# ---- design 1 ----
[config.mk]
export PLATFORM = sky130hd
export DESIGN_NAME = pwm_capture
export DESIGN_NICKNAME = d
export VERILOG_FILES = /design/src/rtl/pwm_capture_pkg.sv /design/src/rtl/pwm_capture_edge.sv /design/src/rtl/pwm_capture.sv
export SDC_FILE = /design/constraint.sdc
export NUM_CORES = 1
export LEC_CHECK = 0
export ABC_AREA = 1
export CORE_MARGIN = 5
export CORE_UTILIZATION = 45
export DETAILED_ROUTE_END_ITERATION = 12
export GPL_TIMING_DRIVEN = 0
export PLACE_DENSITY = 0.69
export SLEW_MARGIN = 20
export SYNTH_ARGS = -nofsm -noshare
export SYNTH_HDL_FRONTEND = slang
export SYNTH_SLANG_ARGS = --single-unit
[constraint.sdc]
create_clock -name clk_i -period 4.5 [get_ports clk_i]
set_clock_uncertainty 0.15 [all_clocks]
set_input_delay 0.9 -clock clk_i [delete_from_list [all_inputs] [get_ports clk_i]]
set_output_delay 0.9 -clock clk_i [all_outputs]
set_load 0.05 [all_outputs]
[src/rtl/pwm_capture_pkg.sv]
// Shared register map, bit positions and FSM encoding for the PWM capture block.
package pwm_capture_pkg;

  localparam logic [7:0] ADDR_CTRL    = 8'h00;
  localparam logic [7:0] ADDR_STATUS  = 8'h04;
  localparam logic [7:0] ADDR_MEAS    = 8'h08;
  localparam logic [7:0] ADDR_TIMEOUT = 8'h0C;

  localparam int CTRL_EN  = 0;
  localparam int CTRL_CLR = 1;

  localparam int STAT_VALID     = 0;
  localparam int STAT_OVF       = 1;
  localparam int STAT_TIMEOUT   = 2;
  localparam int STAT_LEVEL     = 3;
  localparam int STAT_STATE_LSB = 4;

  typedef enum logic [1:0] {
    ST_IDLE    = 2'd0,
    ST_ARM     = 2'd1,
    ST_MEASURE = 2'd2
  } state_e;

endpackage

[src/rtl/pwm_capture_edge.sv]
// Synchroniser for an asynchronous input plus a one-flop rising-edge detector.
module sync_edge_det #(
  parameter int SYNC_STAGES = 2
) (
  input  logic clk_i,
  input  logic rst_i,
  input  logic async_i,
  output logic sync_o,
  output logic rise_o
);

  logic [SYNC_STAGES-1:0] sync_q, sync_d;
  logic                   sync_dly_q, sync_dly_d;

  always_comb begin
    sync_d     = {sync_q[SYNC_STAGES-2:0], async_i};
    sync_dly_d = sync_q[SYNC_STAGES-1];
  end

  always_ff @(posedge clk_i) begin
    if (rst_i) begin
      sync_q     <= '0;
      sync_dly_q <= 1'b0;
    end else begin
      sync_q     <= sync_d;
      sync_dly_q <= sync_dly_d;
    end
  end

  assign sync_o = sync_q[SYNC_STAGES-1];
  assign rise_o = sync_o & ~sync_dly_q;

endmodule

[src/rtl/pwm_capture.sv]
// Measures period and high time of a PWM input between consecutive rising edges;
// results, sticky flags and control live behind a small 32-bit register bus.
module pwm_capture
  import pwm_capture_pkg::*;
#(
  parameter int AW          = 8,
  parameter int DW          = 32,
  parameter int WIDTH_CNT   = 16,
  parameter int SYNC_STAGES = 2
) (
  input  logic          clk_i,
  input  logic          rst_i,
  input  logic [AW-1:0] addr_i,
  input  logic [DW-1:0] wr_data_i,
  input  logic          wr_en_i,
  input  logic          rd_en_i,
  output logic [DW-1:0] rd_data_o,
  input  logic          pwm_i,
  output logic          irq_o
);

  localparam logic [WIDTH_CNT-1:0] CNT_MAX = '1;
  localparam logic [WIDTH_CNT-1:0] CNT_ONE = WIDTH_CNT'(1);
  localparam int HALF = DW / 2;

  logic sync, rise;

  sync_edge_det #(.SYNC_STAGES(SYNC_STAGES)) u_sync (
    .clk_i   (clk_i),
    .rst_i   (rst_i),
    .async_i (pwm_i),
    .sync_o  (sync),
    .rise_o  (rise)
  );

  state_e               state_q, state_d;
  logic                 en_q, en_d;
  logic [WIDTH_CNT-1:0] timeout_q, timeout_d;
  logic [WIDTH_CNT-1:0] cnt_p_q, cnt_p_d, cnt_h_q, cnt_h_d;
  logic [WIDTH_CNT-1:0] meas_p_q, meas_p_d, meas_h_q, meas_h_d;
  logic                 valid_q, valid_d, ovf_q, ovf_d, to_q, to_d;
  logic                 irq_q, irq_d;
  logic [DW-1:0]        rd_data_q, rd_data_d;
  logic                 clr;
  logic [DW-1:0]        status_w, meas_w;
  logic                 unused_wr_bits;

  assign unused_wr_bits = ^wr_data_i[DW-1:WIDTH_CNT];

  always_comb begin
    en_d      = en_q;
    timeout_d = timeout_q;
    state_d   = state_q;
    cnt_p_d   = cnt_p_q;
    cnt_h_d   = cnt_h_q;
    meas_p_d  = meas_p_q;
    meas_h_d  = meas_h_q;
    valid_d   = valid_q;
    ovf_d     = ovf_q;
    to_d      = to_q;
    irq_d     = 1'b0;
    clr       = 1'b0;

    if (wr_en_i && addr_i == AW'(ADDR_CTRL)) begin
      en_d = wr_data_i[CTRL_EN];
      clr  = wr_data_i[CTRL_CLR];
    end
    if (wr_en_i && addr_i == AW'(ADDR_TIMEOUT)) begin
      timeout_d = wr_data_i[WIDTH_CNT-1:0];
    end

    // The FSM follows the registered enable, so a write acts one cycle later.
    if (!en_q) begin
      state_d = ST_IDLE;
      cnt_p_d = '0;
      cnt_h_d = '0;
    end else begin
      case (state_q)
        ST_IDLE: begin
          state_d = ST_ARM;
          cnt_p_d = '0;
          cnt_h_d = '0;
        end
        ST_ARM: begin
          if (rise) begin
            state_d = ST_MEASURE;
            cnt_p_d = CNT_ONE;
            cnt_h_d = CNT_ONE;
          end
        end
        ST_MEASURE: begin
          if (rise) begin
            meas_p_d = cnt_p_q;
            meas_h_d = cnt_h_q;
            valid_d  = 1'b1;
            irq_d    = 1'b1;
            cnt_p_d  = CNT_ONE;
            cnt_h_d  = CNT_ONE;
          end else if (timeout_q != '0 && cnt_p_q == timeout_q) begin
            to_d    = 1'b1;
            state_d = ST_ARM;
            cnt_p_d = '0;
            cnt_h_d = '0;
          end else begin
            if (cnt_p_q != CNT_MAX) cnt_p_d = cnt_p_q + CNT_ONE;
            if (cnt_h_q != CNT_MAX && sync) cnt_h_d = cnt_h_q + CNT_ONE;
            if (cnt_p_d == CNT_MAX || cnt_h_d == CNT_MAX) ovf_d = 1'b1;
          end
        end
        default: state_d = ST_IDLE;
      endcase
    end

    // Clear overrides any capture happening in the same cycle.
    if (clr) begin
      valid_d  = 1'b0;
      ovf_d    = 1'b0;
      to_d     = 1'b0;
      meas_p_d = '0;
      meas_h_d = '0;
      irq_d    = 1'b0;
      if (en_q) begin
        state_d = ST_ARM;
        cnt_p_d = '0;
        cnt_h_d = '0;
      end
    end
  end

  always_comb begin
    status_w                           = '0;
    status_w[STAT_VALID]               = valid_q;
    status_w[STAT_OVF]                 = ovf_q;
    status_w[STAT_TIMEOUT]             = to_q;
    status_w[STAT_LEVEL]               = sync;
    status_w[STAT_STATE_LSB +: 2]      = state_q;
    meas_w                             = '0;
    meas_w[HALF +: WIDTH_CNT]          = meas_p_q;
    meas_w[0 +: WIDTH_CNT]             = meas_h_q;

    rd_data_d = rd_data_q;
    if (rd_en_i) begin
      if (addr_i == AW'(ADDR_CTRL))         rd_data_d = DW'(en_q);
      else if (addr_i == AW'(ADDR_STATUS))  rd_data_d = status_w;
      else if (addr_i == AW'(ADDR_MEAS))    rd_data_d = meas_w;
      else if (addr_i == AW'(ADDR_TIMEOUT)) rd_data_d = DW'(timeout_q);
      else                                  rd_data_d = '0;
    end
  end

  always_ff @(posedge clk_i) begin
    if (rst_i) begin
      state_q   <= ST_IDLE;
      en_q      <= 1'b0;
      timeout_q <= '0;
      cnt_p_q   <= '0;
      cnt_h_q   <= '0;
      meas_p_q  <= '0;
      meas_h_q  <= '0;
      valid_q   <= 1'b0;
      ovf_q     <= 1'b0;
      to_q      <= 1'b0;
      irq_q     <= 1'b0;
      rd_data_q <= '0;
    end else begin
      state_q   <= state_d;
      en_q      <= en_d;
      timeout_q <= timeout_d;
      cnt_p_q   <= cnt_p_d;
      cnt_h_q   <= cnt_h_d;
      meas_p_q  <= meas_p_d;
      meas_h_q  <= meas_h_d;
      valid_q   <= valid_d;
      ovf_q     <= ovf_d;
      to_q      <= to_d;
      irq_q     <= irq_d;
      rd_data_q <= rd_data_d;
    end
  end

  assign irq_o     = irq_q;
  assign rd_data_o = rd_data_q;

endmodule

# ---- design 2 ----
<file path="config.mk">
export PLATFORM = sky130hd
export DESIGN_NAME = map_ram_port_arbiter_flat
export DESIGN_NICKNAME = d
export VERILOG_FILES = /design/src/rtl/map_ram_port_arbiter_pkg.sv /design/src/rtl/map_ram_port_arbiter_if.sv /design/src/rtl/map_ram_port_arbiter_rr_pick.sv /design/src/rtl/map_ram_port_arbiter.sv /design/src/flat_wrapper.sv
export SDC_FILE = /design/constraint.sdc
export NUM_CORES = 1
export LEC_CHECK = 0
export CAP_MARGIN = 20
export CELL_PAD_IN_SITES_DETAIL_PLACEMENT = 0
export CELL_PAD_IN_SITES_GLOBAL_PLACEMENT = 2
export CORE_AREA = 2 2 266 268
export CTS_CLUSTER_SIZE = 28
export DETAILED_ROUTE_END_ITERATION = 10
export DIE_AREA = 0 0 268 270
export PLACE_DENSITY = 0.59
export SLEW_MARGIN = 25
export SYNTH_ARGS = -nofsm -noshare
export SYNTH_HDL_FRONTEND = slang
export SYNTH_SLANG_ARGS = --single-unit
export TNS_END_PERCENT = 50
</file>
<file path="constraint.sdc">
create_clock -name CLOCK_50 -period 6.6 [get_ports CLOCK_50]
set_input_delay 0.99 -clock CLOCK_50 [delete_from_list [all_inputs] [get_ports CLOCK_50]]
set_output_delay 0.99 -clock CLOCK_50 [all_outputs]
set_load 0.03 [all_outputs]
</file>
<file path="src/rtl/map_ram_port_arbiter_pkg.sv">
// Shared types and constants for the map_RAM port-B arbiter.
// Holds the FSM state encoding, the map_RAM geometry and the requester indices.
// Imported by the interface, the round-robin picker and the arbiter top.
package map_arb_pkg;

  typedef enum logic [1:0] {
    IDLE = 2'd0,
    OWN  = 2'd1,
    TURN = 2'd2
  } arb_state_t;

  localparam int MAP_ADDR_W = 5;    // 32 rows
  localparam int MAP_DATA_W = 160;  // 40 tiles x 4 bits
  localparam int OWNER_W    = 2;    // width of owner_id / rr_ptr

  localparam int REQ_SPRITE = 0;
  localparam int REQ_RELOAD = 1;
  localparam int REQ_SCAN   = 2;

endpackage

</file>
<file path="src/rtl/map_ram_port_arbiter_if.sv">
// Master-side bundle of the map_RAM port-B arbiter.
// Ports: req/addr_in/wrdata_in/wren_in from the masters (sliced per master),
// gnt/owner_id/busy/timeout_err back from the arbiter.
interface map_ram_port_arbiter_if
  import map_arb_pkg::*;
#(
  parameter int NUM_REQ = 3,
  parameter int ADDR_W  = MAP_ADDR_W,
  parameter int DATA_W  = MAP_DATA_W
);

  logic [NUM_REQ-1:0]        req;
  logic [NUM_REQ*ADDR_W-1:0] addr_in;
  logic [NUM_REQ*DATA_W-1:0] wrdata_in;
  logic [NUM_REQ-1:0]        wren_in;
  logic [NUM_REQ-1:0]        gnt;
  logic [OWNER_W-1:0]        owner_id;
  logic                      busy;
  logic                      timeout_err;

  modport master (
    output req, addr_in, wrdata_in, wren_in,
    input  gnt, owner_id, busy, timeout_err
  );

  modport slave (
    input  req, addr_in, wrdata_in, wren_in,
    output gnt, owner_id, busy, timeout_err
  );

endinterface

</file>
<file path="src/rtl/map_ram_port_arbiter_rr_pick.sv">
// Combinational round-robin picker: first eligible bit at or above rr_ptr, wrapping.
// Ports: eligible vector + rr_ptr in; one-hot winner, its index and a valid flag out.
// Pure logic, zero latency.
module rr_pick
  import map_arb_pkg::*;
#(
  parameter int NUM_REQ = 3
) (
  input  logic [NUM_REQ-1:0] eligible,
  input  logic [OWNER_W-1:0] rr_ptr,
  output logic [NUM_REQ-1:0] winner,
  output logic [OWNER_W-1:0] win_idx,
  output logic               win_vld
);

  logic [NUM_REQ-1:0] rot;
  int                 pos;
  int                 sum;

  always_comb begin
    // Rotate so that bit 0 of rot corresponds to requester rr_ptr.
    rot     = NUM_REQ'({eligible, eligible} >> rr_ptr);
    pos     = 0;
    win_vld = 1'b0;
    // Scan from the top down so the lowest set bit wins.
    for (int off = NUM_REQ - 1; off >= 0; off--) begin
      if (rot[off]) begin
        pos     = off;
        win_vld = 1'b1;
      end
    end
    sum = int'(rr_ptr) + pos;
    if (sum >= NUM_REQ) begin
      sum = sum - NUM_REQ;
    end
    win_idx = win_vld ? OWNER_W'(sum) : '0;
    winner  = win_vld ? (NUM_REQ'(1) << sum) : '0;
  end

endmodule

</file>
<file path="src/rtl/map_ram_port_arbiter.sv">
// Locks map_RAM port B to one master per transaction, round-robin, with a hold watchdog.
// Ports: CLOCK_50/reset, master bundle (bus), ram_addr/ram_data/ram_wren to address_b/data_b/wren_b.
// Grant one cycle after req; one dead TURN cycle between owners so q_b is never stale.
module map_ram_port_arbiter
  import map_arb_pkg::*;
#(
  parameter int NUM_REQ  = 3,
  parameter int ADDR_W   = MAP_ADDR_W,
  parameter int DATA_W   = MAP_DATA_W,
  parameter int MAX_HOLD = 64
) (
  input  logic                   CLOCK_50,
  input  logic                   reset,
  map_ram_port_arbiter_if.slave  bus,
  output logic [ADDR_W-1:0]      ram_addr,
  output logic [DATA_W-1:0]      ram_data,
  output logic                   ram_wren
);

  localparam int HOLD_W = $clog2(MAX_HOLD);

  arb_state_t          state, state_nxt;
  logic [NUM_REQ-1:0]  gnt_q, gnt_nxt;
  logic [NUM_REQ-1:0]  lockout, lock_nxt;
  logic [OWNER_W-1:0]  owner_q, owner_nxt;
  logic [OWNER_W-1:0]  rr_ptr, rr_nxt, next_ptr;
  logic [HOLD_W-1:0]   hold_cnt, hold_nxt;
  logic                terr_q, terr_nxt;
  logic [ADDR_W-1:0]   addr_hold;

  logic [NUM_REQ-1:0]  eligible;
  logic [NUM_REQ-1:0]  pick_onehot;
  logic [OWNER_W-1:0]  pick_idx;
  logic                pick_vld;

  logic [ADDR_W-1:0]   own_addr;
  logic [DATA_W-1:0]   own_data;
  logic                own_wren;
  logic                own_req;

  // A master that timed out stays out of arbitration until it drops req once.
  assign eligible = bus.req & ~lockout;

  rr_pick #(.NUM_REQ(NUM_REQ)) u_pick (
    .eligible (eligible),
    .rr_ptr   (rr_ptr),
    .winner   (pick_onehot),
    .win_idx  (pick_idx),
    .win_vld  (pick_vld)
  );

  // Owner's slices; non-owner inputs never reach the RAM.
  always_comb begin
    own_addr = '0;
    own_data = '0;
    own_wren = 1'b0;
    own_req  = 1'b0;
    for (int i = 0; i < NUM_REQ; i++) begin
      if (owner_q == OWNER_W'(i)) begin
        own_addr = bus.addr_in[i*ADDR_W +: ADDR_W];
        own_data = bus.wrdata_in[i*DATA_W +: DATA_W];
        own_wren = bus.wren_in[i];
        own_req  = bus.req[i];
      end
    end
  end

  assign next_ptr = (owner_q == OWNER_W'(NUM_REQ - 1)) ? '0 : owner_q + OWNER_W'(1);

  // Port B drive is decoded from registered state, so an async reset
  // kills the write strobe immediately.
  assign ram_wren = (state == OWN) && own_wren;
  assign ram_addr = (state == OWN) ? own_addr : addr_hold;
  assign ram_data = (state == OWN) ? own_data : '0;

  assign bus.gnt         = gnt_q;
  assign bus.owner_id    = owner_q;
  assign bus.busy        = (state == OWN);
  assign bus.timeout_err = terr_q;

  always_comb begin
    state_nxt = state;
    gnt_nxt   = gnt_q;
    owner_nxt = owner_q;
    hold_nxt  = hold_cnt;
    rr_nxt    = rr_ptr;
    lock_nxt  = lockout & bus.req;
    terr_nxt  = 1'b0;
    case (state)
      OWN: begin
        hold_nxt = hold_cnt + HOLD_W'(1);
        if (!own_req) begin
          // Voluntary release wins over a coincident watchdog expiry.
          state_nxt = TURN;
          gnt_nxt   = '0;
          rr_nxt    = next_ptr;
        end else if (hold_cnt == HOLD_W'(MAX_HOLD - 1)) begin
          state_nxt = TURN;
          gnt_nxt   = '0;
          rr_nxt    = next_ptr;
          terr_nxt  = 1'b1;
          lock_nxt  = lock_nxt | gnt_q;
        end
      end
      default: begin
        // IDLE and TURN arbitrate identically; TURN just never stays put.
        state_nxt = IDLE;
        gnt_nxt   = '0;
        if (pick_vld) begin
          state_nxt = OWN;
          gnt_nxt   = pick_onehot;
          owner_nxt = pick_idx;
          hold_nxt  = '0;
        end
      end
    endcase
  end

  always_ff @(posedge CLOCK_50 or negedge reset) begin
    if (!reset) begin
      state     <= IDLE;
      gnt_q     <= '0;
      lockout   <= '0;
      owner_q   <= OWNER_W'(REQ_SPRITE);
      rr_ptr    <= OWNER_W'(REQ_SPRITE);
      hold_cnt  <= '0;
      terr_q    <= 1'b0;
      addr_hold <= '0;
    end else begin
      state     <= state_nxt;
      gnt_q     <= gnt_nxt;
      lockout   <= lock_nxt;
      owner_q   <= owner_nxt;
      rr_ptr    <= rr_nxt;
      hold_cnt  <= hold_nxt;
      terr_q    <= terr_nxt;
      addr_hold <= ram_addr;
    end
  end

endmodule

</file>
<file path="src/flat_wrapper.sv">
// flat-port wrapper written by rule: the top's interface ports become plain ports
module map_ram_port_arbiter_flat import map_arb_pkg::*;
#(
  parameter int NUM_REQ  = 3,
  parameter int ADDR_W   = MAP_ADDR_W,
  parameter int DATA_W   = MAP_DATA_W,
  parameter int MAX_HOLD = 64
)
  (CLOCK_50, reset, ram_addr, ram_data, ram_wren, bus_req, bus_addr_in, bus_wrdata_in, bus_wren_in, bus_gnt, bus_owner_id, bus_busy, bus_timeout_err);
  map_ram_port_arbiter_if #(.NUM_REQ(NUM_REQ), .ADDR_W(ADDR_W), .DATA_W(DATA_W)) bus_i ();
  input  logic CLOCK_50;
  input  logic reset;
  output logic [ADDR_W-1:0] ram_addr;
  output logic [DATA_W-1:0] ram_data;
  output logic ram_wren;
  input wire logic [$bits(bus_i.req)-1:0] bus_req;
  input wire logic [$bits(bus_i.addr_in)-1:0] bus_addr_in;
  input wire logic [$bits(bus_i.wrdata_in)-1:0] bus_wrdata_in;
  input wire logic [$bits(bus_i.wren_in)-1:0] bus_wren_in;
  output wire logic [$bits(bus_i.gnt)-1:0] bus_gnt;
  output wire logic [$bits(bus_i.owner_id)-1:0] bus_owner_id;
  output wire logic [$bits(bus_i.busy)-1:0] bus_busy;
  output wire logic [$bits(bus_i.timeout_err)-1:0] bus_timeout_err;
  assign bus_i.req = bus_req;
  assign bus_i.addr_in = bus_addr_in;
  assign bus_i.wrdata_in = bus_wrdata_in;
  assign bus_i.wren_in = bus_wren_in;
  assign bus_gnt = bus_i.gnt;
  assign bus_owner_id = bus_i.owner_id;
  assign bus_busy = bus_i.busy;
  assign bus_timeout_err = bus_i.timeout_err;
  map_ram_port_arbiter #(.NUM_REQ(NUM_REQ), .ADDR_W(ADDR_W), .DATA_W(DATA_W), .MAX_HOLD(MAX_HOLD)) u_core (.CLOCK_50(CLOCK_50), .reset(reset), .bus(bus_i), .ram_addr(ram_addr), .ram_data(ram_data), .ram_wren(ram_wren));
endmodule
</file>
# ---- design 3 ----
## config.mk

```make
export PLATFORM = sky130hd
export DESIGN_NAME = input_capture
export DESIGN_NICKNAME = d
export VERILOG_FILES = /design/src/rtl/input_capture_pkg.sv /design/src/rtl/input_capture_debouncer.sv /design/src/rtl/input_capture.sv
export SDC_FILE = /design/constraint.sdc
export NUM_CORES = 1
export LEC_CHECK = 0
export ABC_CLOCK_PERIOD_IN_PS = 1930
export CAP_MARGIN = 20
export CORE_MARGIN = 1.5
export CORE_UTILIZATION = 57
export DETAILED_ROUTE_END_ITERATION = 7
export DONT_BUFFER_PORTS = 1
export HOLD_SLACK_MARGIN = 0.06
export PLACE_DENSITY_LB_ADDON = 0.08
export SLEW_MARGIN = 10
export SYNTH_ARGS = -nofsm -noshare
export SYNTH_HDL_FRONTEND = slang
export SYNTH_SLANG_ARGS = --single-unit
```

## constraint.sdc

```tcl
create_clock -name clk -period 1.93 [get_ports clk]
set_input_delay 0.4825 -clock clk [delete_from_list [all_inputs] [get_ports clk]]
set_output_delay 0.4825 -clock clk [all_outputs]
set_load 0.005 [all_outputs]
```

## src/rtl/input_capture_pkg.sv

```systemverilog
// Shared codes, channel indices and FSM encoding for the input capture block.
package input_capture_pkg;

  localparam int unsigned CODE_W  = 3;
  localparam int unsigned NUM_CH  = 2;
  localparam int unsigned NUM_RAW = 5;

  // Raw input positions in the debounced level vector
  localparam int unsigned IDX_UP    = 0;
  localparam int unsigned IDX_DOWN  = 1;
  localparam int unsigned IDX_LEFT  = 2;
  localparam int unsigned IDX_RIGHT = 3;
  localparam int unsigned IDX_BTN   = 4;

  // Channel numbers: joystick slot and button slot
  localparam int unsigned CH_JOY = 0;
  localparam int unsigned CH_BTN = 1;

  localparam logic [CODE_W-1:0] JOY_NONE  = 3'd0;
  localparam logic [CODE_W-1:0] JOY_UP    = 3'd1;
  localparam logic [CODE_W-1:0] JOY_DOWN  = 3'd2;
  localparam logic [CODE_W-1:0] JOY_LEFT  = 3'd3;
  localparam logic [CODE_W-1:0] JOY_RIGHT = 3'd4;
  localparam logic [CODE_W-1:0] BTN_PRESS = 3'd1;

  typedef enum logic [1:0] {
    ST_IDLE  = 2'd0,
    ST_PEND  = 2'd1,
    ST_WRITE = 2'd2,
    ST_WAIT  = 2'd3
  } cap_state_e;

  // Priority encode the joystick: up > down > left > right
  function automatic logic [CODE_W-1:0] joy_code(input logic up, input logic down,
                                                 input logic left, input logic right);
    if (up)         return JOY_UP;
    else if (down)  return JOY_DOWN;
    else if (left)  return JOY_LEFT;
    else if (right) return JOY_RIGHT;
    else            return JOY_NONE;
  endfunction

endpackage

```

## src/rtl/input_capture_debouncer.sv

```systemverilog
// Two-flop synchronizer followed by a stable-sample counter debouncer.
module input_capture_debouncer #(
  parameter int unsigned DEBOUNCE_CYCLES = 1000000
) (
  input  logic clk,
  input  logic rst_n,
  input  logic raw,
  output logic level
);

  localparam int unsigned CNT_W = (DEBOUNCE_CYCLES > 1) ? $clog2(DEBOUNCE_CYCLES) : 1;
  localparam logic [CNT_W-1:0] CNT_MAX = CNT_W'(DEBOUNCE_CYCLES - 1);

  logic             sync1_q;
  logic             sync2_q;
  logic             level_q;
  logic [CNT_W-1:0] cnt_q;

  // Synchronize the raw level into the clock domain
  always_ff @(posedge clk or negedge rst_n) begin
    if (!rst_n) begin
      sync1_q <= 1'b0;
      sync2_q <= 1'b0;
    end else begin
      sync1_q <= raw;
      sync2_q <= sync1_q;
    end
  end

  // Accept a level change only after enough consecutive differing samples
  always_ff @(posedge clk or negedge rst_n) begin
    if (!rst_n) begin
      level_q <= 1'b0;
      cnt_q   <= '0;
    end else if (sync2_q == level_q) begin
      cnt_q <= '0;
    end else if (cnt_q == CNT_MAX) begin
      level_q <= ~level_q;
      cnt_q   <= '0;
    end else begin
      cnt_q <= cnt_q + CNT_W'(1);
    end
  end

  assign level = level_q;

endmodule

```

## src/rtl/input_capture.sv

```systemverilog
// Debounces joystick/button switches and posts event codes into two memory slots.
module input_capture
  import input_capture_pkg::*;
#(
  parameter int unsigned SIZE            = 16,
  parameter int unsigned DEBOUNCE_CYCLES = 1000000
) (
  input  logic            clk,
  input  logic            rst_n,
  input  logic            joy_up,
  input  logic            joy_down,
  input  logic            joy_left,
  input  logic            joy_right,
  input  logic            btn,
  input  logic [SIZE-1:0] input0_read_data,
  input  logic [SIZE-1:0] input1_read_data,
  output logic [SIZE-1:0] input0_write_data,
  output logic [SIZE-1:0] input1_write_data,
  output logic            input0_write_en,
  output logic            input1_write_en,
  output logic            overrun0,
  output logic            overrun1
);

  logic [NUM_RAW-1:0] raw_c;
  logic [NUM_RAW-1:0] level;

  assign raw_c = {btn, joy_right, joy_left, joy_down, joy_up};

  for (genvar i = 0; i < NUM_RAW; i++) begin : g_deb
    input_capture_debouncer #(
      .DEBOUNCE_CYCLES(DEBOUNCE_CYCLES)
    ) u_deb (
      .clk  (clk),
      .rst_n(rst_n),
      .raw  (raw_c[i]),
      .level(level[i])
    );
  end

  logic [CODE_W-1:0] joy_code_c;
  logic [CODE_W-1:0] joy_prev_q;
  logic              btn_prev_q;
  logic [NUM_CH-1:0] ev_valid_c;
  logic [CODE_W-1:0] ev_code_c [NUM_CH];
  logic [NUM_CH-1:0] slot_zero_c;

  assign joy_code_c = joy_code(level[IDX_UP], level[IDX_DOWN], level[IDX_LEFT], level[IDX_RIGHT]);

  // Remember last joystick code and button level for edge detection
  always_ff @(posedge clk or negedge rst_n) begin
    if (!rst_n) begin
      joy_prev_q <= JOY_NONE;
      btn_prev_q <= 1'b0;
    end else begin
      joy_prev_q <= joy_code_c;
      btn_prev_q <= level[IDX_BTN];
    end
  end

  // Event detection and slot-empty flags per channel
  always_comb begin
    ev_valid_c[CH_JOY]  = (joy_code_c != joy_prev_q) && (joy_code_c != JOY_NONE);
    ev_code_c[CH_JOY]   = joy_code_c;
    ev_valid_c[CH_BTN]  = level[IDX_BTN] & ~btn_prev_q;
    ev_code_c[CH_BTN]   = BTN_PRESS;
    slot_zero_c[CH_JOY] = (input0_read_data == '0);
    slot_zero_c[CH_BTN] = (input1_read_data == '0);
  end

  cap_state_e        state_q      [NUM_CH];
  cap_state_e        state_nxt    [NUM_CH];
  logic [NUM_CH-1:0] held_vld_q;
  logic [NUM_CH-1:0] held_vld_nxt;
  logic [CODE_W-1:0] held_code_q  [NUM_CH];
  logic [CODE_W-1:0] held_code_nxt[NUM_CH];
  logic [CODE_W-1:0] wr_code_nxt  [NUM_CH];
  logic [NUM_CH-1:0] ovr_nxt;
  logic [NUM_CH-1:0] wr_en_q;
  logic [SIZE-1:0]   wr_data_q    [NUM_CH];
  logic [NUM_CH-1:0] ovr_q;

  // Next-state logic for each channel's delivery FSM
  always_comb begin
    for (int c = 0; c < NUM_CH; c++) begin
      state_nxt[c]     = state_q[c];
      held_vld_nxt[c]  = held_vld_q[c];
      held_code_nxt[c] = held_code_q[c];
      wr_code_nxt[c]   = '0;
      ovr_nxt[c]       = 1'b0;

      // Outside IDLE a new event replaces the one-deep held code
      if (state_q[c] != ST_IDLE && ev_valid_c[c]) begin
        held_code_nxt[c] = ev_code_c[c];
        held_vld_nxt[c]  = 1'b1;
        ovr_nxt[c]       = held_vld_q[c];
      end

      case (state_q[c])
        ST_IDLE: begin
          if (ev_valid_c[c]) begin
            if (slot_zero_c[c]) begin
              state_nxt[c]   = ST_WRITE;
              wr_code_nxt[c] = ev_code_c[c];
            end else begin
              held_code_nxt[c] = ev_code_c[c];
              held_vld_nxt[c]  = 1'b1;
              state_nxt[c]     = ST_PEND;
            end
          end
        end
        ST_PEND: begin
          if (slot_zero_c[c]) begin
            state_nxt[c]     = ST_WRITE;
            wr_code_nxt[c]   = held_code_nxt[c];
            held_vld_nxt[c]  = 1'b0;
            held_code_nxt[c] = '0;
          end
        end
        ST_WRITE: state_nxt[c] = ST_WAIT;
        ST_WAIT: begin
          if (slot_zero_c[c]) state_nxt[c] = held_vld_nxt[c] ? ST_PEND : ST_IDLE;
        end
        default: state_nxt[c] = ST_IDLE;
      endcase
    end
  end

  // State register with registered write strobe, data and overrun pulse
  always_ff @(posedge clk or negedge rst_n) begin
    if (!rst_n) begin
      held_vld_q <= '0;
      wr_en_q    <= '0;
      ovr_q      <= '0;
      for (int c = 0; c < NUM_CH; c++) begin
        state_q[c]     <= ST_IDLE;
        held_code_q[c] <= '0;
        wr_data_q[c]   <= '0;
      end
    end else begin
      held_vld_q <= held_vld_nxt;
      ovr_q      <= ovr_nxt;
      for (int c = 0; c < NUM_CH; c++) begin
        state_q[c]     <= state_nxt[c];
        held_code_q[c] <= held_code_nxt[c];
        wr_en_q[c]     <= (state_nxt[c] == ST_WRITE);
        wr_data_q[c]   <= SIZE'(wr_code_nxt[c]);
      end
    end
  end

  assign input0_write_en   = wr_en_q[CH_JOY];
  assign input1_write_en   = wr_en_q[CH_BTN];
  assign input0_write_data = wr_data_q[CH_JOY];
  assign input1_write_data = wr_data_q[CH_BTN];
  assign overrun0          = ovr_q[CH_JOY];
  assign overrun1          = ovr_q[CH_BTN];

endmodule

```


==> gallery <==
Clock wires, drivers and flops.
Plate I
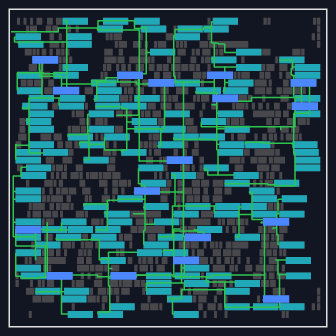
Plate II
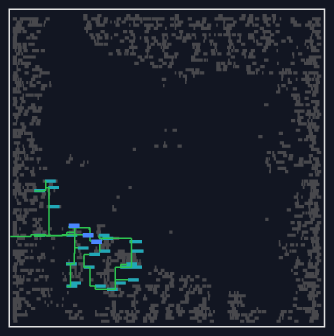
Plate III
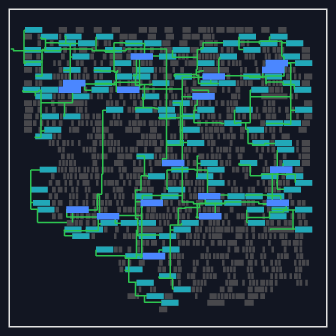
The one with the fewest sequential cells is Plate II.
design 1: Plate III
design 3: Plate I
design 2: Plate II

Key to Plate II:
[cells driving clock nets] blue | count: 3
[flip-flops] cyan | count: 24
[clock wires] green | length: 445 um
routed clock nets: 4

Fig. 1: design 1, M3 wires
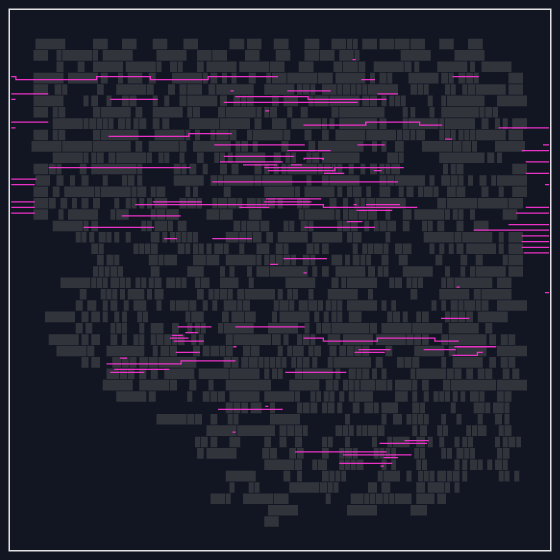
wire length on this layer: 1080 um
main direction: horizontal
vias post-DR: 6553
met3 usage: 0.04988
WL final: 18.97 mm

Fig. 2: design 1, cells by drive strength
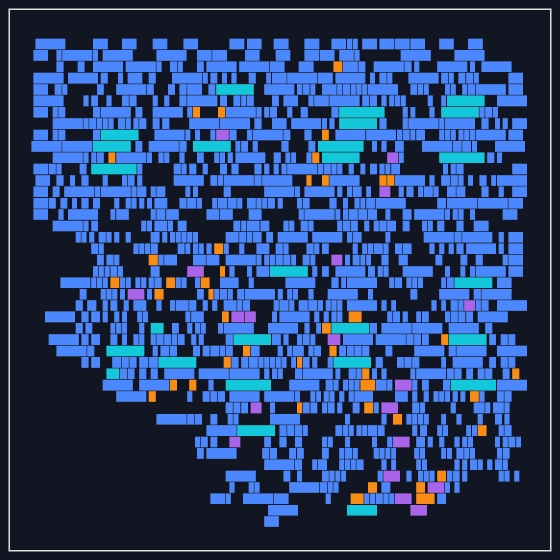
| size | color | cells | most used |
|---|---|---|---|
| drive 6 and up | cyan | 26 | clkbuf_16 |
| drive 3 to 4 | purple | 19 | nor2_4 |
| drive 1 or less | blue | 974 | nand2_1 |
| drive 2 | orange | 42 | buf_2 |
area delta synth->final: 23.30%
Worst Slack Setup Final: 1.790 ns
fin area: 0.007880 sq mm
Non-clock buffers: 112

==> metrics.yaml, design 1 <==
regArea_sq_mm: 0.002442
synth-edff-count: 0
arrival_ns: 2.86
fp_util: 0.4604
synth_cell_types: 37
inverters: 101
yosys_warnings: 0
adder_share: 0.003915
path_clk_slew_ns: 0.06
cts-root-buf: "clkbuf_16"
worstSetupEndpoint: "meas_h_q[4]$_SDFFE_PP0P_"
wl_met2_mm: 8.808
run_status: "completed"
grt_overflow: 0
synthTopCellsByCount: "nand2_1 (199), nor2_1 (133), dfxtp_1 (122)"
vias_per_cell: 5.280
largest_area_cell: "dfxtp_1"
synth_area_sq_mm: 0.006391
routedWlPerCell_um: 15.28
ys_top_logic_family: "simple AND/OR/NAND/NOR gates"
worstPathRequired_ns: 4.65
cts.sinks: 122
clkbuf_count: 18
buf_share: 0.1053
postCtsSetupRepairBufs: 0
crit_fanout: 10
synth-main-ff-cell: "dfxtp_1"
mi_logic_area_sq_mm: 0.003331
ys_sh_simple: 0.3148
taps: 180
n_antenna_cell: 0
top_cells_by_area: "dfxtp_1 (38%), nand2_1 (12%), a21oi_1 (9.3%)"
aoi_share: 0.1764
grt_pass1_vias: 5860
hp-start: "u_sync.sync_q[0]$_SDFF_PP0_"
fin_tns_setup_ns: 0
grtUsageTotal: 0.2283
rrSetupSlack_ns: 2.12
portBuffers: 59
combAreaFraction: 0.4227
power-top-group: "clock"
cpPeakStageDelay_ns: 0.39
hold_depth: 2
worstPathCellList: "clkdlybuf4s50_1 -> or2_2 -> nor4_1 -> inv_1 -> nor2_1 -> nand2_1 -> nand2_1 -> buf_2 -> nor2_1"
flops: 122
rows: 43
tritoncts: "done"
slew_headroom: 0.5577
startpoint_type: "input port"
grt_pass1_wl_mm: 30.02
fin_crit_sh: 0.6023
die_x_um: 129.2
lay_top_count: "nand2_1"
period_needed_ns: 2.710
grt_max_degree: 17
drtIter0Drc: 628
layoutNonFillerInstCount: 1241
crit_family: "simple AND/OR/NAND/NOR gates"
fin_nets: 1095
antenna_left: 0
design 1: state kept, by name (all words and copies together) (netlist names), 2 cells and up:
signal and flops:
state_q 2, u_sync.sync_q 2, cnt_p_q 16, cnt_h_q 16, meas_p_q 16, rd_data_o 32
meas_h_q 16, timeout_q 16
design 1: stage by stage:
stage / cell area, sq um / setup slack (ns) / util
3_5_place_dp: 7207 / 1.362 / 0.5192
3_3_place_gp: 7207 / 1.352 / 0.5192
2_1_floorplan: 6391 / 2.107 / -
6_report: 7880 / 1.790 / 0.5677
5_1_grt: 7880 / 1.578 / 0.5677
4_1_cts: 7880 / 1.798 / 0.5677
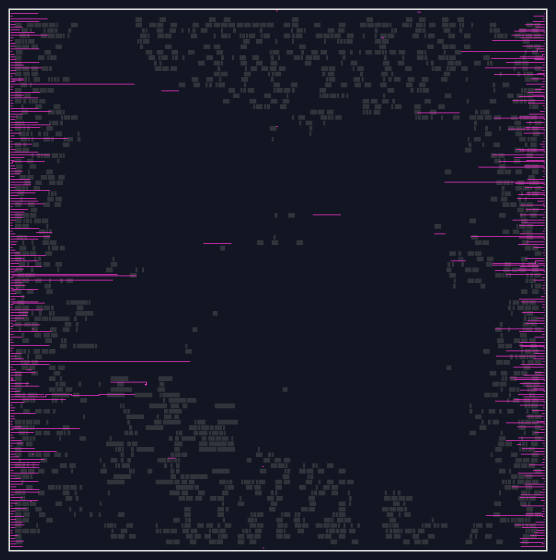
Fig. 3. M3 wires (design 2).
main direction: horizontal
share of all routed wire: 8.9%
nets with wire on the layer: 404
longest straight run: 89.5 um
wire length on this layer: 3630 um
met3 usage: 0.02972
vias post-DR: 8397
WL final: 40.76 mm

==> metrics.yaml, design 2 <==
syn-instance-count: 854
rows: 97
arrival_ns: 3.51
postCtsSetupRepairBufs: 0
io_pins: 676
busiest_layer: "met2"
vias_per_cell: 3.480
grt_max_degree: 92
regArea_sq_um: 608.1
slew_headroom: 0.3361
adder_share: 0.02026
grt_overflow: 0
seqPwrFrac: 0.066
synth-edff-count: 0
synth.avg_cell_area_sq_um: 6.219
drc: 0
crit_type: "reg2out"
area_delta_synth_final_pct: 147.6
power.share.clock: 0.033
hold_depth: 1
p_sw_frac: 0.5800
logic_gates: 749
routedWlPerCell_um: 16.89
critPathCaptureType: "output port"
rrSetupSlack_ns: 3.58
largest_register_ffs: 6
cts_resized: 0
run_status: "completed"
routed-wl-met3_mm: 3.627
holdBufCountCts: 0
clkbuf_count: 3
fill_cells: 7863
grtUsageTotal: 0.1027
crit_family: "buffers and inverters"
pre_cts_ws_ns: 2.317
worstReg2RegStart: "u_core.lockout[2]$_DFF_PN0_"
mux_area_frac: 0.3239
buf_share: 0.5221
ys_top_logic_family: "multiplexers"
holdWs_ns: 0.4728
wl_met2_mm: 21.02
worstPathRequired_ns: 5.61
flops: 24
layoutNonFillerInstCount: 2413
antenna_found_initial: 6
dp_cells: 2406
synth_flops: 24
fin_crit_sh: 0.6815
xor_share: 0.003298
fin_nets: 1982
ys_chip_area_sq_mm: 0.005311
antenna_left: 0
combinationalPowerShare: 0.900
synth_cell_types: 38
met1_usage: 0.1125
## design 2: cells in the mapped netlist, drive strengths merged (2+ instances only)
master	n	area, sq um
buf	49	236.5
a32o	3	30.03
xnor2	2	17.52
o21ai	11	55.05
a31oi	2	12.51
mux2i	167	1672
a22o	3	26.28
nor3	2	10.01
a21oi	168	840.8
and3	3	18.77
ha	7	87.58
inv	5	18.77
nand3	3	15.01
nand2	11	41.29
mux2	4	48.79
a211oi	3	27.52
nor2b	5	31.28
nor2	338	1269
dfrtp	24	600.6
clkbuf	27	101.4
nand2b	6	37.54
Fig. 4: design 3, logic cells by family
Bar = 20 um.
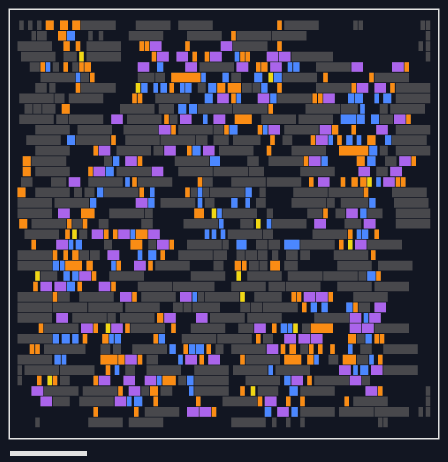
| family | color | cells | where |
|---|---|---|---|
| NAND gates | blue | 117 | widely spread |
| XOR/XNOR gates | purple | 95 | widely spread |
| NOR gates | orange | 169 | widely spread |
| inverters | yellow | 15 | widely spread |
Final Non-Filler Cells: 837
most used logic cell in the final layout: dfrtp_1
logic share of the area: 0.3907

==> metrics.yaml, design 3 <==
power_clock_w: 0.00336
buf_share: 0.02761
grt_overflow: 0
grt_max_degree: 142
core_area_sq_mm: 0.01142
mi_logic_area_sq_mm: 0.002939
die_area_sq_mm: 0.01241
slew_headroom: 0.6432
antenna_found_initial: 0
yosys.stat.seqShare: 0.5267
seq_area_frac: 0.4691
r2r_end: "g_deb[0].u_deb.cnt_q[11]$_DFF_PN0_"
die_y_um: 111.4
gp_congestion: 0.7699
finalWorstSetupSlack_ns: 0.09729
largest_register_ffs: 100
holdWs_ns: -0.2519
synth_area_sq_mm: 0.006699
dominant_cells: "flip-flops and latches"
tightest_slew_ns: 0.5307
vias_per_cell: 5.399
synthTopCellsByCount: "dfrtp_1 (141), nor2_1 (126), xor2_1 (55)"
cts_buffers: 17
routed-wl-met3_um: 455
synth_flops: 141
crit_cells: 7
clock.fmax_ghz: 0.5456
flops: 141
cpMaxStageDelayCell: "dfrtp_1"
routedWlPerCell_um: 13.61
synthArstFlopShare: 1.000
leakagePower_nw: 3.386
busiest_layer: "met2"
clkbuf_count: 17
powerComb_w: 0.000140
p_sw_frac: 0.2180
run_status: "finished, violations left"
drtIter0Drc: 298
rrSetupSlack_ns: 0.1
syn-instance-count: 655
fin_tns_setup_ns: 0
fp_util: 0.5867
htreeDepth: 4
path_clk_slew_ns: 0.06
power-top-group: "clock"
hold_viol: 141
cpPeakStageDelay_ns: 0.39
violations: "negative hold slack"
peakVddDrop_v: 0.0008845
p_seq_w: 0.00302
final_area_sq_mm: 0.007522
use_met2: 0.3211
worstSkewPairLatency_ns: 0.43
top_area_frac: 0.5267
design 3: worst reg2reg max path, delay by kind of cell, from the launching register on:
family	cells	cell delay, ns
buf+inv	1	0.15
flops	1	0.39
simple gates	5	0.96
fa+ha+maj	1	0.22
design 3: cell families (layout without fill, tap and decap cells):
family / Yosys count / after routing / share of synthesized area
compound gates: 23 / 23 / 0.02316
xor+xnor: 95 / 95 / 0.1242
fa+ha+maj: 5 / 5 / 0.009339
buf+inv: 54 / 68 / 0.05230
flops: 141 / 141 / 0.5267
mux: 8 / 8 / 0.01270
other cells: 1 / 26 / 0.0005598
simple gates: 328 / 328 / 0.2510

# ---- design 4 ----
Fig. 5: design 4, routing congestion map
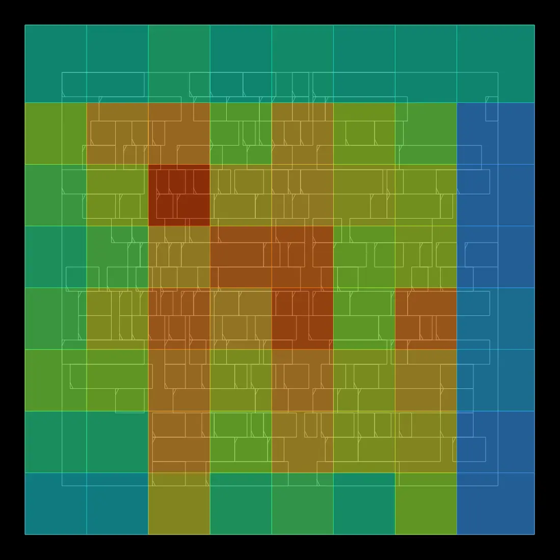

### config.mk
export PLATFORM = sky130hd
export DESIGN_NAME = layer_done_responder
export DESIGN_NICKNAME = d
export VERILOG_FILES = /design/src/rtl/layer_done_responder.sv
export SDC_FILE = /design/constraint.sdc
export NUM_CORES = 1
export LEC_CHECK = 0
export CAP_MARGIN = 15
export CORE_MARGIN = 4
export CORE_UTILIZATION = 56
export DETAILED_ROUTE_END_ITERATION = 10
export PLACE_DENSITY = 0.81
export RECOVER_POWER = 25
export SLEW_MARGIN = 10
export SYNTH_ARGS = -nofsm -noshare
export SYNTH_HDL_FRONTEND = slang
export SYNTH_SLANG_ARGS = --single-unit
### constraint.sdc
create_clock -name clk -period 3.6 [get_ports clk]
set_input_delay 0.36 -clock clk [delete_from_list [all_inputs] [get_ports clk]]
set_output_delay 0.36 -clock clk [all_outputs]
set_load 0.01 [all_outputs]
### src/rtl/layer_done_responder.sv
// layer_done_responder: per-layer tile completion accounting for the layer
// sequencing handshake. Tracks the runLayer code from global_controller,
// counts tileDone pulses and emits one conv/pool/fc status pulse when the
// active layer's quota is met.
// Optional feature: define LAYER_WATCHDOG_EN to build the RUN-state
// watchdog that drives timeoutErr; otherwise timeoutErr is tied low.
module layer_done_responder #(
    parameter int CONV_TILES  = 16,
    parameter int POOL_TILES  = 8,
    parameter int FC_TILES    = 4,
    parameter int CNT_W       = 8,
    parameter int WDOG_CYCLES = 1024
) (
    input  logic             clk,
    input  logic             rst,
    input  logic             ena,
    input  logic [3:0]       runLayer,
    input  logic             tileDone,
    output logic             convStatus,
    output logic             poolStatus,
    output logic             fcStatus,
    output logic             layerStart,
    output logic             layerBusy,
    output logic [CNT_W-1:0] tileCount,
    output logic             layerErr,
    output logic             timeoutErr
);

    typedef enum logic [2:0] {IDLE, ARM, RUN, DONE, HOLD} state_t;

    state_t           state;
    logic [3:0]       curLayer;
    logic             startQ, convQ, poolQ, fcQ;
    logic             isConv, isPool, isFc;
    logic [CNT_W-1:0] quotaM1;
    logic             newLegal;
    logic             retarget;
    logic             strayTile;

    // Layer type and quota follow the latched layer, not the live input.
    always_comb begin
        isConv = 1'b0;
        isPool = 1'b0;
        isFc   = 1'b0;
        case (curLayer)
            4'd1, 4'd3, 4'd5, 4'd6, 4'd7: isConv = 1'b1;
            4'd2, 4'd4, 4'd8:             isPool = 1'b1;
            4'd9, 4'd10, 4'd11:           isFc   = 1'b1;
            default: ;
        endcase
        quotaM1 = CNT_W'(CONV_TILES - 1);
        if (isPool) quotaM1 = CNT_W'(POOL_TILES - 1);
        if (isFc)   quotaM1 = CNT_W'(FC_TILES - 1);
    end

    // IDLE keeps curLayer at 0, so a code change in IDLE, RUN or HOLD is
    // the same event: 0 parks, legal re-arms, illegal parks and flags.
    assign newLegal  = (runLayer != 4'd0) && (runLayer <= 4'd11);
    assign retarget  = (state == IDLE || state == RUN || state == HOLD) &&
                       (runLayer != curLayer);
    assign strayTile = tileDone && (state == IDLE || state == DONE || state == HOLD);

    // Sequencer: state, layer latch, tile counter, pulses and sticky error.
    always_ff @(posedge clk or negedge rst) begin
        if (!rst) begin
            state     <= IDLE;
            curLayer  <= 4'd0;
            tileCount <= '0;
            layerBusy <= 1'b0;
            layerErr  <= 1'b0;
            startQ    <= 1'b0;
            convQ     <= 1'b0;
            poolQ     <= 1'b0;
            fcQ       <= 1'b0;
        end else if (ena) begin
            startQ <= 1'b0;
            convQ  <= 1'b0;
            poolQ  <= 1'b0;
            fcQ    <= 1'b0;
            if (strayTile) layerErr <= 1'b1;
            if (retarget) begin
                // A change mid-RUN aborts silently; the pending tile is dropped.
                layerBusy <= 1'b0;
                if (runLayer == 4'd0) begin
                    state    <= IDLE;
                    curLayer <= 4'd0;
                end else if (newLegal) begin
                    state     <= ARM;
                    curLayer  <= runLayer;
                    tileCount <= '0;
                    startQ    <= 1'b1;
                end else begin
                    state    <= IDLE;
                    curLayer <= 4'd0;
                    layerErr <= 1'b1;
                end
            end else begin
                case (state)
                    ARM: begin
                        state     <= RUN;
                        layerBusy <= 1'b1;
                    end
                    RUN: begin
                        if (tileDone) begin
                            if (tileCount == quotaM1) begin
                                // Final tile: count stays at quota-1 (no wrap).
                                state     <= DONE;
                                layerBusy <= 1'b0;
                                convQ     <= isConv;
                                poolQ     <= isPool;
                                fcQ       <= isFc;
                            end else begin
                                tileCount <= tileCount + 1'b1;
                            end
                        end
                    end
                    DONE:    state <= HOLD;
                    default: ;
                endcase
            end
        end
    end

    // Pulse registers freeze with ena low; gating keeps them quiet meanwhile
    // and lets a frozen pulse appear exactly once when ena returns.
    assign layerStart = startQ & ena;
    assign convStatus = convQ & ena;
    assign poolStatus = poolQ & ena;
    assign fcStatus   = fcQ & ena;

`ifdef LAYER_WATCHDOG_EN
    localparam int WD_W = $clog2(WDOG_CYCLES + 1);
    logic [WD_W-1:0] wdogCnt;

    // Watchdog: cycles in RUN since entry or the last tile; flag only, the
    // controller owns recovery.
    always_ff @(posedge clk or negedge rst) begin
        if (!rst) begin
            wdogCnt    <= '0;
            timeoutErr <= 1'b0;
        end else if (ena) begin
            if (state == ARM) begin
                wdogCnt <= '0;
            end else if (state == RUN) begin
                if (tileDone) begin
                    wdogCnt <= '0;
                end else if (wdogCnt != WD_W'(WDOG_CYCLES)) begin
                    wdogCnt <= wdogCnt + 1'b1;
                    if (wdogCnt == WD_W'(WDOG_CYCLES - 1)) timeoutErr <= 1'b1;
                end
            end
        end
    end
`else
    assign timeoutErr = 1'b0;
`endif

endmodule

# ---- design 5 ----
[config.mk]
export PLATFORM = sky130hd
export DESIGN_NAME = ps2_host_tx
export DESIGN_NICKNAME = d
export VERILOG_FILES = /design/src/rtl/ps2_pkg.sv /design/src/rtl/ps2_edge_sync.sv /design/src/rtl/ps2_host_tx.sv
export SDC_FILE = /design/constraint.sdc
export NUM_CORES = 1
export LEC_CHECK = 0
export ABC_AREA = 1
export ABC_CLOCK_PERIOD_IN_PS = 2290
export CORE_UTILIZATION = 60
export CTS_CLUSTER_DIAMETER = 50
export DETAILED_ROUTE_END_ITERATION = 8
export PLACE_DENSITY = 0.8
export SLEW_MARGIN = 0
export SYNTH_ARGS = -nofsm -noshare
export SYNTH_HDL_FRONTEND = slang
export SYNTH_HIERARCHICAL = 1
export SYNTH_SLANG_ARGS = --single-unit
[constraint.sdc]
create_clock -name clk -period 2.29 [get_ports clk]
set_input_delay 0.458 -clock clk [delete_from_list [all_inputs] [get_ports clk]]
set_output_delay 0.458 -clock clk [all_outputs]
set_load 0.01 [all_outputs]
[src/rtl/ps2_pkg.sv]
// Shared PS/2 definitions: host transmitter state encoding, keyboard command
// and reply bytes, and the frame parity helper.
package ps2_pkg;

  typedef enum logic [2:0] {
    IDLE,
    INHIBIT,
    WAIT_START,
    DATA,
    WAIT_IDLE,
    ABORT
  } state_t;

  localparam logic [7:0] CMD_SET_LED  = 8'hED;
  localparam logic [7:0] CMD_RESET    = 8'hFF;
  localparam logic [7:0] CMD_ECHO     = 8'hEE;
  localparam logic [7:0] RSP_ACK      = 8'hFA;
  localparam logic [7:0] BREAK_PREFIX = 8'hF0;

  // Bit index after fall #1 is 0; these mark which fall comes next.
  localparam logic [3:0] IDX_PARITY = 4'd7;
  localparam logic [3:0] IDX_STOP   = 4'd8;

  function automatic logic odd_parity(input logic [7:0] data);
    return ~^data;
  endfunction

endpackage

[src/rtl/ps2_edge_sync.sv]
// Two-flop synchronizer for the PS/2 clock and data pins, plus a one-cycle
// pulse on each synchronized falling edge of the PS/2 clock.
module ps2_edge_sync (
  input  logic clk,
  input  logic rst,
  input  logic i_ps2_clk,
  input  logic i_ps2_data,
  output logic o_clk_s,
  output logic o_data_s,
  output logic o_fall
);

  logic [1:0] r_clk_sync;
  logic [1:0] r_data_sync;
  logic       r_clk_prev;

  // NOTE: sync flops reset to 1 (idle bus) so leaving reset never fakes a falling edge.
  always_ff @(posedge clk) begin
    if (rst) begin
      r_clk_sync  <= 2'b11;
      r_data_sync <= 2'b11;
      r_clk_prev  <= 1'b1;
    end else begin
      r_clk_sync  <= {r_clk_sync[0], i_ps2_clk};
      r_data_sync <= {r_data_sync[0], i_ps2_data};
      r_clk_prev  <= r_clk_sync[1];
    end
  end

  assign o_clk_s  = r_clk_sync[1];
  assign o_data_s = r_data_sync[1];
  assign o_fall   = r_clk_prev & ~r_clk_sync[1];

endmodule

[src/rtl/ps2_host_tx.sv]
// Host-to-device PS/2 transmitter: inhibit, request-to-send, shift out one
// command byte on device clock falls, check the ack, and flag timeouts.
module ps2_host_tx #(
  parameter int INHIBIT_CYCLES = 5000,
  parameter int START_TIMEOUT  = 750000,
  parameter int FRAME_TIMEOUT  = 100000
) (
  input  logic       clk,
  input  logic       rst,
  input  logic [7:0] tx_data,
  input  logic       tx_valid,
  output logic       tx_ready,
  input  logic       ps2_clk,
  input  logic       ps2_data,
  output logic       ps2_clk_oe,
  output logic       ps2_data_oe,
  output logic       done,
  output logic       err
);
  import ps2_pkg::*;

  localparam int CNT_MAX0 = (INHIBIT_CYCLES > START_TIMEOUT) ? INHIBIT_CYCLES : START_TIMEOUT;
  localparam int CNT_MAX  = (CNT_MAX0 > FRAME_TIMEOUT) ? CNT_MAX0 : FRAME_TIMEOUT;
  localparam int CNT_W    = $clog2(CNT_MAX + 1);

  localparam logic [CNT_W-1:0] INH_LAST   = CNT_W'(INHIBIT_CYCLES - 1);
  localparam logic [CNT_W-1:0] START_LAST = CNT_W'(START_TIMEOUT - 1);
  localparam logic [CNT_W-1:0] FRAME_LAST = CNT_W'(FRAME_TIMEOUT - 1);

  state_t           r_state, w_state;
  logic [CNT_W-1:0] r_cnt, w_cnt;
  logic [3:0]       r_idx, w_idx;
  logic [7:0]       r_shift, w_shift;
  logic             r_parity, w_parity;
  logic             r_clk_oe, w_clk_oe;
  logic             r_data_oe, w_data_oe;
  logic             r_done, w_done;
  logic             r_err, w_err;
  logic             w_abort;
  logic             w_clk_s, w_data_s, w_fall;

  ps2_edge_sync u_sync (
    .clk        (clk),
    .rst        (rst),
    .i_ps2_clk  (ps2_clk),
    .i_ps2_data (ps2_data),
    .o_clk_s    (w_clk_s),
    .o_data_s   (w_data_s),
    .o_fall     (w_fall)
  );

  always_ff @(posedge clk) begin
    if (rst) begin
      r_state   <= IDLE;
      r_cnt     <= '0;
      r_idx     <= '0;
      r_shift   <= '0;
      r_parity  <= 1'b0;
      r_clk_oe  <= 1'b0;
      r_data_oe <= 1'b0;
      r_done    <= 1'b0;
      r_err     <= 1'b0;
    end else begin
      r_state   <= w_state;
      r_cnt     <= w_cnt;
      r_idx     <= w_idx;
      r_shift   <= w_shift;
      r_parity  <= w_parity;
      r_clk_oe  <= w_clk_oe;
      r_data_oe <= w_data_oe;
      r_done    <= w_done;
      r_err     <= w_err;
    end
  end

  // NOTE: every next-value gets a default first so no branch infers a latch.
  always_comb begin
    w_state   = r_state;
    w_cnt     = (&r_cnt) ? r_cnt : r_cnt + 1'b1;
    w_idx     = r_idx;
    w_shift   = r_shift;
    w_parity  = r_parity;
    w_clk_oe  = r_clk_oe;
    w_data_oe = r_data_oe;
    w_done    = 1'b0;
    w_err     = 1'b0;
    w_abort   = 1'b0;

    case (r_state)
      IDLE: begin
        w_cnt     = '0;
        w_clk_oe  = 1'b0;
        w_data_oe = 1'b0;
        if (tx_valid) begin
          w_shift  = tx_data;
          w_parity = odd_parity(tx_data);
          w_clk_oe = 1'b1;
          w_state  = INHIBIT;
        end
      end
      INHIBIT: begin
        // Data goes low one cycle before the clock is released.
        if (r_data_oe) begin
          w_clk_oe = 1'b0;
          w_cnt    = '0;
          w_state  = WAIT_START;
        end else if (r_cnt == INH_LAST) begin
          w_data_oe = 1'b1;
        end
      end
      WAIT_START: begin
        if (r_cnt == START_LAST) begin
          w_abort = 1'b1;
        end else if (w_fall) begin
          w_cnt     = '0;
          w_idx     = '0;
          w_data_oe = ~r_shift[0];
          w_shift   = {1'b0, r_shift[7:1]};
          w_state   = DATA;
        end
      end
      DATA: begin
        if (r_cnt == FRAME_LAST) begin
          w_abort = 1'b1;
        end else if (w_fall) begin
          w_idx = r_idx + 1'b1;
          if (r_idx < IDX_PARITY) begin
            w_data_oe = ~r_shift[0];
            w_shift   = {1'b0, r_shift[7:1]};
          end else if (r_idx == IDX_PARITY) begin
            w_data_oe = ~r_parity;
          end else if (r_idx == IDX_STOP) begin
            w_data_oe = 1'b0;
          end else if (w_data_s) begin
            w_abort = 1'b1;
          end else begin
            w_state = WAIT_IDLE;
          end
        end
      end
      WAIT_IDLE: begin
        if (r_cnt == FRAME_LAST) begin
          w_abort = 1'b1;
        end else if (w_clk_s && w_data_s) begin
          w_done  = 1'b1;
          w_state = IDLE;
        end
      end
      ABORT: begin
        w_clk_oe  = 1'b0;
        w_data_oe = 1'b0;
        w_state   = IDLE;
      end
      default: w_state = IDLE;
    endcase

    if (w_abort) begin
      w_state   = ABORT;
      w_clk_oe  = 1'b0;
      w_data_oe = 1'b0;
      w_err     = 1'b1;
    end
  end

  assign tx_ready    = (r_state == IDLE);
  assign ps2_clk_oe  = r_clk_oe;
  assign ps2_data_oe = r_data_oe;
  assign done        = r_done;
  assign err         = r_err;

endmodule

# ---- design 6 ----
[src/rtl/receive_ethernet_packet_ex_if.sv]
// Signal bundle between the user receive side, the RX packet side and
// the receive front end; slave is the front end, master drives it.
interface receive_ethernet_packet_ex_if #(
  parameter int DATA_WIDTH  = 16,
  parameter int COUNT_WIDTH = 11
);
  logic                   ethernet_rcv_req_in;
  logic [DATA_WIDTH-1:0]  ethernet_rcv_data_out;
  logic                   ethernet_rcv_data_rdy_out;
  logic                   ethernet_rcv_complete_out;
  logic [COUNT_WIDTH-1:0] ethernet_rcv_word_count_out;
  logic                   ethernet_rcv_overflow_out;
  logic                   ethernet_rcv_runt_out;
  logic                   ethernet_rcv_dropped_out;
  logic [47:0]            my_mac_in;
  logic                   rx_req_out;
  logic [DATA_WIDTH-1:0]  rx_packet_data_in;
  logic                   rx_packet_data_rdy_in;
  logic                   rx_packet_complete_in;

  modport slave (
    input  ethernet_rcv_req_in,
    output ethernet_rcv_data_out,
    output ethernet_rcv_data_rdy_out,
    output ethernet_rcv_complete_out,
    output ethernet_rcv_word_count_out,
    output ethernet_rcv_overflow_out,
    output ethernet_rcv_runt_out,
    output ethernet_rcv_dropped_out,
    input  my_mac_in,
    output rx_req_out,
    input  rx_packet_data_in,
    input  rx_packet_data_rdy_in,
    input  rx_packet_complete_in
  );

  modport master (
    output ethernet_rcv_req_in,
    input  ethernet_rcv_data_out,
    input  ethernet_rcv_data_rdy_out,
    input  ethernet_rcv_complete_out,
    input  ethernet_rcv_word_count_out,
    input  ethernet_rcv_overflow_out,
    input  ethernet_rcv_runt_out,
    input  ethernet_rcv_dropped_out,
    output my_mac_in,
    input  rx_req_out,
    output rx_packet_data_in,
    output rx_packet_data_rdy_in,
    output rx_packet_complete_in
  );
endinterface

[src/rtl/receive_ethernet_packet_ex.sv]
// Receive front end: strips header words, forwards and counts payload.
// Define RX_MAC_FILTER_EN to compile in the destination-MAC filter.
module receive_ethernet_packet_ex #(
  parameter int DATA_WIDTH        = 16,
  parameter int HEADER_WORDS      = 18,
  parameter int MAX_PAYLOAD_WORDS = 1024,
  parameter int COUNT_WIDTH       = 11
) (
  input  logic                          Clock,
  input  logic                          Reset,
  receive_ethernet_packet_ex_if.slave   bus
);
  localparam int HW = $clog2(HEADER_WORDS + 1);

  typedef enum logic [2:0] {
    IDLE,
    HEADER,
    PAYLOAD,
    DRAIN,
    DONE
  } state_e;

  state_e                 state_q, state_d;
  logic [HW-1:0]          hdr_q, hdr_d;
  logic [COUNT_WIDTH-1:0] cnt_q, cnt_d;
  logic                   ovf_q, ovf_d;
  logic                   runt_q, runt_d;
  logic                   drop_q, drop_d;
  logic                   fwd;
  logic                   hdr_last;
  logic                   cnt_full;
  logic                   mac_ok;
  logic                   rdy;
  logic                   cmpl;

`ifdef RX_MAC_FILTER_EN
  localparam int MAC_WORDS = 48 / DATA_WIDTH;
  logic [47:0] mac_q, mac_d;
  logic [47:0] word_ext;

  always_comb begin
    word_ext = 48'(bus.rx_packet_data_in);
    mac_d    = mac_q;
    if (state_q == HEADER && rdy && hdr_q < HW'(MAC_WORDS))
      mac_d = (mac_q << DATA_WIDTH) | word_ext;
    // mac_d already holds the final word when the header is only the MAC
    mac_ok = (mac_d == bus.my_mac_in) || (mac_d == 48'hFFFF_FFFF_FFFF);
  end

  always_ff @(posedge Clock) begin
    if (Reset) mac_q <= '0;
    else       mac_q <= mac_d;
  end
`else
  assign mac_ok = 1'b1;
`endif

  assign rdy      = bus.rx_packet_data_rdy_in;
  assign cmpl     = bus.rx_packet_complete_in;
  assign hdr_last = (hdr_q == HW'(HEADER_WORDS - 1));
  assign cnt_full = (cnt_q == COUNT_WIDTH'(MAX_PAYLOAD_WORDS));

  always_comb begin
    state_d = state_q;
    hdr_d   = hdr_q;
    cnt_d   = cnt_q;
    ovf_d   = ovf_q;
    runt_d  = runt_q;
    drop_d  = drop_q;
    fwd     = 1'b0;
    unique case (state_q)
      IDLE: begin
        if (bus.ethernet_rcv_req_in) begin
          state_d = HEADER;
          hdr_d   = '0;
          cnt_d   = '0;
          ovf_d   = 1'b0;
          runt_d  = 1'b0;
          drop_d  = 1'b0;
        end
      end
      HEADER: begin
        if (rdy) hdr_d = hdr_q + 1'b1;
        if (rdy && hdr_last) begin
          drop_d = !mac_ok;
          if (cmpl)        state_d = DONE;
          else if (mac_ok) state_d = PAYLOAD;
          else             state_d = DRAIN;
        end else if (cmpl) begin
          runt_d  = 1'b1;
          state_d = DONE;
        end
      end
      PAYLOAD: begin
        if (rdy) begin
          if (cnt_full) begin
            ovf_d   = 1'b1;
            state_d = DRAIN;
          end else begin
            fwd   = 1'b1;
            cnt_d = cnt_q + 1'b1;
          end
        end
        if (cmpl) state_d = DONE;
      end
      DRAIN: begin
        if (cmpl) state_d = DONE;
      end
      DONE: begin
        state_d = IDLE;
      end
      default: begin
        state_d = IDLE;
      end
    endcase
  end

  always_ff @(posedge Clock) begin
    if (Reset) begin
      state_q <= IDLE;
      hdr_q   <= '0;
      cnt_q   <= '0;
      ovf_q   <= 1'b0;
      runt_q  <= 1'b0;
      drop_q  <= 1'b0;
    end else begin
      state_q <= state_d;
      hdr_q   <= hdr_d;
      cnt_q   <= cnt_d;
      ovf_q   <= ovf_d;
      runt_q  <= runt_d;
      drop_q  <= drop_d;
    end
  end

  assign bus.ethernet_rcv_data_rdy_out   = fwd;
  assign bus.ethernet_rcv_data_out       = fwd ? bus.rx_packet_data_in
                                               : '0;
  assign bus.ethernet_rcv_complete_out   = (state_q == DONE);
  assign bus.ethernet_rcv_word_count_out = cnt_q;
  assign bus.ethernet_rcv_overflow_out   = ovf_q;
  assign bus.ethernet_rcv_runt_out       = runt_q;
  assign bus.ethernet_rcv_dropped_out    = drop_q;
  assign bus.rx_req_out = (state_q == HEADER) ||
                          (state_q == PAYLOAD) ||
                          (state_q == DRAIN);
endmodule

[src/flat_wrapper.sv]
// flat-port wrapper written by rule: the top's interface ports become plain ports
module receive_ethernet_packet_ex_flat 
#(
  parameter int DATA_WIDTH        = 16,
  parameter int HEADER_WORDS      = 18,
  parameter int MAX_PAYLOAD_WORDS = 1024,
  parameter int COUNT_WIDTH       = 11
)
  (Clock, Reset, bus_ethernet_rcv_req_in, bus_ethernet_rcv_data_out, bus_ethernet_rcv_data_rdy_out, bus_ethernet_rcv_complete_out, bus_ethernet_rcv_word_count_out, bus_ethernet_rcv_overflow_out, bus_ethernet_rcv_runt_out, bus_ethernet_rcv_dropped_out, bus_my_mac_in, bus_rx_req_out, bus_rx_packet_data_in, bus_rx_packet_data_rdy_in, bus_rx_packet_complete_in);
  receive_ethernet_packet_ex_if #(.DATA_WIDTH(DATA_WIDTH), .COUNT_WIDTH(COUNT_WIDTH)) bus_i ();
  input  logic Clock;
  input  logic Reset;
  input wire logic [$bits(bus_i.ethernet_rcv_req_in)-1:0] bus_ethernet_rcv_req_in;
  output wire logic [$bits(bus_i.ethernet_rcv_data_out)-1:0] bus_ethernet_rcv_data_out;
  output wire logic [$bits(bus_i.ethernet_rcv_data_rdy_out)-1:0] bus_ethernet_rcv_data_rdy_out;
  output wire logic [$bits(bus_i.ethernet_rcv_complete_out)-1:0] bus_ethernet_rcv_complete_out;
  output wire logic [$bits(bus_i.ethernet_rcv_word_count_out)-1:0] bus_ethernet_rcv_word_count_out;
  output wire logic [$bits(bus_i.ethernet_rcv_overflow_out)-1:0] bus_ethernet_rcv_overflow_out;
  output wire logic [$bits(bus_i.ethernet_rcv_runt_out)-1:0] bus_ethernet_rcv_runt_out;
  output wire logic [$bits(bus_i.ethernet_rcv_dropped_out)-1:0] bus_ethernet_rcv_dropped_out;
  input wire logic [$bits(bus_i.my_mac_in)-1:0] bus_my_mac_in;
  output wire logic [$bits(bus_i.rx_req_out)-1:0] bus_rx_req_out;
  input wire logic [$bits(bus_i.rx_packet_data_in)-1:0] bus_rx_packet_data_in;
  input wire logic [$bits(bus_i.rx_packet_data_rdy_in)-1:0] bus_rx_packet_data_rdy_in;
  input wire logic [$bits(bus_i.rx_packet_complete_in)-1:0] bus_rx_packet_complete_in;
  assign bus_i.ethernet_rcv_req_in = bus_ethernet_rcv_req_in;
  assign bus_ethernet_rcv_data_out = bus_i.ethernet_rcv_data_out;
  assign bus_ethernet_rcv_data_rdy_out = bus_i.ethernet_rcv_data_rdy_out;
  assign bus_ethernet_rcv_complete_out = bus_i.ethernet_rcv_complete_out;
  assign bus_ethernet_rcv_word_count_out = bus_i.ethernet_rcv_word_count_out;
  assign bus_ethernet_rcv_overflow_out = bus_i.ethernet_rcv_overflow_out;
  assign bus_ethernet_rcv_runt_out = bus_i.ethernet_rcv_runt_out;
  assign bus_ethernet_rcv_dropped_out = bus_i.ethernet_rcv_dropped_out;
  assign bus_i.my_mac_in = bus_my_mac_in;
  assign bus_rx_req_out = bus_i.rx_req_out;
  assign bus_i.rx_packet_data_in = bus_rx_packet_data_in;
  assign bus_i.rx_packet_data_rdy_in = bus_rx_packet_data_rdy_in;
  assign bus_i.rx_packet_complete_in = bus_rx_packet_complete_in;
  receive_ethernet_packet_ex #(.DATA_WIDTH(DATA_WIDTH), .HEADER_WORDS(HEADER_WORDS), .MAX_PAYLOAD_WORDS(MAX_PAYLOAD_WORDS), .COUNT_WIDTH(COUNT_WIDTH)) u_core (.Clock(Clock), .Reset(Reset), .bus(bus_i));
endmodule
[config.mk]
export PLATFORM = sky130hd
export DESIGN_NAME = receive_ethernet_packet_ex_flat
export DESIGN_NICKNAME = d
export VERILOG_FILES = /design/src/rtl/receive_ethernet_packet_ex_if.sv /design/src/rtl/receive_ethernet_packet_ex.sv /design/src/flat_wrapper.sv
export SDC_FILE = /design/constraint.sdc
export NUM_CORES = 1
export LEC_CHECK = 0
export CAP_MARGIN = 20
export CORE_AREA = 2 2 56 79
export CTS_CLUSTER_DIAMETER = 50
export DETAILED_ROUTE_END_ITERATION = 8
export DIE_AREA = 0 0 58 81
export GPL_ROUTABILITY_DRIVEN = 1
export GPL_TIMING_DRIVEN = 0
export PLACE_DENSITY_LB_ADDON = 0.3
export REMOVE_ABC_BUFFERS = 1
export SLEW_MARGIN = 20
export SYNTH_ARGS = -nofsm -noshare
export SYNTH_HDL_FRONTEND = slang
export SYNTH_SLANG_ARGS = --single-unit
[constraint.sdc]
create_clock -name Clock -period 1.8 [get_ports Clock]
set_input_delay 0.18 -clock Clock [delete_from_list [all_inputs] [get_ports Clock]]
set_output_delay 0.18 -clock Clock [all_outputs]
set_load 0.01 [all_outputs]

## Gallery

M3 wires.
panel A
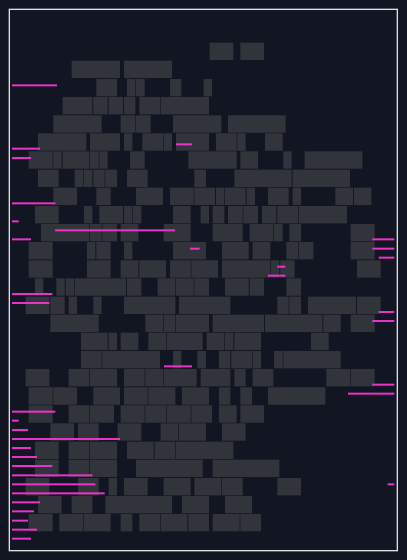
panel B
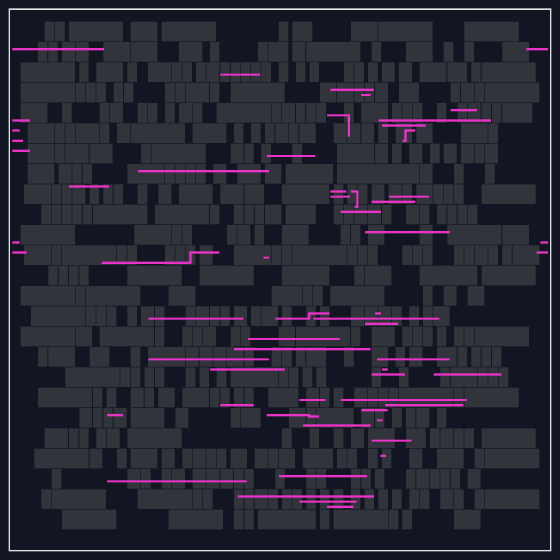
panel C
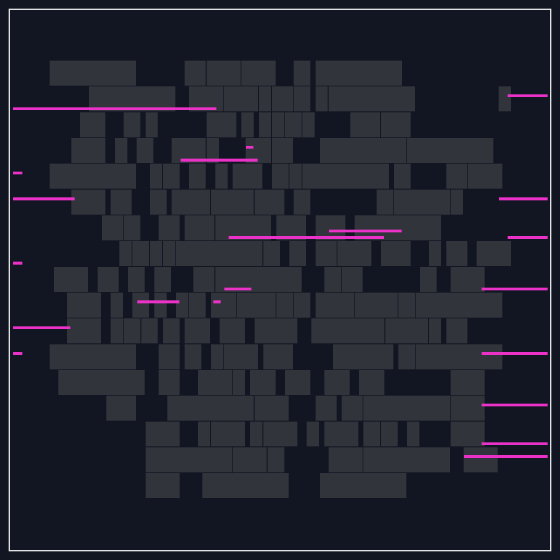
| picture | from |
|---|---|
| panel C | design 4 |
| panel A | design 6 |
| panel B | design 5 |

Key to panel A:
longest straight run: 17.7 um
main direction: horizontal
wire length on this layer: 174 um
nets with wire on the layer: 34
share of all routed wire: 4.8%

Fig. 6: design 5, routing congestion map
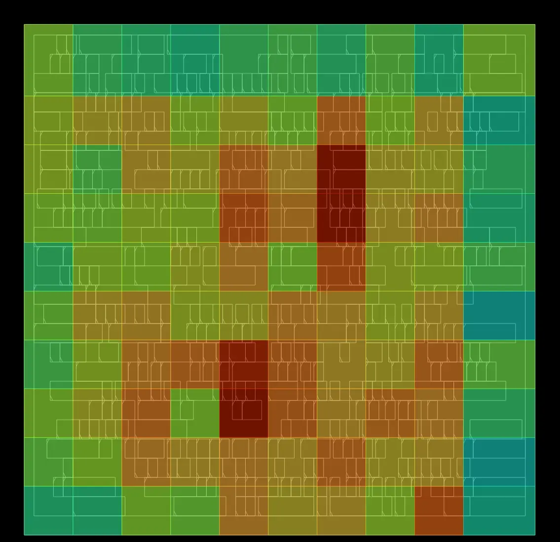
met1 Use GR: 0.3998
met3 usage: 0.05000
M2 GR Usage: 0.3998

==> metrics.yaml, design 5 <==
run_status: "completed"
clock.fmax_ghz: 0.4752
cts.sinks: 45
seq_area_frac: 0.2736
holdBufCountCts: 0
critPathLaunch: "r_state[1]$_SDFFE_PP0P_"
wl_mm: 6.544
finalMaxSlewViolations: 0
dp_hpwl_mm: 5.037
worstReg2RegStart: "r_cnt[0]$_SDFF_PP0_"
peakVddDrop_v: 0.0005893
gp_congestion: 0.9806
holdWs_ns: 0.4137
rsz0062_at_grt: "no"
clkbuf_count: 6
portBuffers: 17
## design 5: logic make-up after synthesis
group / Yosys count / synth area share
AND-OR/OR-AND: 29 / 0.05370
XOR/XNOR: 9 / 0.02664
adder cells (fa/ha/maj): 3 / 0.01269
buffers and inverters: 90 / 0.1260
flip-flops: 45 / 0.3044
AND/OR/NAND/NOR: 291 / 0.4765
## design 5: per-layer routing
layer	global-route usage	wire, um
met5	0	0
met4	0.06972	89
met3	0.05000	384
met2	0.3998	2765
met1	0.3998	3304
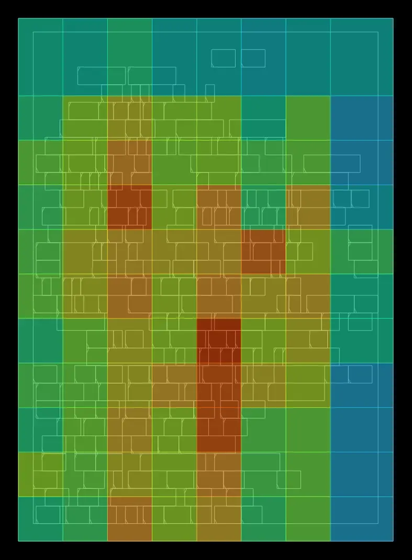
Fig. 7. Routing congestion map (design 6).
Core Util, Final: 0.5373
GR peak layer: met2
met1 Use GR: 0.2039
Overall Global Routing Usage: 0.1638
met3 usage: 0.02866

==> metrics.yaml, design 6 <==
pwr_density_cell_mw_per_mm2: 412.5
leakagePower_nw: 0.8517
worstReg2RegStart: "u_core.state_q[2]$_SDFFE_PP0P_"
drtIter0Drc: 37
pre_cts_ws_ns: -0.6541
routedWlPerCell_um: 13.84
lay_top_count: "clkdlybuf4s50_1"
combinationalPowerShare: 0.130
fin_nets: 292
dp_hpwl_mm: 2.420
buf_share: 0.3398
wl_met2_mm: 1.844
cts-root-buf: "clkbuf_8"
top_area_frac: 0.3333
violations: "negative setup slack"
critPathLaunch: "u_core.bus.ethernet_rcv_word_count_out[6]$_SDFFE_PP0P_"
crit_type: "reg2out"
finalWorstSetupSlack_ns: -0.03060
rsz0062_at_grt: "yes"
wl_met1_mm: 1.565
synthArstFlopShare: 0
cpPeakStageDelay_ns: 0.37
holdBufCountCts: 0
p_seq_w: 0.000468
io_pins: 102
setup_viol_count_final: 16
lay_top_cells: "clkdlybuf4s50_1 (34), nor2_1 (19), buf_6 (18)"
worstPathRequired_ns: 1.62
antenna_found_initial: 0
hold_viol: 0
crit_family: "simple AND/OR/NAND/NOR gates"
dp_cells: 242
worstSkewPairLatency_ns: 0.27
run_status: "finished, violations left"
critPathMostFrequentCell: "buf_6"
grt_overflow: 0
peakVddDrop_v: 0.0003568
[design 6: kinds of logic after synthesis]
| family | Yosys count | synth area share |
|---|---|---|
| and+or+nand+nor | 80 | 0.3671 |
| xor gates and xnor gates | 9 | 0.06250 |
| muxes | 4 | 0.03472 |
| other | 1 | 0.002973 |
| DFF | 21 | 0.3333 |
| buffers and inverters | 14 | 0.06051 |
| adders and majority gates | 4 | 0.03968 |
| AOI/OAI and AO/OA | 19 | 0.09921 |
Fig. 8: design 4, clock wires, drivers and flops
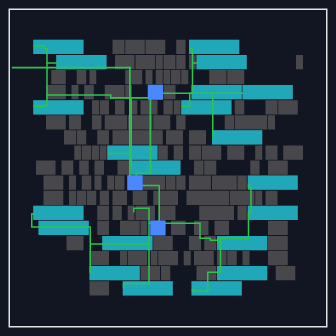
[clock wires] green | length: 267 um
[cells driving clock nets] blue | count: 3
[flip-flops] cyan | count: 21
routed clock nets: 4
flops lie: widely spread
clock latency (worst-skew pair): 0.30 ns
Clk. pwr: 0.000115 W
clk_skew: 0.006755 ns
Clk pwr share: 0.146

## Picture notes: Fig. 5
GR peak layer: met2
Overall Global Routing Usage: 0.1720
met1 Use GR: 0.2336
M2 GR Usage: 0.2773

==> metrics.yaml, design 4 <==
dp_cells: 183
critPathCaptureType: "output port"
drtIter0Drc: 17
synthArstFlopShare: 1.000
core_area_sq_mm: 0.002255
run_status: "completed"
htreeDepth: 1
synth_flops: 21
ys_chip_area_sq_mm: 0.001344
cts.sinks: 21
fin_tns_setup_ns: 0
peakVddDrop_v: 0.0003866
die_y_um: 56.99
rows: 17
io_pins: 23
hold_viol: 0
worstPathCellList: "clkdlybuf4s50_1 -> and2_1 -> clkdlybuf4s50_1"
drc: 0
adder_share: 0.009311
cpMaxStageDelayCell: "clkdlybuf4s50_1"
crit_type: "in2out"
p_sw_w: 0.0003219
wl_mm: 2.578
power_w: 0.0007830
layoutNonFillerInstCount: 187
xor_share: 0.03911
fin_nets: 169
holdBufCountCts: 0
gp_congestion: 0.7644
fp_util: 0.5960
die_x_um: 56.99
syn-instance-count: 142
seq_area_frac: 0.3412
internal-power_w: 0.0004612
yosys_cells: 142
p_sw_frac: 0.4111
cts-root-buf: "clkbuf_4"
crit_cells: 3
finish.utilization: 0.6831
crit_family: "buffers and inverters"
worstPathRequired_ns: 3.24
synth.avg_cell_area_sq_um: 9.463
design 4: Yosys cell counts (all sizes together), types with 4 or more instances:
master,n,share of area
dfrtp,21,0.39
nand2,18,0.056
o21ai,18,0.070
nand3,9,0.043
a21oi,7,0.026
buf,7,0.053
xor2,6,0.039
inv,5,0.014
nor2,5,0.014
and2,4,0.019
nand2b,4,0.019
design 4: sequential cells by signal (all words and copies together) (netlist names):
register / flops
poolQ: 1
tileCount: 8
startQ: 1
curLayer: 4
layerErr: 1
layerBusy: 1
fcQ: 1
convQ: 1
state: 3

# ---- design 7 ----
Fig. 9: design 7, routing congestion map
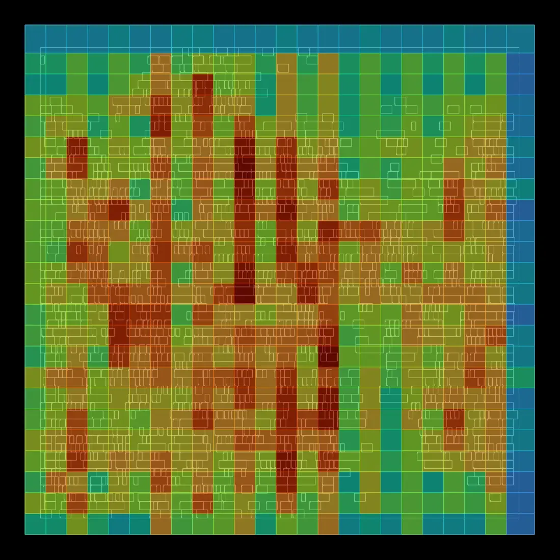

`src/rtl/rv32i_pkg.sv`:
```
// Shared RV32I definitions for the memory/writeback slice:
// funct3 load/store sizes, writeback source selects, FSM state type.
package rv32i_pkg;

    localparam logic [2:0] F3_B  = 3'b000;
    localparam logic [2:0] F3_H  = 3'b001;
    localparam logic [2:0] F3_W  = 3'b010;
    localparam logic [2:0] F3_BU = 3'b100;
    localparam logic [2:0] F3_HU = 3'b101;

    localparam logic [1:0] SRC_ALU = 2'b00;
    localparam logic [1:0] SRC_MEM = 2'b01;
    localparam logic [1:0] SRC_PC4 = 2'b10;
    localparam logic [1:0] SRC_IMM = 2'b11;

    typedef enum logic {
        IDLE     = 1'b0,
        MEM_WAIT = 1'b1
    } state_t;

    typedef struct packed {
        logic [4:0] rd;
        logic       reg_wr;
        logic [1:0] src;
        logic [2:0] funct3;
        logic [1:0] addr_lo;
        logic       is_load;
    } pend_t;

    function automatic logic misaligned(
        input logic [2:0] f3,
        input logic [1:0] lo
    );
        if (f3 == F3_H || f3 == F3_HU) return lo[0];
        if (f3 == F3_W) return lo != 2'b00;
        return 1'b0;
    endfunction

endpackage

```
`src/rtl/load_store_align.sv`:
```
// Combinational store byte-enable/replication and load extract/extend.
// Ports: funct3, addr_lo in; st_data, ld_raw in; be, st_wdata, ld_data out.
module load_store_align
    import rv32i_pkg::*;
#(
    parameter int XLEN = 32
) (
    input  logic [2:0]      funct3,
    input  logic [1:0]      addr_lo,
    input  logic [XLEN-1:0] st_data,
    input  logic [XLEN-1:0] ld_raw,
    output logic [3:0]      be,
    output logic [XLEN-1:0] st_wdata,
    output logic [XLEN-1:0] ld_data
);

    logic [7:0]  lane_b;
    logic [15:0] lane_h;

    always_comb begin
        lane_b = ld_raw[{addr_lo, 3'b000} +: 8];
        lane_h = addr_lo[1] ? ld_raw[31:16] : ld_raw[15:0];
    end

    // Byte enables apply to loads too; the memory just ignores them on reads.
    always_comb begin
        be       = 4'b1111;
        st_wdata = st_data;
        case (funct3[1:0])
            2'b00: begin
                be       = 4'b0001 << addr_lo;
                st_wdata = {(XLEN/8){st_data[7:0]}};
            end
            2'b01: begin
                be       = 4'b0011 << {addr_lo[1], 1'b0};
                st_wdata = {(XLEN/16){st_data[15:0]}};
            end
            default: ;
        endcase
    end

    always_comb begin
        ld_data = ld_raw;
        case (funct3)
            F3_B:    ld_data = {{(XLEN-8){lane_b[7]}}, lane_b};
            F3_H:    ld_data = {{(XLEN-16){lane_h[15]}}, lane_h};
            F3_BU:   ld_data = {{(XLEN-8){1'b0}}, lane_b};
            F3_HU:   ld_data = {{(XLEN-16){1'b0}}, lane_h};
            default: ld_data = ld_raw;
        endcase
    end

endmodule

```
`src/rtl/mem_wb_stage.sv`:
```
// MEM/WB stage: issues data-memory accesses, waits for dmem_rvalid, and
// drives register writeback. Ports: EX bundle + ex_valid/ex_ready in,
// dmem_* request/response, mem_wb_rd/mem_wb_data/reg_mem_wb_wr out.
// Optional MISALIGN_TRAP_EN adds a misalign output and traps misaligned ops.
module mem_wb_stage
    import rv32i_pkg::*;
#(
    parameter int XLEN = 32
) (
    input  logic            CLK,
    input  logic            rst_n,
    input  logic            ex_valid,
    output logic            ex_ready,
    input  logic [XLEN-1:0] ex_alu_result,
    input  logic [XLEN-1:0] ex_rs2,
    input  logic [31:0]     ex_pc,
    input  logic [XLEN-1:0] ex_imm,
    input  logic [2:0]      ex_funct3,
    input  logic [4:0]      ex_rd,
    input  logic [1:0]      ex_src_to_reg,
    input  logic            ex_reg_wr,
    input  logic            ex_mem_rd,
    input  logic            ex_mem_wr,
    output logic            dmem_req,
    output logic            dmem_we,
    output logic [XLEN-1:0] dmem_addr,
    output logic [XLEN-1:0] dmem_wdata,
    output logic [3:0]      dmem_be,
    input  logic            dmem_rvalid,
    input  logic [XLEN-1:0] dmem_rdata,
`ifdef MISALIGN_TRAP_EN
    output logic            misalign,
`endif
    output logic [4:0]      mem_wb_rd,
    output logic [XLEN-1:0] mem_wb_data,
    output logic            reg_mem_wb_wr
);

    state_t          state, state_nx;
    pend_t           pend_q;
    logic            we_q;
    logic [XLEN-1:0] alt_q;
    logic [XLEN-1:0] ex_wb;
    logic [2:0]      al_f3;
    logic [1:0]      al_lo;
    logic [3:0]      al_be;
    logic [XLEN-1:0] al_wdata;
    logic [XLEN-1:0] al_ld;
    logic            accept;
    logic            is_mem;
    logic            trap;
    logic            issue;
    logic            done;

    always_comb begin
        accept = ex_valid && ex_ready;
        is_mem = ex_mem_rd || ex_mem_wr;
`ifdef MISALIGN_TRAP_EN
        trap = is_mem && misaligned(ex_funct3, ex_alu_result[1:0]);
`else
        trap = 1'b0;
`endif
        issue  = accept && is_mem && !trap;
        done   = (state == MEM_WAIT) && dmem_rvalid;
    end

    // Aligner sees the incoming op while idle (store setup) and the
    // pending load while waiting (read data extract).
    always_comb begin
        if (state == MEM_WAIT) begin
            al_f3 = pend_q.funct3;
            al_lo = pend_q.addr_lo;
        end else begin
            al_f3 = ex_funct3;
            al_lo = ex_alu_result[1:0];
        end
    end

    load_store_align #(.XLEN(XLEN)) u_align (
        .funct3  (al_f3),
        .addr_lo (al_lo),
        .st_data (ex_rs2),
        .ld_raw  (dmem_rdata),
        .be      (al_be),
        .st_wdata(al_wdata),
        .ld_data (al_ld)
    );

    always_comb begin
        case (ex_src_to_reg)
            SRC_PC4: ex_wb = XLEN'(ex_pc + 32'd4);
            SRC_IMM: ex_wb = ex_imm;
            default: ex_wb = ex_alu_result;
        endcase
    end

    always_ff @(posedge CLK or negedge rst_n) begin
        if (!rst_n) state <= IDLE;
        else        state <= state_nx;
    end

    always_comb begin
        state_nx = state;
        unique case (state)
            IDLE:     if (issue) state_nx = MEM_WAIT;
            MEM_WAIT: if (dmem_rvalid) state_nx = IDLE;
            default:  state_nx = IDLE;
        endcase
    end

    always_comb begin
        ex_ready = (state == IDLE);
        dmem_req = (state == MEM_WAIT);
        dmem_we  = dmem_req && we_q;
    end

    always_ff @(posedge CLK or negedge rst_n) begin
        if (!rst_n) begin
            pend_q        <= '0;
            we_q          <= 1'b0;
            alt_q         <= '0;
            dmem_addr     <= '0;
            dmem_wdata    <= '0;
            dmem_be       <= '0;
            mem_wb_rd     <= '0;
            mem_wb_data   <= '0;
            reg_mem_wb_wr <= 1'b0;
        end else begin
            reg_mem_wb_wr <= 1'b0;
            if (accept && !is_mem) begin
                mem_wb_rd     <= ex_rd;
                mem_wb_data   <= ex_wb;
                reg_mem_wb_wr <= ex_reg_wr && (ex_rd != 5'd0);
            end else if (issue) begin
                dmem_addr      <= {ex_alu_result[XLEN-1:2], 2'b00};
                dmem_wdata     <= al_wdata;
                dmem_be        <= al_be;
                we_q           <= ex_mem_wr;
                alt_q          <= ex_wb;
                pend_q.rd      <= ex_rd;
                pend_q.reg_wr  <= ex_reg_wr;
                pend_q.src     <= ex_src_to_reg;
                pend_q.funct3  <= ex_funct3;
                pend_q.addr_lo <= ex_alu_result[1:0];
                pend_q.is_load <= ex_mem_rd && !ex_mem_wr;
            end else if (done && pend_q.is_load) begin
                mem_wb_rd     <= pend_q.rd;
                mem_wb_data   <= (pend_q.src == SRC_MEM) ? al_ld : alt_q;
                reg_mem_wb_wr <= pend_q.reg_wr && (pend_q.rd != 5'd0);
            end
        end
    end

`ifdef MISALIGN_TRAP_EN
    always_ff @(posedge CLK or negedge rst_n) begin
        if (!rst_n) misalign <= 1'b0;
        else        misalign <= accept && trap;
    end
`endif

endmodule

```
`config.mk`:
```
export PLATFORM = sky130hd
export DESIGN_NAME = mem_wb_stage
export DESIGN_NICKNAME = d
export VERILOG_FILES = /design/src/rtl/rv32i_pkg.sv /design/src/rtl/load_store_align.sv /design/src/rtl/mem_wb_stage.sv
export SDC_FILE = /design/constraint.sdc
export NUM_CORES = 1
export LEC_CHECK = 0
export ABC_AREA = 1
export CORE_MARGIN = 5
export CORE_UTILIZATION = 35
export CTS_CLUSTER_SIZE = 40
export DETAILED_ROUTE_END_ITERATION = 8
export PLACE_DENSITY = 0.75
export SYNTH_ARGS = -nofsm -noshare
export SYNTH_HDL_FRONTEND = slang
export SYNTH_SLANG_ARGS = --single-unit
```
`constraint.sdc`:
```
create_clock -name CLK -period 4.58 [get_ports CLK]
set_input_delay 1.145 -clock CLK [delete_from_list [all_inputs] [get_ports CLK]]
set_output_delay 1.145 -clock CLK [all_outputs]
set_load 0.05 [all_outputs]
```
# ---- design 8 ----
<file path="src/rtl/pc_redirect_ctrl.sv">
// Program-counter redirect sequencer: arbitrates trap/mret/branch redirects, holds them while
// the fetch bus is busy, generates the post-redirect flush window and implements WFI sleep.
`timescale 1ns / 1ps
module pc_redirect_ctrl #(
    parameter int unsigned RVC_SUPPORT  = 0,
    parameter int unsigned FLUSH_CYCLES = 2
) (
    input  logic        clk,
    input  logic        rst_n,
    input  logic        trap_req,
    input  logic [31:0] trap_vector,
    input  logic        mret_req,
    input  logic [31:0] mepc,
    input  logic        br_taken,
    input  logic [31:0] br_target,
    input  logic        wfi_req,
    input  logic        irq_pending,
    input  logic        fetch_busy,
    output logic        pc_jump,
    output logic [31:0] pc_jump_addr,
    output logic        pc_stall_n,
    output logic        flush,
    output logic        sleeping
);

    typedef enum logic [1:0] {StRun, StPend, StFlush, StSleep} state_e;

    state_e      state_q;
    logic [2:0]  cnt_q;
    logic [31:0] pend_addr_q;
    logic [1:0]  pend_prio_q;

    logic        win_valid;
    logic [1:0]  win_prio;
    logic [31:0] win_raw;
    logic [31:0] win_addr;
    logic        sel_valid;
    logic        take_new;
    logic [31:0] eff_addr;
    logic [1:0]  eff_prio;

    // Fixed priority: lower number wins.
    always_comb begin
        win_valid = 1'b1;
        win_prio  = 2'd0;
        win_raw   = trap_vector;
        if (trap_req) begin
            win_prio = 2'd0;
            win_raw  = trap_vector;
        end else if (mret_req) begin
            win_prio = 2'd1;
            win_raw  = mepc;
        end else if (br_taken) begin
            win_prio = 2'd2;
            win_raw  = br_target;
        end else begin
            win_valid = 1'b0;
            win_raw   = 32'd0;
        end

        if (RVC_SUPPORT != 0) begin
            win_addr = {win_raw[31:1], 1'b0};
        end else begin
            win_addr = {win_raw[31:2], 2'b00};
        end

        // While asleep only a trap may wake the core through the redirect path.
        sel_valid = (state_q == StSleep) ? trap_req : win_valid;

        take_new = win_valid && (win_prio <= pend_prio_q);
        eff_addr = take_new ? win_addr : pend_addr_q;
        eff_prio = take_new ? win_prio : pend_prio_q;
    end

    always_ff @(posedge clk or negedge rst_n) begin
        if (!rst_n) begin
            state_q      <= StRun;
            cnt_q        <= 3'd0;
            pend_addr_q  <= 32'd0;
            pend_prio_q  <= 2'd0;
            pc_jump      <= 1'b0;
            pc_jump_addr <= 32'd0;
            flush        <= 1'b0;
            sleeping     <= 1'b0;
        end else begin
            pc_jump <= 1'b0;
            case (state_q)
                StPend: begin
                    if (!fetch_busy) begin
                        pc_jump      <= 1'b1;
                        pc_jump_addr <= eff_addr;
                        cnt_q        <= 3'(FLUSH_CYCLES);
                        flush        <= 1'b1;
                        state_q      <= StFlush;
                    end else begin
                        pend_addr_q <= eff_addr;
                        pend_prio_q <= eff_prio;
                    end
                end
                default: begin
                    if (sel_valid) begin
                        sleeping <= 1'b0;
                        if (!fetch_busy) begin
                            pc_jump      <= 1'b1;
                            pc_jump_addr <= win_addr;
                            cnt_q        <= 3'(FLUSH_CYCLES);
                            flush        <= 1'b1;
                            state_q      <= StFlush;
                        end else begin
                            pend_addr_q <= win_addr;
                            pend_prio_q <= win_prio;
                            // Keep killing IF/ID if an earlier redirect is still flushing.
                            flush       <= (state_q == StFlush);
                            state_q     <= StPend;
                        end
                    end else if (state_q == StFlush) begin
                        if (cnt_q <= 3'd1) begin
                            cnt_q   <= 3'd0;
                            flush   <= 1'b0;
                            state_q <= StRun;
                        end else begin
                            cnt_q <= cnt_q - 3'd1;
                        end
                    end else if (state_q == StSleep) begin
                        if (irq_pending) begin
                            sleeping <= 1'b0;
                            state_q  <= StRun;
                        end
                    end else if (wfi_req && !irq_pending) begin
                        sleeping <= 1'b1;
                        state_q  <= StSleep;
                    end
                end
            endcase
        end
    end

    assign pc_stall_n = rst_n & ~fetch_busy & ((state_q == StRun) | (state_q == StFlush))
                        & ~pc_jump;

endmodule

</file>
<file path="config.mk">
export PLATFORM = sky130hd
export DESIGN_NAME = pc_redirect_ctrl
export DESIGN_NICKNAME = d
export VERILOG_FILES = /design/src/rtl/pc_redirect_ctrl.sv
export SDC_FILE = /design/constraint.sdc
export NUM_CORES = 1
export LEC_CHECK = 0
export ABC_AREA = 1
export CORE_MARGIN = 2
export CORE_UTILIZATION = 50
export CTS_CLUSTER_SIZE = 8
export DETAILED_ROUTE_END_ITERATION = 10
export PLACE_DENSITY = 0.91
export SYNTH_ARGS = -nofsm -noshare
export SYNTH_HDL_FRONTEND = slang
export SYNTH_SLANG_ARGS = --single-unit
</file>
<file path="constraint.sdc">
create_clock -name clk -period 2.78 [get_ports clk]
set_clock_uncertainty 0.2 [all_clocks]
set_input_delay 0.278 -clock clk [delete_from_list [all_inputs] [get_ports clk]]
set_output_delay 0.278 -clock clk [all_outputs]
set_load 0.05 [all_outputs]
</file>
# ---- design 9 ----
### config.mk
export PLATFORM = sky130hd
export DESIGN_NAME = control_sequencer
export DESIGN_NICKNAME = d
export VERILOG_FILES = /design/src/rtl/control_pkg.sv /design/src/rtl/control_wait_timer.sv /design/src/rtl/control_sequencer.sv
export SDC_FILE = /design/constraint.sdc
export NUM_CORES = 1
export LEC_CHECK = 0
export CAP_MARGIN = 10
export CORE_ASPECT_RATIO = 0.9
export CORE_MARGIN = 4
export CORE_UTILIZATION = 30
export DETAILED_ROUTE_END_ITERATION = 12
export PLACE_DENSITY = 0.6
export SYNTH_ARGS = -nofsm -noshare
export SYNTH_HDL_FRONTEND = slang
export SYNTH_SLANG_ARGS = --single-unit
### constraint.sdc
create_clock -name clk -period 5.01 [get_ports clk]
set_clock_uncertainty 0.2 [all_clocks]
set_input_delay 1.002 -clock clk [delete_from_list [all_inputs] [get_ports clk]]
set_output_delay 1.002 -clock clk [all_outputs]
set_load 0.02 [all_outputs]
### src/rtl/control_pkg.sv
// control_pkg: shared types and constants for the instruction sequencer.
//   state_t      - sequencer T-state enumeration
//   AG_*         - bus agent indices into the OE/WE vectors
//   OP_*         - decoded opcodes (low nibble of the instruction)
//   ALU_*        - ALU operation codes
//   tstate_code  - 3-bit debug code for a state (HALT and PRG share 7;
//                  HALTED distinguishes them)
package control_pkg;

    typedef enum logic [3:0] {
        S_IDLE,
        S_F1,
        S_F2,
        S_F3,
        S_E1,
        S_E2,
        S_E3,
        S_HALT,
        S_PRG
    } state_t;

    localparam int AG_PC   = 0;
    localparam int AG_ACC  = 1;
    localparam int AG_BREG = 2;
    localparam int AG_MAR  = 3;
    localparam int AG_MEM  = 4;
    localparam int AG_OR   = 5;
    localparam int AG_IR   = 6;
    localparam int AG_ALU  = 7;

    localparam logic [3:0] OP_NOP = 4'h0;
    localparam logic [3:0] OP_LDA = 4'h1;
    localparam logic [3:0] OP_ADD = 4'h2;
    localparam logic [3:0] OP_SUB = 4'h3;
    localparam logic [3:0] OP_STA = 4'h4;
    localparam logic [3:0] OP_OUT = 4'h5;
    localparam logic [3:0] OP_HLT = 4'hF;

    localparam logic [1:0] ALU_PASS = 2'b00;
    localparam logic [1:0] ALU_ADD  = 2'b01;
    localparam logic [1:0] ALU_SUB  = 2'b10;

    function automatic logic [2:0] tstate_code(input state_t s);
        logic [2:0] code;
        case (s)
            S_IDLE:  code = 3'd0;
            S_F1:    code = 3'd1;
            S_F2:    code = 3'd2;
            S_F3:    code = 3'd3;
            S_E1:    code = 3'd4;
            S_E2:    code = 3'd5;
            S_E3:    code = 3'd6;
            default: code = 3'd7;
        endcase
        return code;
    endfunction

endpackage

### src/rtl/control_wait_timer.sv
// control_wait_timer: stall counter for memory T-states.
//   clk, clr - clock, async active-low reset
//   clear    - synchronous clear (dominates enable)
//   enable   - count one stall cycle
//   expire   - high during the stall cycle that reaches WAIT_MAX stalls
// The count saturates at WAIT_MAX and never wraps.
module control_wait_timer #(
    parameter int WAIT_MAX = 15,
    localparam int CW = $clog2(WAIT_MAX + 1)
) (
    input  logic clk,
    input  logic clr,
    input  logic clear,
    input  logic enable,
    output logic expire
);

    logic [CW-1:0] count_q;

    always_ff @(posedge clk or negedge clr) begin
        if (!clr) begin
            count_q <= '0;
        end else if (clear) begin
            count_q <= '0;
        end else if (enable && (count_q != CW'(WAIT_MAX))) begin
            count_q <= count_q + 1'b1;
        end
    end

    // count_q holds the stalls already taken, so the current stall is
    // number count_q+1.
    assign expire = enable && (count_q >= CW'(WAIT_MAX - 1));

endmodule

### src/rtl/control_sequencer.sv
// control_sequencer: fetch/decode/execute sequencer for the bus computer.
//   clk, clr           - clock, async active-low reset
//   inst               - opcode field from IR
//   done               - memory ready, ends a memory T-state
//   prgm               - program-mode request (honoured at F1 and HALT)
//   prgm_src/prgm_dst  - manual bus source / destination index
//   prgm_oe/prgm_we    - manual strobes
//   oe, we             - one-hot (or zero) bus enables
//   alu_op, pc_inc     - ALU function, PC increment strobe
//   halted, err        - HALT indicator, sticky error
//   tstate             - debug state code
//
// state | meaning
// IDLE  | after reset, F1 next clock
// F1    | OE PC, WE MAR; instruction boundary, PRGM checked here
// F2    | OE MEM, WE IR; memory T-state
// F3    | PC_INC; opcode latched and decoded
// E1-E3 | execute T-states (E2 is always a memory T-state)
// HALT  | outputs idle, HALTED=1
// PRG   | bus strobes from manual switches
module control_sequencer
    import control_pkg::*;
#(
    parameter int NREG     = 8,
    parameter int OPW      = 4,
    parameter int WAIT_MAX = 15
) (
    input  logic                    clk,
    input  logic                    clr,
    input  logic [OPW-1:0]          inst,
    input  logic                    done,
    input  logic                    prgm,
    input  logic [$clog2(NREG)-1:0] prgm_src,
    input  logic [$clog2(NREG)-1:0] prgm_dst,
    input  logic                    prgm_oe,
    input  logic                    prgm_we,
    output logic [NREG-1:0]         oe,
    output logic [NREG-1:0]         we,
    output logic [1:0]              alu_op,
    output logic                    pc_inc,
    output logic                    halted,
    output logic                    err,
    output logic [2:0]              tstate
);

    state_t         state;
    logic [OPW-1:0] op_q;
    logic           err_q;
    logic           mem_state;
    logic           tmr_expire;
    logic [3:0]     op_lo;
    logic           inst_hi_ok;

    assign op_lo      = op_q[3:0];
    assign inst_hi_ok = ((inst >> 4) == '0);
    assign mem_state  = (state == S_F2) || (state == S_E2);

    // Clearing whenever outside a memory T-state (or on DONE) guarantees
    // a zero count on entry to the next one.
    control_wait_timer #(.WAIT_MAX(WAIT_MAX)) u_wait_timer (
        .clk    (clk),
        .clr    (clr),
        .clear  (!mem_state || done),
        .enable (mem_state && !done),
        .expire (tmr_expire)
    );

    always_ff @(posedge clk or negedge clr) begin
        if (!clr) begin
            state <= S_IDLE;
            op_q  <= '0;
            err_q <= 1'b0;
        end else begin
            case (state)
                S_IDLE: state <= S_F1;
                S_F1:   state <= prgm ? S_PRG : S_F2;
                S_F2: begin
                    if (done) begin
                        state <= S_F3;
                    end else if (tmr_expire) begin
                        state <= S_HALT;
                        err_q <= 1'b1;
                    end
                end
                S_F3: begin
                    op_q <= inst;
                    if (!inst_hi_ok) begin
                        state <= S_HALT;
                        err_q <= 1'b1;
                    end else begin
                        case (inst[3:0])
                            OP_NOP: state <= S_F1;
                            OP_LDA, OP_ADD, OP_SUB, OP_STA, OP_OUT: state <= S_E1;
                            OP_HLT: state <= S_HALT;
                            default: begin
                                state <= S_HALT;
                                err_q <= 1'b1;
                            end
                        endcase
                    end
                end
                S_E1: state <= (op_lo == OP_OUT) ? S_F1 : S_E2;
                S_E2: begin
                    if (done) begin
                        state <= ((op_lo == OP_ADD) || (op_lo == OP_SUB)) ? S_E3 : S_F1;
                    end else if (tmr_expire) begin
                        state <= S_HALT;
                        err_q <= 1'b1;
                    end
                end
                S_E3:   state <= S_F1;
                S_HALT: if (prgm) state <= S_PRG;
                S_PRG: begin
                    if (!prgm) begin
                        state <= S_F1;
                        err_q <= 1'b0;
                    end
                end
                default: state <= S_IDLE;
            endcase
        end
    end

    always_comb begin
        oe     = '0;
        we     = '0;
        alu_op = ALU_PASS;
        pc_inc = 1'b0;
        halted = 1'b0;
        case (state)
            S_F1: begin
                oe[AG_PC]  = 1'b1;
                we[AG_MAR] = 1'b1;
            end
            S_F2: begin
                oe[AG_MEM] = 1'b1;
                we[AG_IR]  = 1'b1;
            end
            S_F3: pc_inc = 1'b1;
            S_E1: begin
                if (op_lo == OP_OUT) begin
                    oe[AG_ACC] = 1'b1;
                    we[AG_OR]  = 1'b1;
                end else begin
                    oe[AG_IR]  = 1'b1;
                    we[AG_MAR] = 1'b1;
                end
            end
            S_E2: begin
                if (op_lo == OP_STA) begin
                    oe[AG_ACC] = 1'b1;
                    we[AG_MEM] = 1'b1;
                end else if (op_lo == OP_LDA) begin
                    oe[AG_MEM] = 1'b1;
                    we[AG_ACC] = 1'b1;
                end else begin
                    oe[AG_MEM]  = 1'b1;
                    we[AG_BREG] = 1'b1;
                end
            end
            S_E3: begin
                oe[AG_ALU] = 1'b1;
                we[AG_ACC] = 1'b1;
                alu_op     = (op_lo == OP_SUB) ? ALU_SUB : ALU_ADD;
            end
            S_HALT: halted = 1'b1;
            S_PRG: begin
                // Indices at or above NREG match no bit and leave the bus idle.
                for (int i = 0; i < NREG; i++) begin
                    oe[i] = prgm_oe && (int'(prgm_src) == i);
                    we[i] = prgm_we && (int'(prgm_dst) == i);
                end
            end
            default: ;
        endcase
    end

    assign err    = err_q;
    assign tstate = tstate_code(state);

endmodule

# ---- design 10 ----
===== config.mk =====
export PLATFORM = sky130hd
export DESIGN_NAME = hr_4t16_demux_top_flat
export DESIGN_NICKNAME = d
export VERILOG_FILES = /design/src/rtl/hr_4t16_demux_if.sv /design/src/rtl/hr_4t16_demux_top.sv /design/src/flat_wrapper.sv
export SDC_FILE = /design/constraint.sdc
export NUM_CORES = 1
export LEC_CHECK = 0
export ABC_AREA = 1
export CAP_MARGIN = 10
export CORE_AREA = 5 5 69 71
export DETAILED_ROUTE_END_ITERATION = 7
export DIE_AREA = 0 0 74 76
export GPL_ROUTABILITY_DRIVEN = 1
export HOLD_SLACK_MARGIN = 0.05
export PLACE_DENSITY = 0.71
export SLEW_MARGIN = 30
export SYNTH_ARGS = -nofsm -noshare
export SYNTH_HDL_FRONTEND = slang
export SYNTH_SLANG_ARGS = --single-unit
export TNS_END_PERCENT = 5

===== constraint.sdc =====
create_clock -name clk_hr -period 1.4 [get_ports clk_hr]
set_input_delay 0.28 -clock clk_hr [delete_from_list [all_inputs] [get_ports clk_hr]]
set_output_delay 0.28 -clock clk_hr [all_outputs]
set_load 0.01 [all_outputs]

===== src/rtl/hr_4t16_demux_if.sv =====
// Receive-side bus of the half-rate 4:16 deserializer.
// master = beat source / word consumer, slave = deserializer.
interface hr_4t16_demux_if #(
   parameter int NUM_LANES = 4,
   parameter int VEC_W     = 16
);
   logic [NUM_LANES-1:0] din;
   logic                 align_en;
   logic [VEC_W-1:0]     dout;
   logic                 dout_valid;
   logic                 locked;
   logic [1:0]           slip_cnt;

   modport master (
      output din, align_en,
      input  dout, dout_valid, locked, slip_cnt
   );

   modport slave (
      input  din, align_en,
      output dout, dout_valid, locked, slip_cnt
   );
endinterface


===== src/rtl/hr_4t16_demux_top.sv =====
// Half-rate 4:16 deserializer: gathers four 4-bit beats into a 16-bit word
// and finds the word boundary by beat-slipping against a training pattern.

// One lane: keeps the three earlier beats of the current frame; the nibble
// presented is those beats plus the live bit, with bit k = beat k.
module hr_4t16_lane (
   input  logic       clk_hr,
   input  logic       rst_n,
   input  logic       bit_in,
   input  logic       shift_en,
   output logic [3:0] nib
);
   logic [2:0] sr;

   always_ff @(posedge clk_hr or negedge rst_n) begin
      if (!rst_n)        sr <= '0;
      else if (shift_en) sr <= {bit_in, sr[2:1]};
   end

   assign nib = {bit_in, sr};
endmodule

module hr_4t16_demux_top #(
   parameter logic [15:0] ALIGN_PATTERN = 16'h8421,
   parameter int          LOCK_CNT      = 4,
   parameter int          UNLOCK_CNT    = 4
) (
   input  logic            clk_hr,
   input  logic            rst_n,
   hr_4t16_demux_if.slave  bus
);
   localparam int NUM_LANES = 4;
   localparam int BEATS     = 4;
   localparam logic [3:0] LOCK_N   = LOCK_CNT[3:0];
   localparam logic [3:0] UNLOCK_N = UNLOCK_CNT[3:0];

   typedef enum logic [1:0] {SEARCH, VERIFY, LOCKED} state_t;

   state_t     state;
   logic [1:0] beat_cnt;
   logic [3:0] mcnt;
   logic       slip_pend;
   logic [1:0] slip_cnt_q;
   logic       locked_q;
   logic       dout_valid_q;
   logic [15:0] dout_q;

   logic [NUM_LANES-1:0][BEATS-1:0] lane_nib;
   logic [15:0] candidate;
   logic        boundary;
   logic        match;

   // The discarded beat after a slip must not enter the history.
   for (genvar j = 0; j < NUM_LANES; j++) begin : g_lane
      hr_4t16_lane u_lane (
         .clk_hr   (clk_hr),
         .rst_n    (rst_n),
         .bit_in   (bus.din[j]),
         .shift_en (!slip_pend),
         .nib      (lane_nib[j])
      );
   end

   // Lane j occupies word bits [4j+3:4j], so the packed array is the word.
   assign candidate = lane_nib;
   assign boundary  = (beat_cnt == 2'd3) && !slip_pend;
   assign match     = (candidate == ALIGN_PATTERN);

   always_ff @(posedge clk_hr or negedge rst_n) begin
      if (!rst_n) begin
         state        <= SEARCH;
         beat_cnt     <= '0;
         mcnt         <= '0;
         slip_pend    <= 1'b0;
         slip_cnt_q   <= '0;
         locked_q     <= 1'b0;
         dout_valid_q <= 1'b0;
         dout_q       <= '0;
      end else begin
         dout_valid_q <= 1'b0;
         if (slip_pend) begin
            slip_pend <= 1'b0;
         end else begin
            beat_cnt <= beat_cnt + 2'd1;
            if (boundary) begin
               dout_q       <= candidate;
               dout_valid_q <= 1'b1;
               if (bus.align_en) begin
                  case (state)
                     SEARCH: begin
                        if (match) begin
                           if (LOCK_N == 4'd1) begin
                              state    <= LOCKED;
                              locked_q <= 1'b1;
                              mcnt     <= '0;
                           end else begin
                              state <= VERIFY;
                              mcnt  <= 4'd1;
                           end
                        end else begin
                           slip_pend  <= 1'b1;
                           slip_cnt_q <= slip_cnt_q + 2'd1;
                        end
                     end
                     VERIFY: begin
                        if (match) begin
                           if (mcnt + 4'd1 == LOCK_N) begin
                              state    <= LOCKED;
                              locked_q <= 1'b1;
                              mcnt     <= '0;
                           end else begin
                              mcnt <= mcnt + 4'd1;
                           end
                        end else begin
                           state <= SEARCH;
                           mcnt  <= '0;
                        end
                     end
                     LOCKED: begin
                        // mcnt doubles as the consecutive-mismatch run here.
                        if (match) begin
                           mcnt <= '0;
                        end else if (mcnt + 4'd1 == UNLOCK_N) begin
                           state    <= SEARCH;
                           locked_q <= 1'b0;
                           mcnt     <= '0;
                        end else begin
                           mcnt <= mcnt + 4'd1;
                        end
                     end
                     default: begin
                        state    <= SEARCH;
                        locked_q <= 1'b0;
                        mcnt     <= '0;
                     end
                  endcase
               end
            end
         end
      end
   end

   assign bus.dout       = dout_q;
   assign bus.dout_valid = dout_valid_q;
   assign bus.locked     = locked_q;
   assign bus.slip_cnt   = slip_cnt_q;
endmodule


===== src/flat_wrapper.sv =====
// flat-port wrapper written by rule: the top's interface ports become plain ports
module hr_4t16_demux_top_flat 
#(
   parameter logic [15:0] ALIGN_PATTERN = 16'h8421,
   parameter int          LOCK_CNT      = 4,
   parameter int          UNLOCK_CNT    = 4
)
  (clk_hr, rst_n, bus_din, bus_align_en, bus_dout, bus_dout_valid, bus_locked, bus_slip_cnt);
  hr_4t16_demux_if bus_i ();
  input  logic clk_hr;
  input  logic rst_n;
  input wire logic [$bits(bus_i.din)-1:0] bus_din;
  input wire logic [$bits(bus_i.align_en)-1:0] bus_align_en;
  output wire logic [$bits(bus_i.dout)-1:0] bus_dout;
  output wire logic [$bits(bus_i.dout_valid)-1:0] bus_dout_valid;
  output wire logic [$bits(bus_i.locked)-1:0] bus_locked;
  output wire logic [$bits(bus_i.slip_cnt)-1:0] bus_slip_cnt;
  assign bus_i.din = bus_din;
  assign bus_i.align_en = bus_align_en;
  assign bus_dout = bus_i.dout;
  assign bus_dout_valid = bus_i.dout_valid;
  assign bus_locked = bus_i.locked;
  assign bus_slip_cnt = bus_i.slip_cnt;
  hr_4t16_demux_top #(.ALIGN_PATTERN(ALIGN_PATTERN), .LOCK_CNT(LOCK_CNT), .UNLOCK_CNT(UNLOCK_CNT)) u_core (.clk_hr(clk_hr), .rst_n(rst_n), .bus(bus_i));
endmodule

Fig. 10: design 8, cells by drive strength
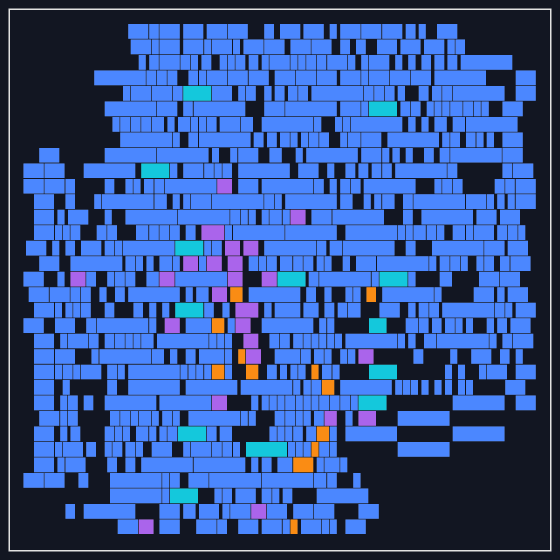
| size | color | cells | most used |
|---|---|---|---|
| drive 6 and up | cyan | 13 | clkbuf_8 |
| drive 3 to 4 | purple | 24 | buf_4 |
| drive 1 or less | blue | 636 | nand2_1 |
| drive 2 | orange | 12 | nand2_2 |
Worst Slack Setup Final: 0.3289 ns
area delta synth->final: 37.87%
Non-clock buffers: 150

Fig. 11: design 8, logic cells by family
Bar = 20 um.
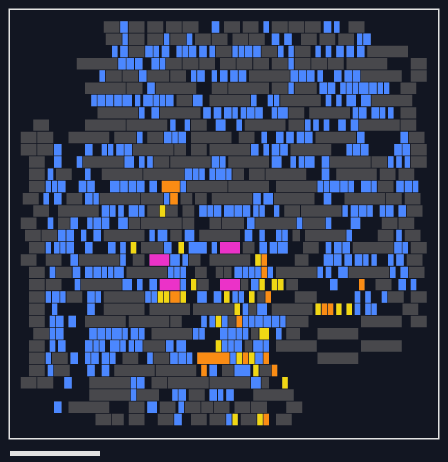
| family | color | cells |
|---|---|---|
| inverters | yellow | 26 |
| NOR gates | orange | 16 |
| NAND gates | blue | 387 |
| adder and majority cells | magenta | 4 |
most used logic cell in the final layout: nand2_1
Final Non-Filler Cells: 790
logic share of the area: 0.3452

==> metrics.yaml, design 8 <==
run_status: "completed"
clock.fmax_ghz: 0.4080
synth_flops: 74
num_vias: 4562
worstSetupEndpoint: "pend_addr_q[4]$_DFFE_PN0P_"
fin_crit_sh: 0.8817
internal-power_w: 0.002857
period_needed_ns: 2.451
routedWlPerCell_um: 15.87
crit_fanout: 33
met1_usage: 0.3395
synthTopCellsByCount: "nand2_1 (186), nand3_1 (163), dfrtp_1 (74)"
largest_area_cell: "dfrtp_1"
cpPeakStageDelay_ns: 0.58
startpoint_type: "input port"
dp_hpwl_mm: 8.558
worstPathCellList: "clkdlybuf4s50_1 -> buf_4 -> nor2_4 -> nand2_2 -> nand2_2 -> nand2_1 -> nand2_2 -> inv_4 -> nand2_4 -> nand2_1 -> nand2_1"
grt_pass1_wl_mm: 19.80
grt_use_met3: 0.05746
-- design 8: final cells by class --
cell class              count  area (sq um)
fillers                   633          2399
multi-input cells         419          1966
flip-flops and latches     74          1852
repair buffers            150          1456
clock buffers              11         151.4
well taps                 105         131.4
inverters                  26         100.1
clock inverters             5         37.54
-- design 8: cells by family (layout without fill, tap and decap cells) --
group / after synthesis / count (layout) / synth area share
AND/OR/NAND/NOR: 403 / 403 / 0.4468
flip-flops: 74 / 74 / 0.4483
buffers and inverters: 67 / 192 / 0.07634
AND-OR/OR-AND: 12 / 12 / 0.01636
adder cells (fa/ha/maj): 4 / 4 / 0.01212
Fig. 12: design 9, clock wires, drivers and flops
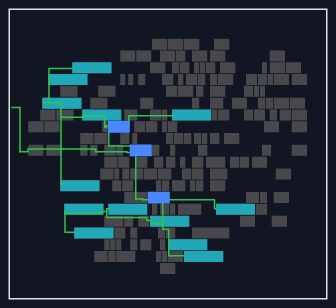
[flip-flops] cyan | count: 13
[clock wires] green | length: 202 um
[cells driving clock nets] blue | count: 3
routed clock nets: 4
Clk. pwr: 0.0000939 W
Clk pwr share: 0.126
clock latency (worst-skew pair): 0.24 ns

==> metrics.yaml, design 9 <==
finalMaxSlewViolations: 0
clock_area_frac: 0.02832
hold_path.class: "reg2reg"
synth-main-ff-cell: "dfrtp_1"
critPathCaptureType: "output port"
core_area_sq_mm: 0.003503
die_x_um: 72.83
startpoint_type: "flip-flop"
crit_cells: 5
taps: 44
area_delta_synth_final_pct: 40.13
critPathLaunch: "state[1]$_DFFE_PN0P_"
cpPeakStageDelay_ns: 0.63
run_status: "completed"
ys_sh_simple: 0.3793
finish.utilization: 0.4539
holdWs_ns: 0.3787
[design 9: registers in the layout (all words and copies together) (netlist names)]
register	cells
state	4
op_lo	4
u_wait_timer.count_q	4
err	1
[design 9: routing by layer]
layer	track usage	vias up
met3	0.03343	4
met2	0.2151	49
li1	-	592
met5	0	-
met1	0.2040	561
met4	0.02765	0
[design 9: report_power, final]
part	internal [W]	switching (W)	leakage (nW)
clock	0.0000562	0.0000377	0.0228
sequential	0.000141	0.0000956	0.164
combinational	0.000212	0.000203	0.368
total	0.000409	0.000336	0.555
Fig. 13: design 10, cells by drive strength
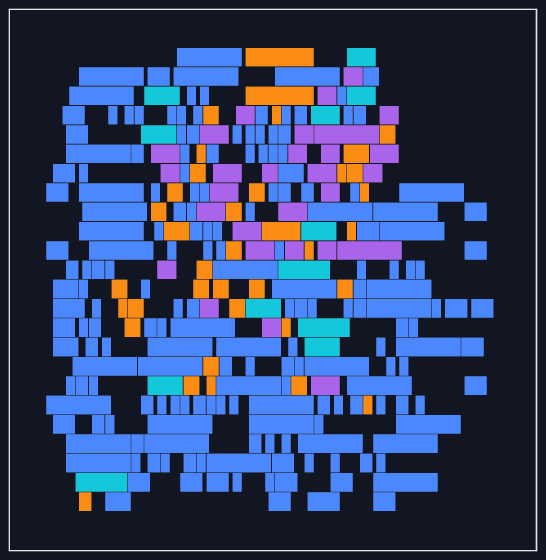
| size | color | cells | most used |
|---|---|---|---|
| drive 3 to 4 | purple | 29 | buf_4 |
| drive 1 or less | blue | 189 | nand2_1 |
| drive 2 | orange | 37 | nand2_2 |
| drive 6 and up | cyan | 12 | clkbuf_8 |
fin area: 0.002539 sq mm
Worst Slack Setup Final: -0.00002365 ns

==> metrics.yaml, design 10 <==
run_status: "finished, violations left"
violations: "negative setup slack"
fin_crit_sh: 1.000
portBuffers: 26
internal-power_w: 0.002755
slew_headroom: 0.8140
met1_usage: 0.1894
hold_end: "u_core.bus.dout[11]$_DFFE_PN0P_"
r2r_end: "u_core.state[0]$_DFFE_PN0P_"
dp_hpwl_mm: 2.608
cts_buffers: 5
area_delta_synth_final_pct: 33.93
path_clk_slew_ns: 0.07
finalWorstSetupSlack_ns: -0.00002365
pwr_density_cell_mw_per_mm2: 1695
top_cells_by_area: "dfrtp_1 (54%), nand2_1 (13%), o21ai_0 (6.9%)"
clock.fmax_ghz: 0.7143
wl_mm: 3.687
power-top-group: "registers"
power_clock_w: 0.000769
postCtsSetupRepairBufs: 0
yosys.stat.seqShare: 0.5413
die_y_um: 76
top_area_frac: 0.5413
top_layer: "met4"
synth_area_sq_mm: 0.001896
rsz0062_at_grt: "yes"
tightest_slew_ns: 0.2780
critPathCaptureType: "flip-flop"
wl_met1_mm: 1.694
worstReg2RegStart: "u_core.g_lane[2].u_lane.sr[1]$_DFFE_PN0N_"
synth.most_common_cell: "nand2_1"
htreeDepth: 2
synth-main-ff-cell: "dfrtp_1"
die_area_sq_mm: 0.005624
tritoncts: "done"
place_area_sq_mm: 0.002310
p_sw_frac: 0.3598
mux_area_frac: 0
synthTopCellsByCount: "nand2_1 (68), dfrtp_1 (41), o21ai_0 (26)"
gp_congestion: 0.7823
crit_type: "reg2reg"
setup_viol_count_final: 1
grt_pass1_vias: 1487
power.share.clock: 0.179
io_pins: 27
use_met2: 0.2278
grt_overflow: 0
hold_depth: 3
grtUsageTotal: 0.1471
holdWs_ns: 0.3289
aoi_share: 0.07393
leakagePower_nw: 1.318
skew_ns: 0.006533
finish.utilization: 0.6082
drtIter0Drc: 75
fp_util: 0.4541
wl_met2_mm: 1.791
power_w: 0.004303
synth_flops: 41
hold_viol: 0
cts_resized: 22
layout-drive-gt1-share: 0.2921
ys_top_logic_family: "simple AND/OR/NAND/NOR gates"
routed-wl-met3_um: 132
cts.sinks: 41
period_needed_ns: 1.400
worstSkewPairLatency_ns: 0.29
lay_top_count: "nand2_1"
lay_top_cells: "nand2_1 (61), dfrtp_1 (39), o21ai_0 (26)"
## design 10: final cells by class
cell class              instances  area share
well taps                      52     0.02563
inverters                      27     0.04091
repair buffers                 46      0.1671
clock inverters                 1    0.002957
flip-flops and latches         41      0.4051
clock buffers                   6     0.03253
multi-input cells             146      0.3258
## design 10: worst max-delay path, cell delays in order (launching register included)
cell	delay [ns]
dfrtp_1	0.40
nor2_1	0.13
nand2_2	0.09
nor2_2	0.17
nand3_2	0.16
nor2_4	0.16
nor2_4	0.06
nand3_1	0.07
nand2_1	0.05
Fig. 14: design 7, cells by drive strength
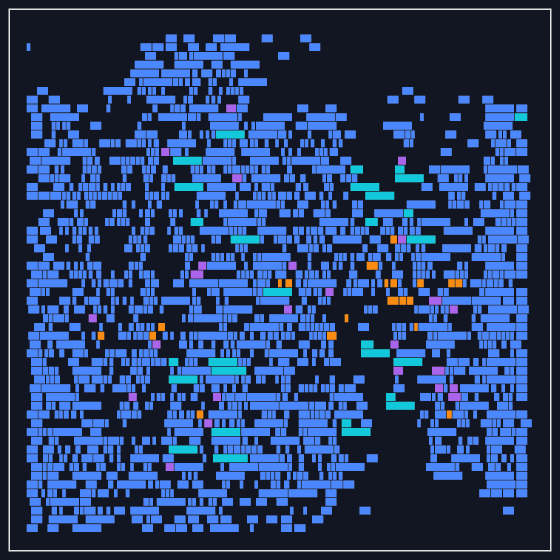
| size | color | cells | most used |
|---|---|---|---|
| drive 2 | orange | 20 | nand2_2 |
| drive 1 or less | blue | 1483 | nand2_1 |
| drive 6 and up | cyan | 29 | clkbuf_16 |
| drive 3 to 4 | purple | 24 | buf_4 |
area delta synth->final: 42.40%
Non-clock buffers: 300
Worst Slack Setup Final: 1.316 ns

Notes on Fig. 9 above:
met1 Use GR: 0.3174
Overall Global Routing Usage: 0.2458
M2 GR Usage: 0.3980
wire per inst: 18.78 um

==> metrics.yaml, design 7 <==
htreeDepth: 4
synth_area_sq_mm: 0.008732
routed-wl-met3_mm: 3.511
yosys_cells: 1284
run_status: "completed"
crit_fanout: 13
hold_path.class: "reg2reg"
num_vias: 9723
dp_cells: 1848
cap_violations: 0
path_clk_slew_ns: 0.07
ctsLongestPathBuffers: 2
r2r_cells: 7
core_area_sq_mm: 0.02446
inverters: 108
die_area_sq_mm: 0.02821
rsz0062_at_grt: "no"
grt_pass1_wl_mm: 54.44
lay_top_cells: "nand2_1 (517), clkdlybuf4s50_1 (282), dfrtp_1 (152)"
flops: 152
period_needed_ns: 3.264
drtPass1Iterations: 6
yosys.stat.seqShare: 0.4356
fin_nets: 1721
n_antenna_cell: 4
wl_met1_mm: 14.62
synth-edff-count: 0
synth.most_common_cell: "nand2_1"
crit_cells: 2
power_clock_w: 0.00147
top_cells_by_area: "dfrtp_1 (44%), nand2_1 (22%), nand3_1 (6.1%)"
worstPathCellList: "inv_2 -> clkdlybuf4s50_1"
holdWs_ns: 0.4732
p_seq_w: 0.00197
[design 7: worst max path at each step]
stage                  startpoint               endpoint  slack, ns
2_1_floorplan  dmem_req$_DFF_PN0_                dmem_we       2.18
3_3_place_gp             ex_pc[2]  alt_q[18]$_DFFE_PN0P_       1.18
3_5_place_dp             ex_valid  alt_q[15]$_DFFE_PN0P_       1.15
5_1_grt        dmem_req$_DFF_PN0_               ex_ready       1.26
6_report       dmem_req$_DFF_PN0_               ex_ready       1.32
4_1_cts        dmem_req$_DFF_PN0_               ex_ready       1.29

==> gallery <==
M3 wires.
(a)
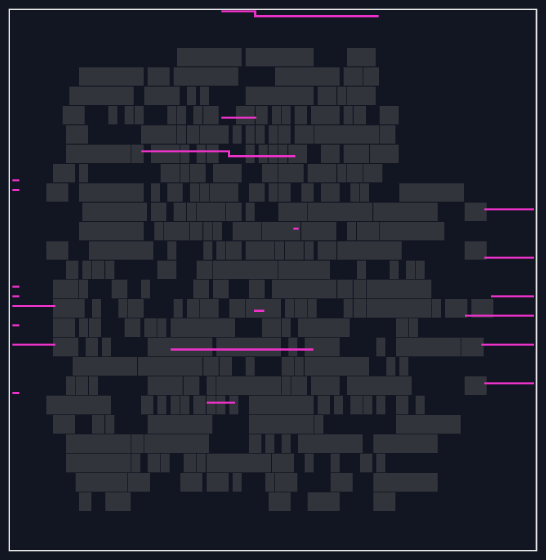
(b)
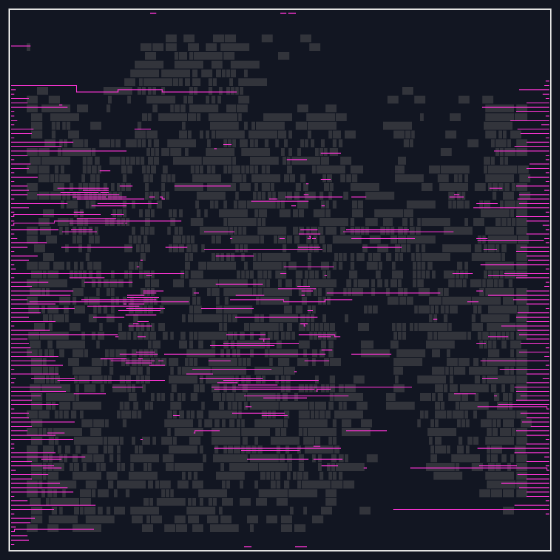
(c)
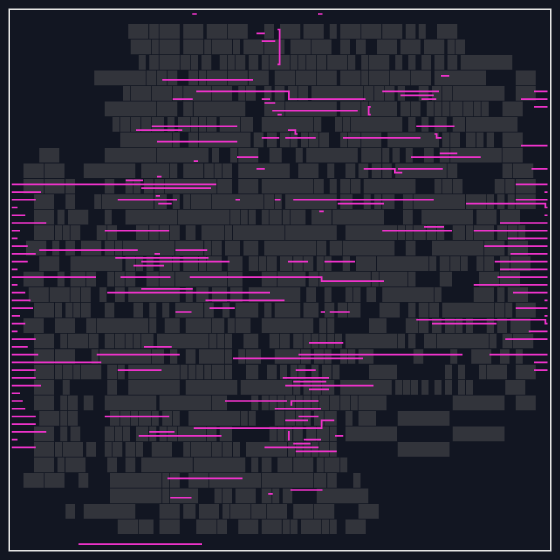
(d)
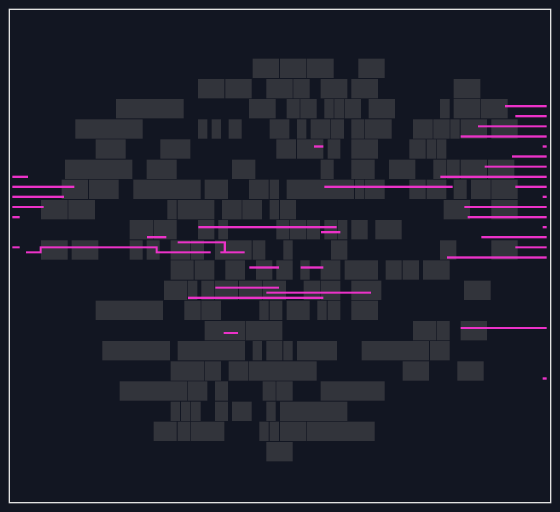
design 7 -> (b)
design 10 -> (a)
design 8 -> (c)
design 9 -> (d)

Key to (d):
wire length on this layer: 266 um
nets with wire on the layer: 34
longest straight run: 18.4 um
share of all routed wire: 8.4%



## Gallery

Clock wires, drivers and flops.
image #1
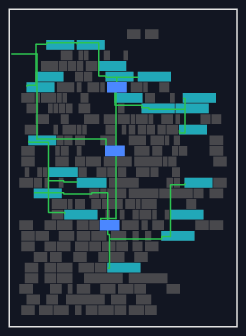
image #2
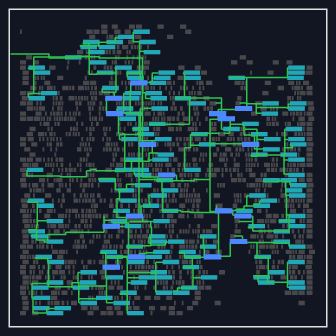
image #3
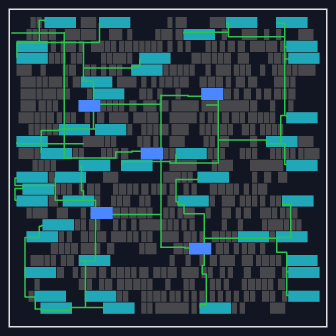
image #4
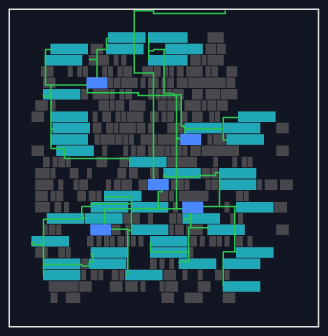
image #5
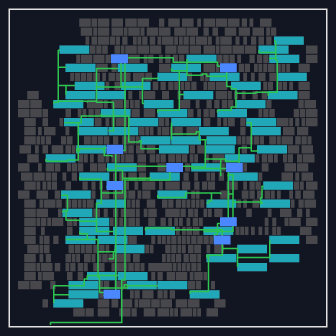
| from | picture |
|---|---|
| design 8 | image #5 |
| design 7 | image #2 |
| design 10 | image #4 |
| design 6 | image #1 |
| design 5 | image #3 |
Of these, fewest sequential cells: image #1
Of these, most sequential cells: image #2

Key to image #5:
[cells driving clock nets] blue | count: 9
[clock wires] green | length: 953 um
[flip-flops] cyan | count: 74
flops lie: widely spread


## Gallery

Routing congestion map.
picture 1
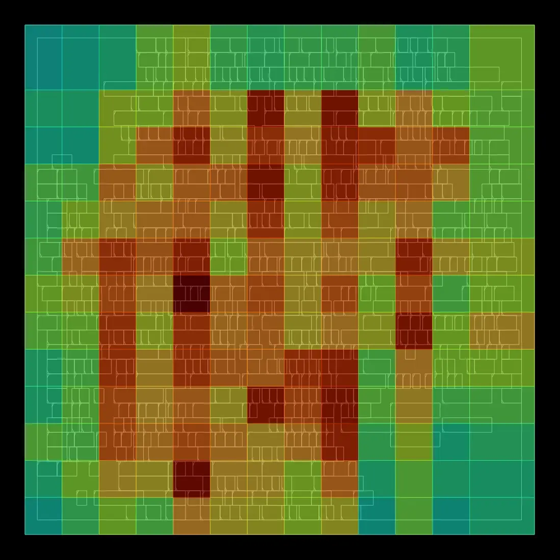
picture 2
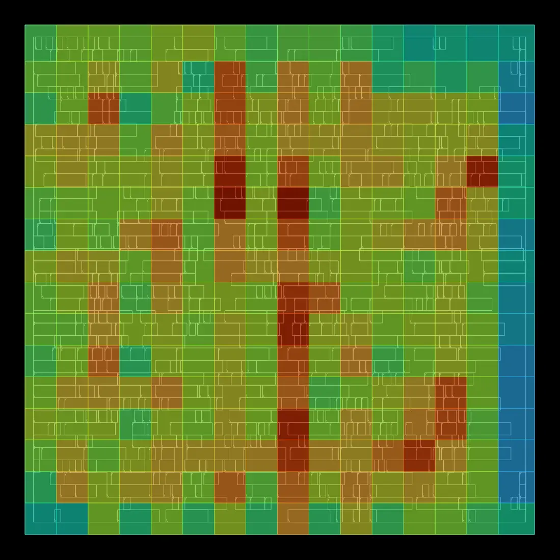
picture 3
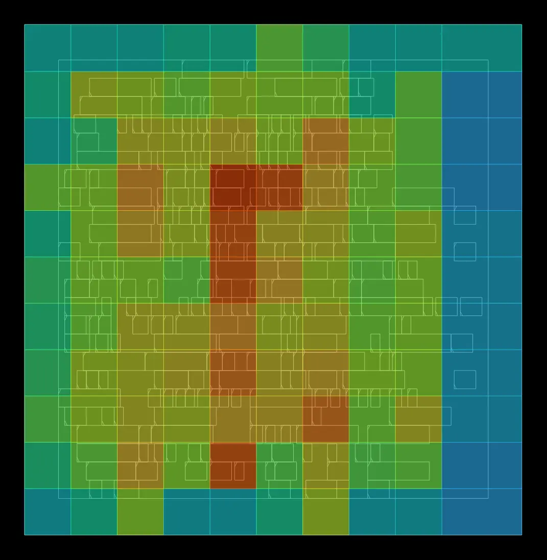
picture 4
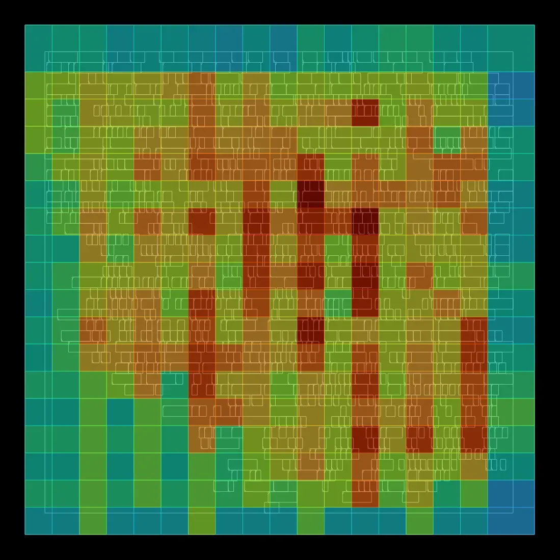
picture 5
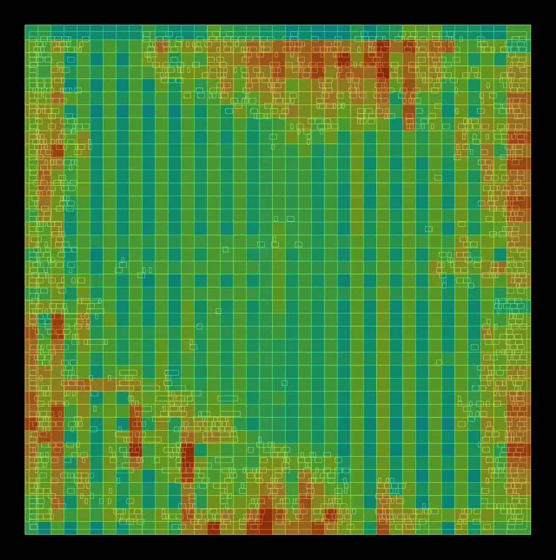
picture 6
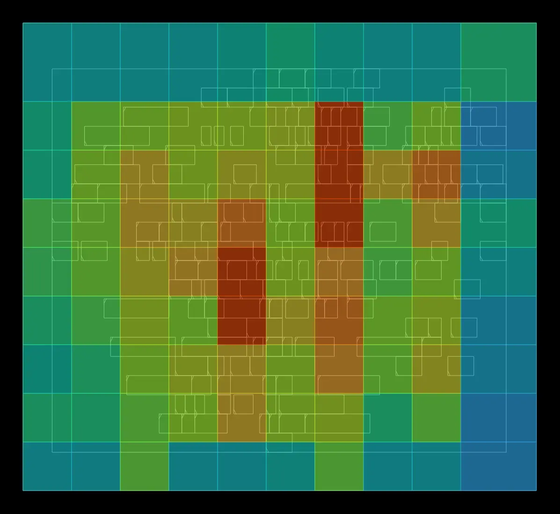
Of these, least wire per cell: picture 3
Of these, highest track usage: picture 1
picture 5 -> design 2
picture 1 -> design 8
picture 3 -> design 10
picture 2 -> design 3
picture 6 -> design 9
picture 4 -> design 1

Power figures rest on the tool's default switching activity, not on a simulated workload.
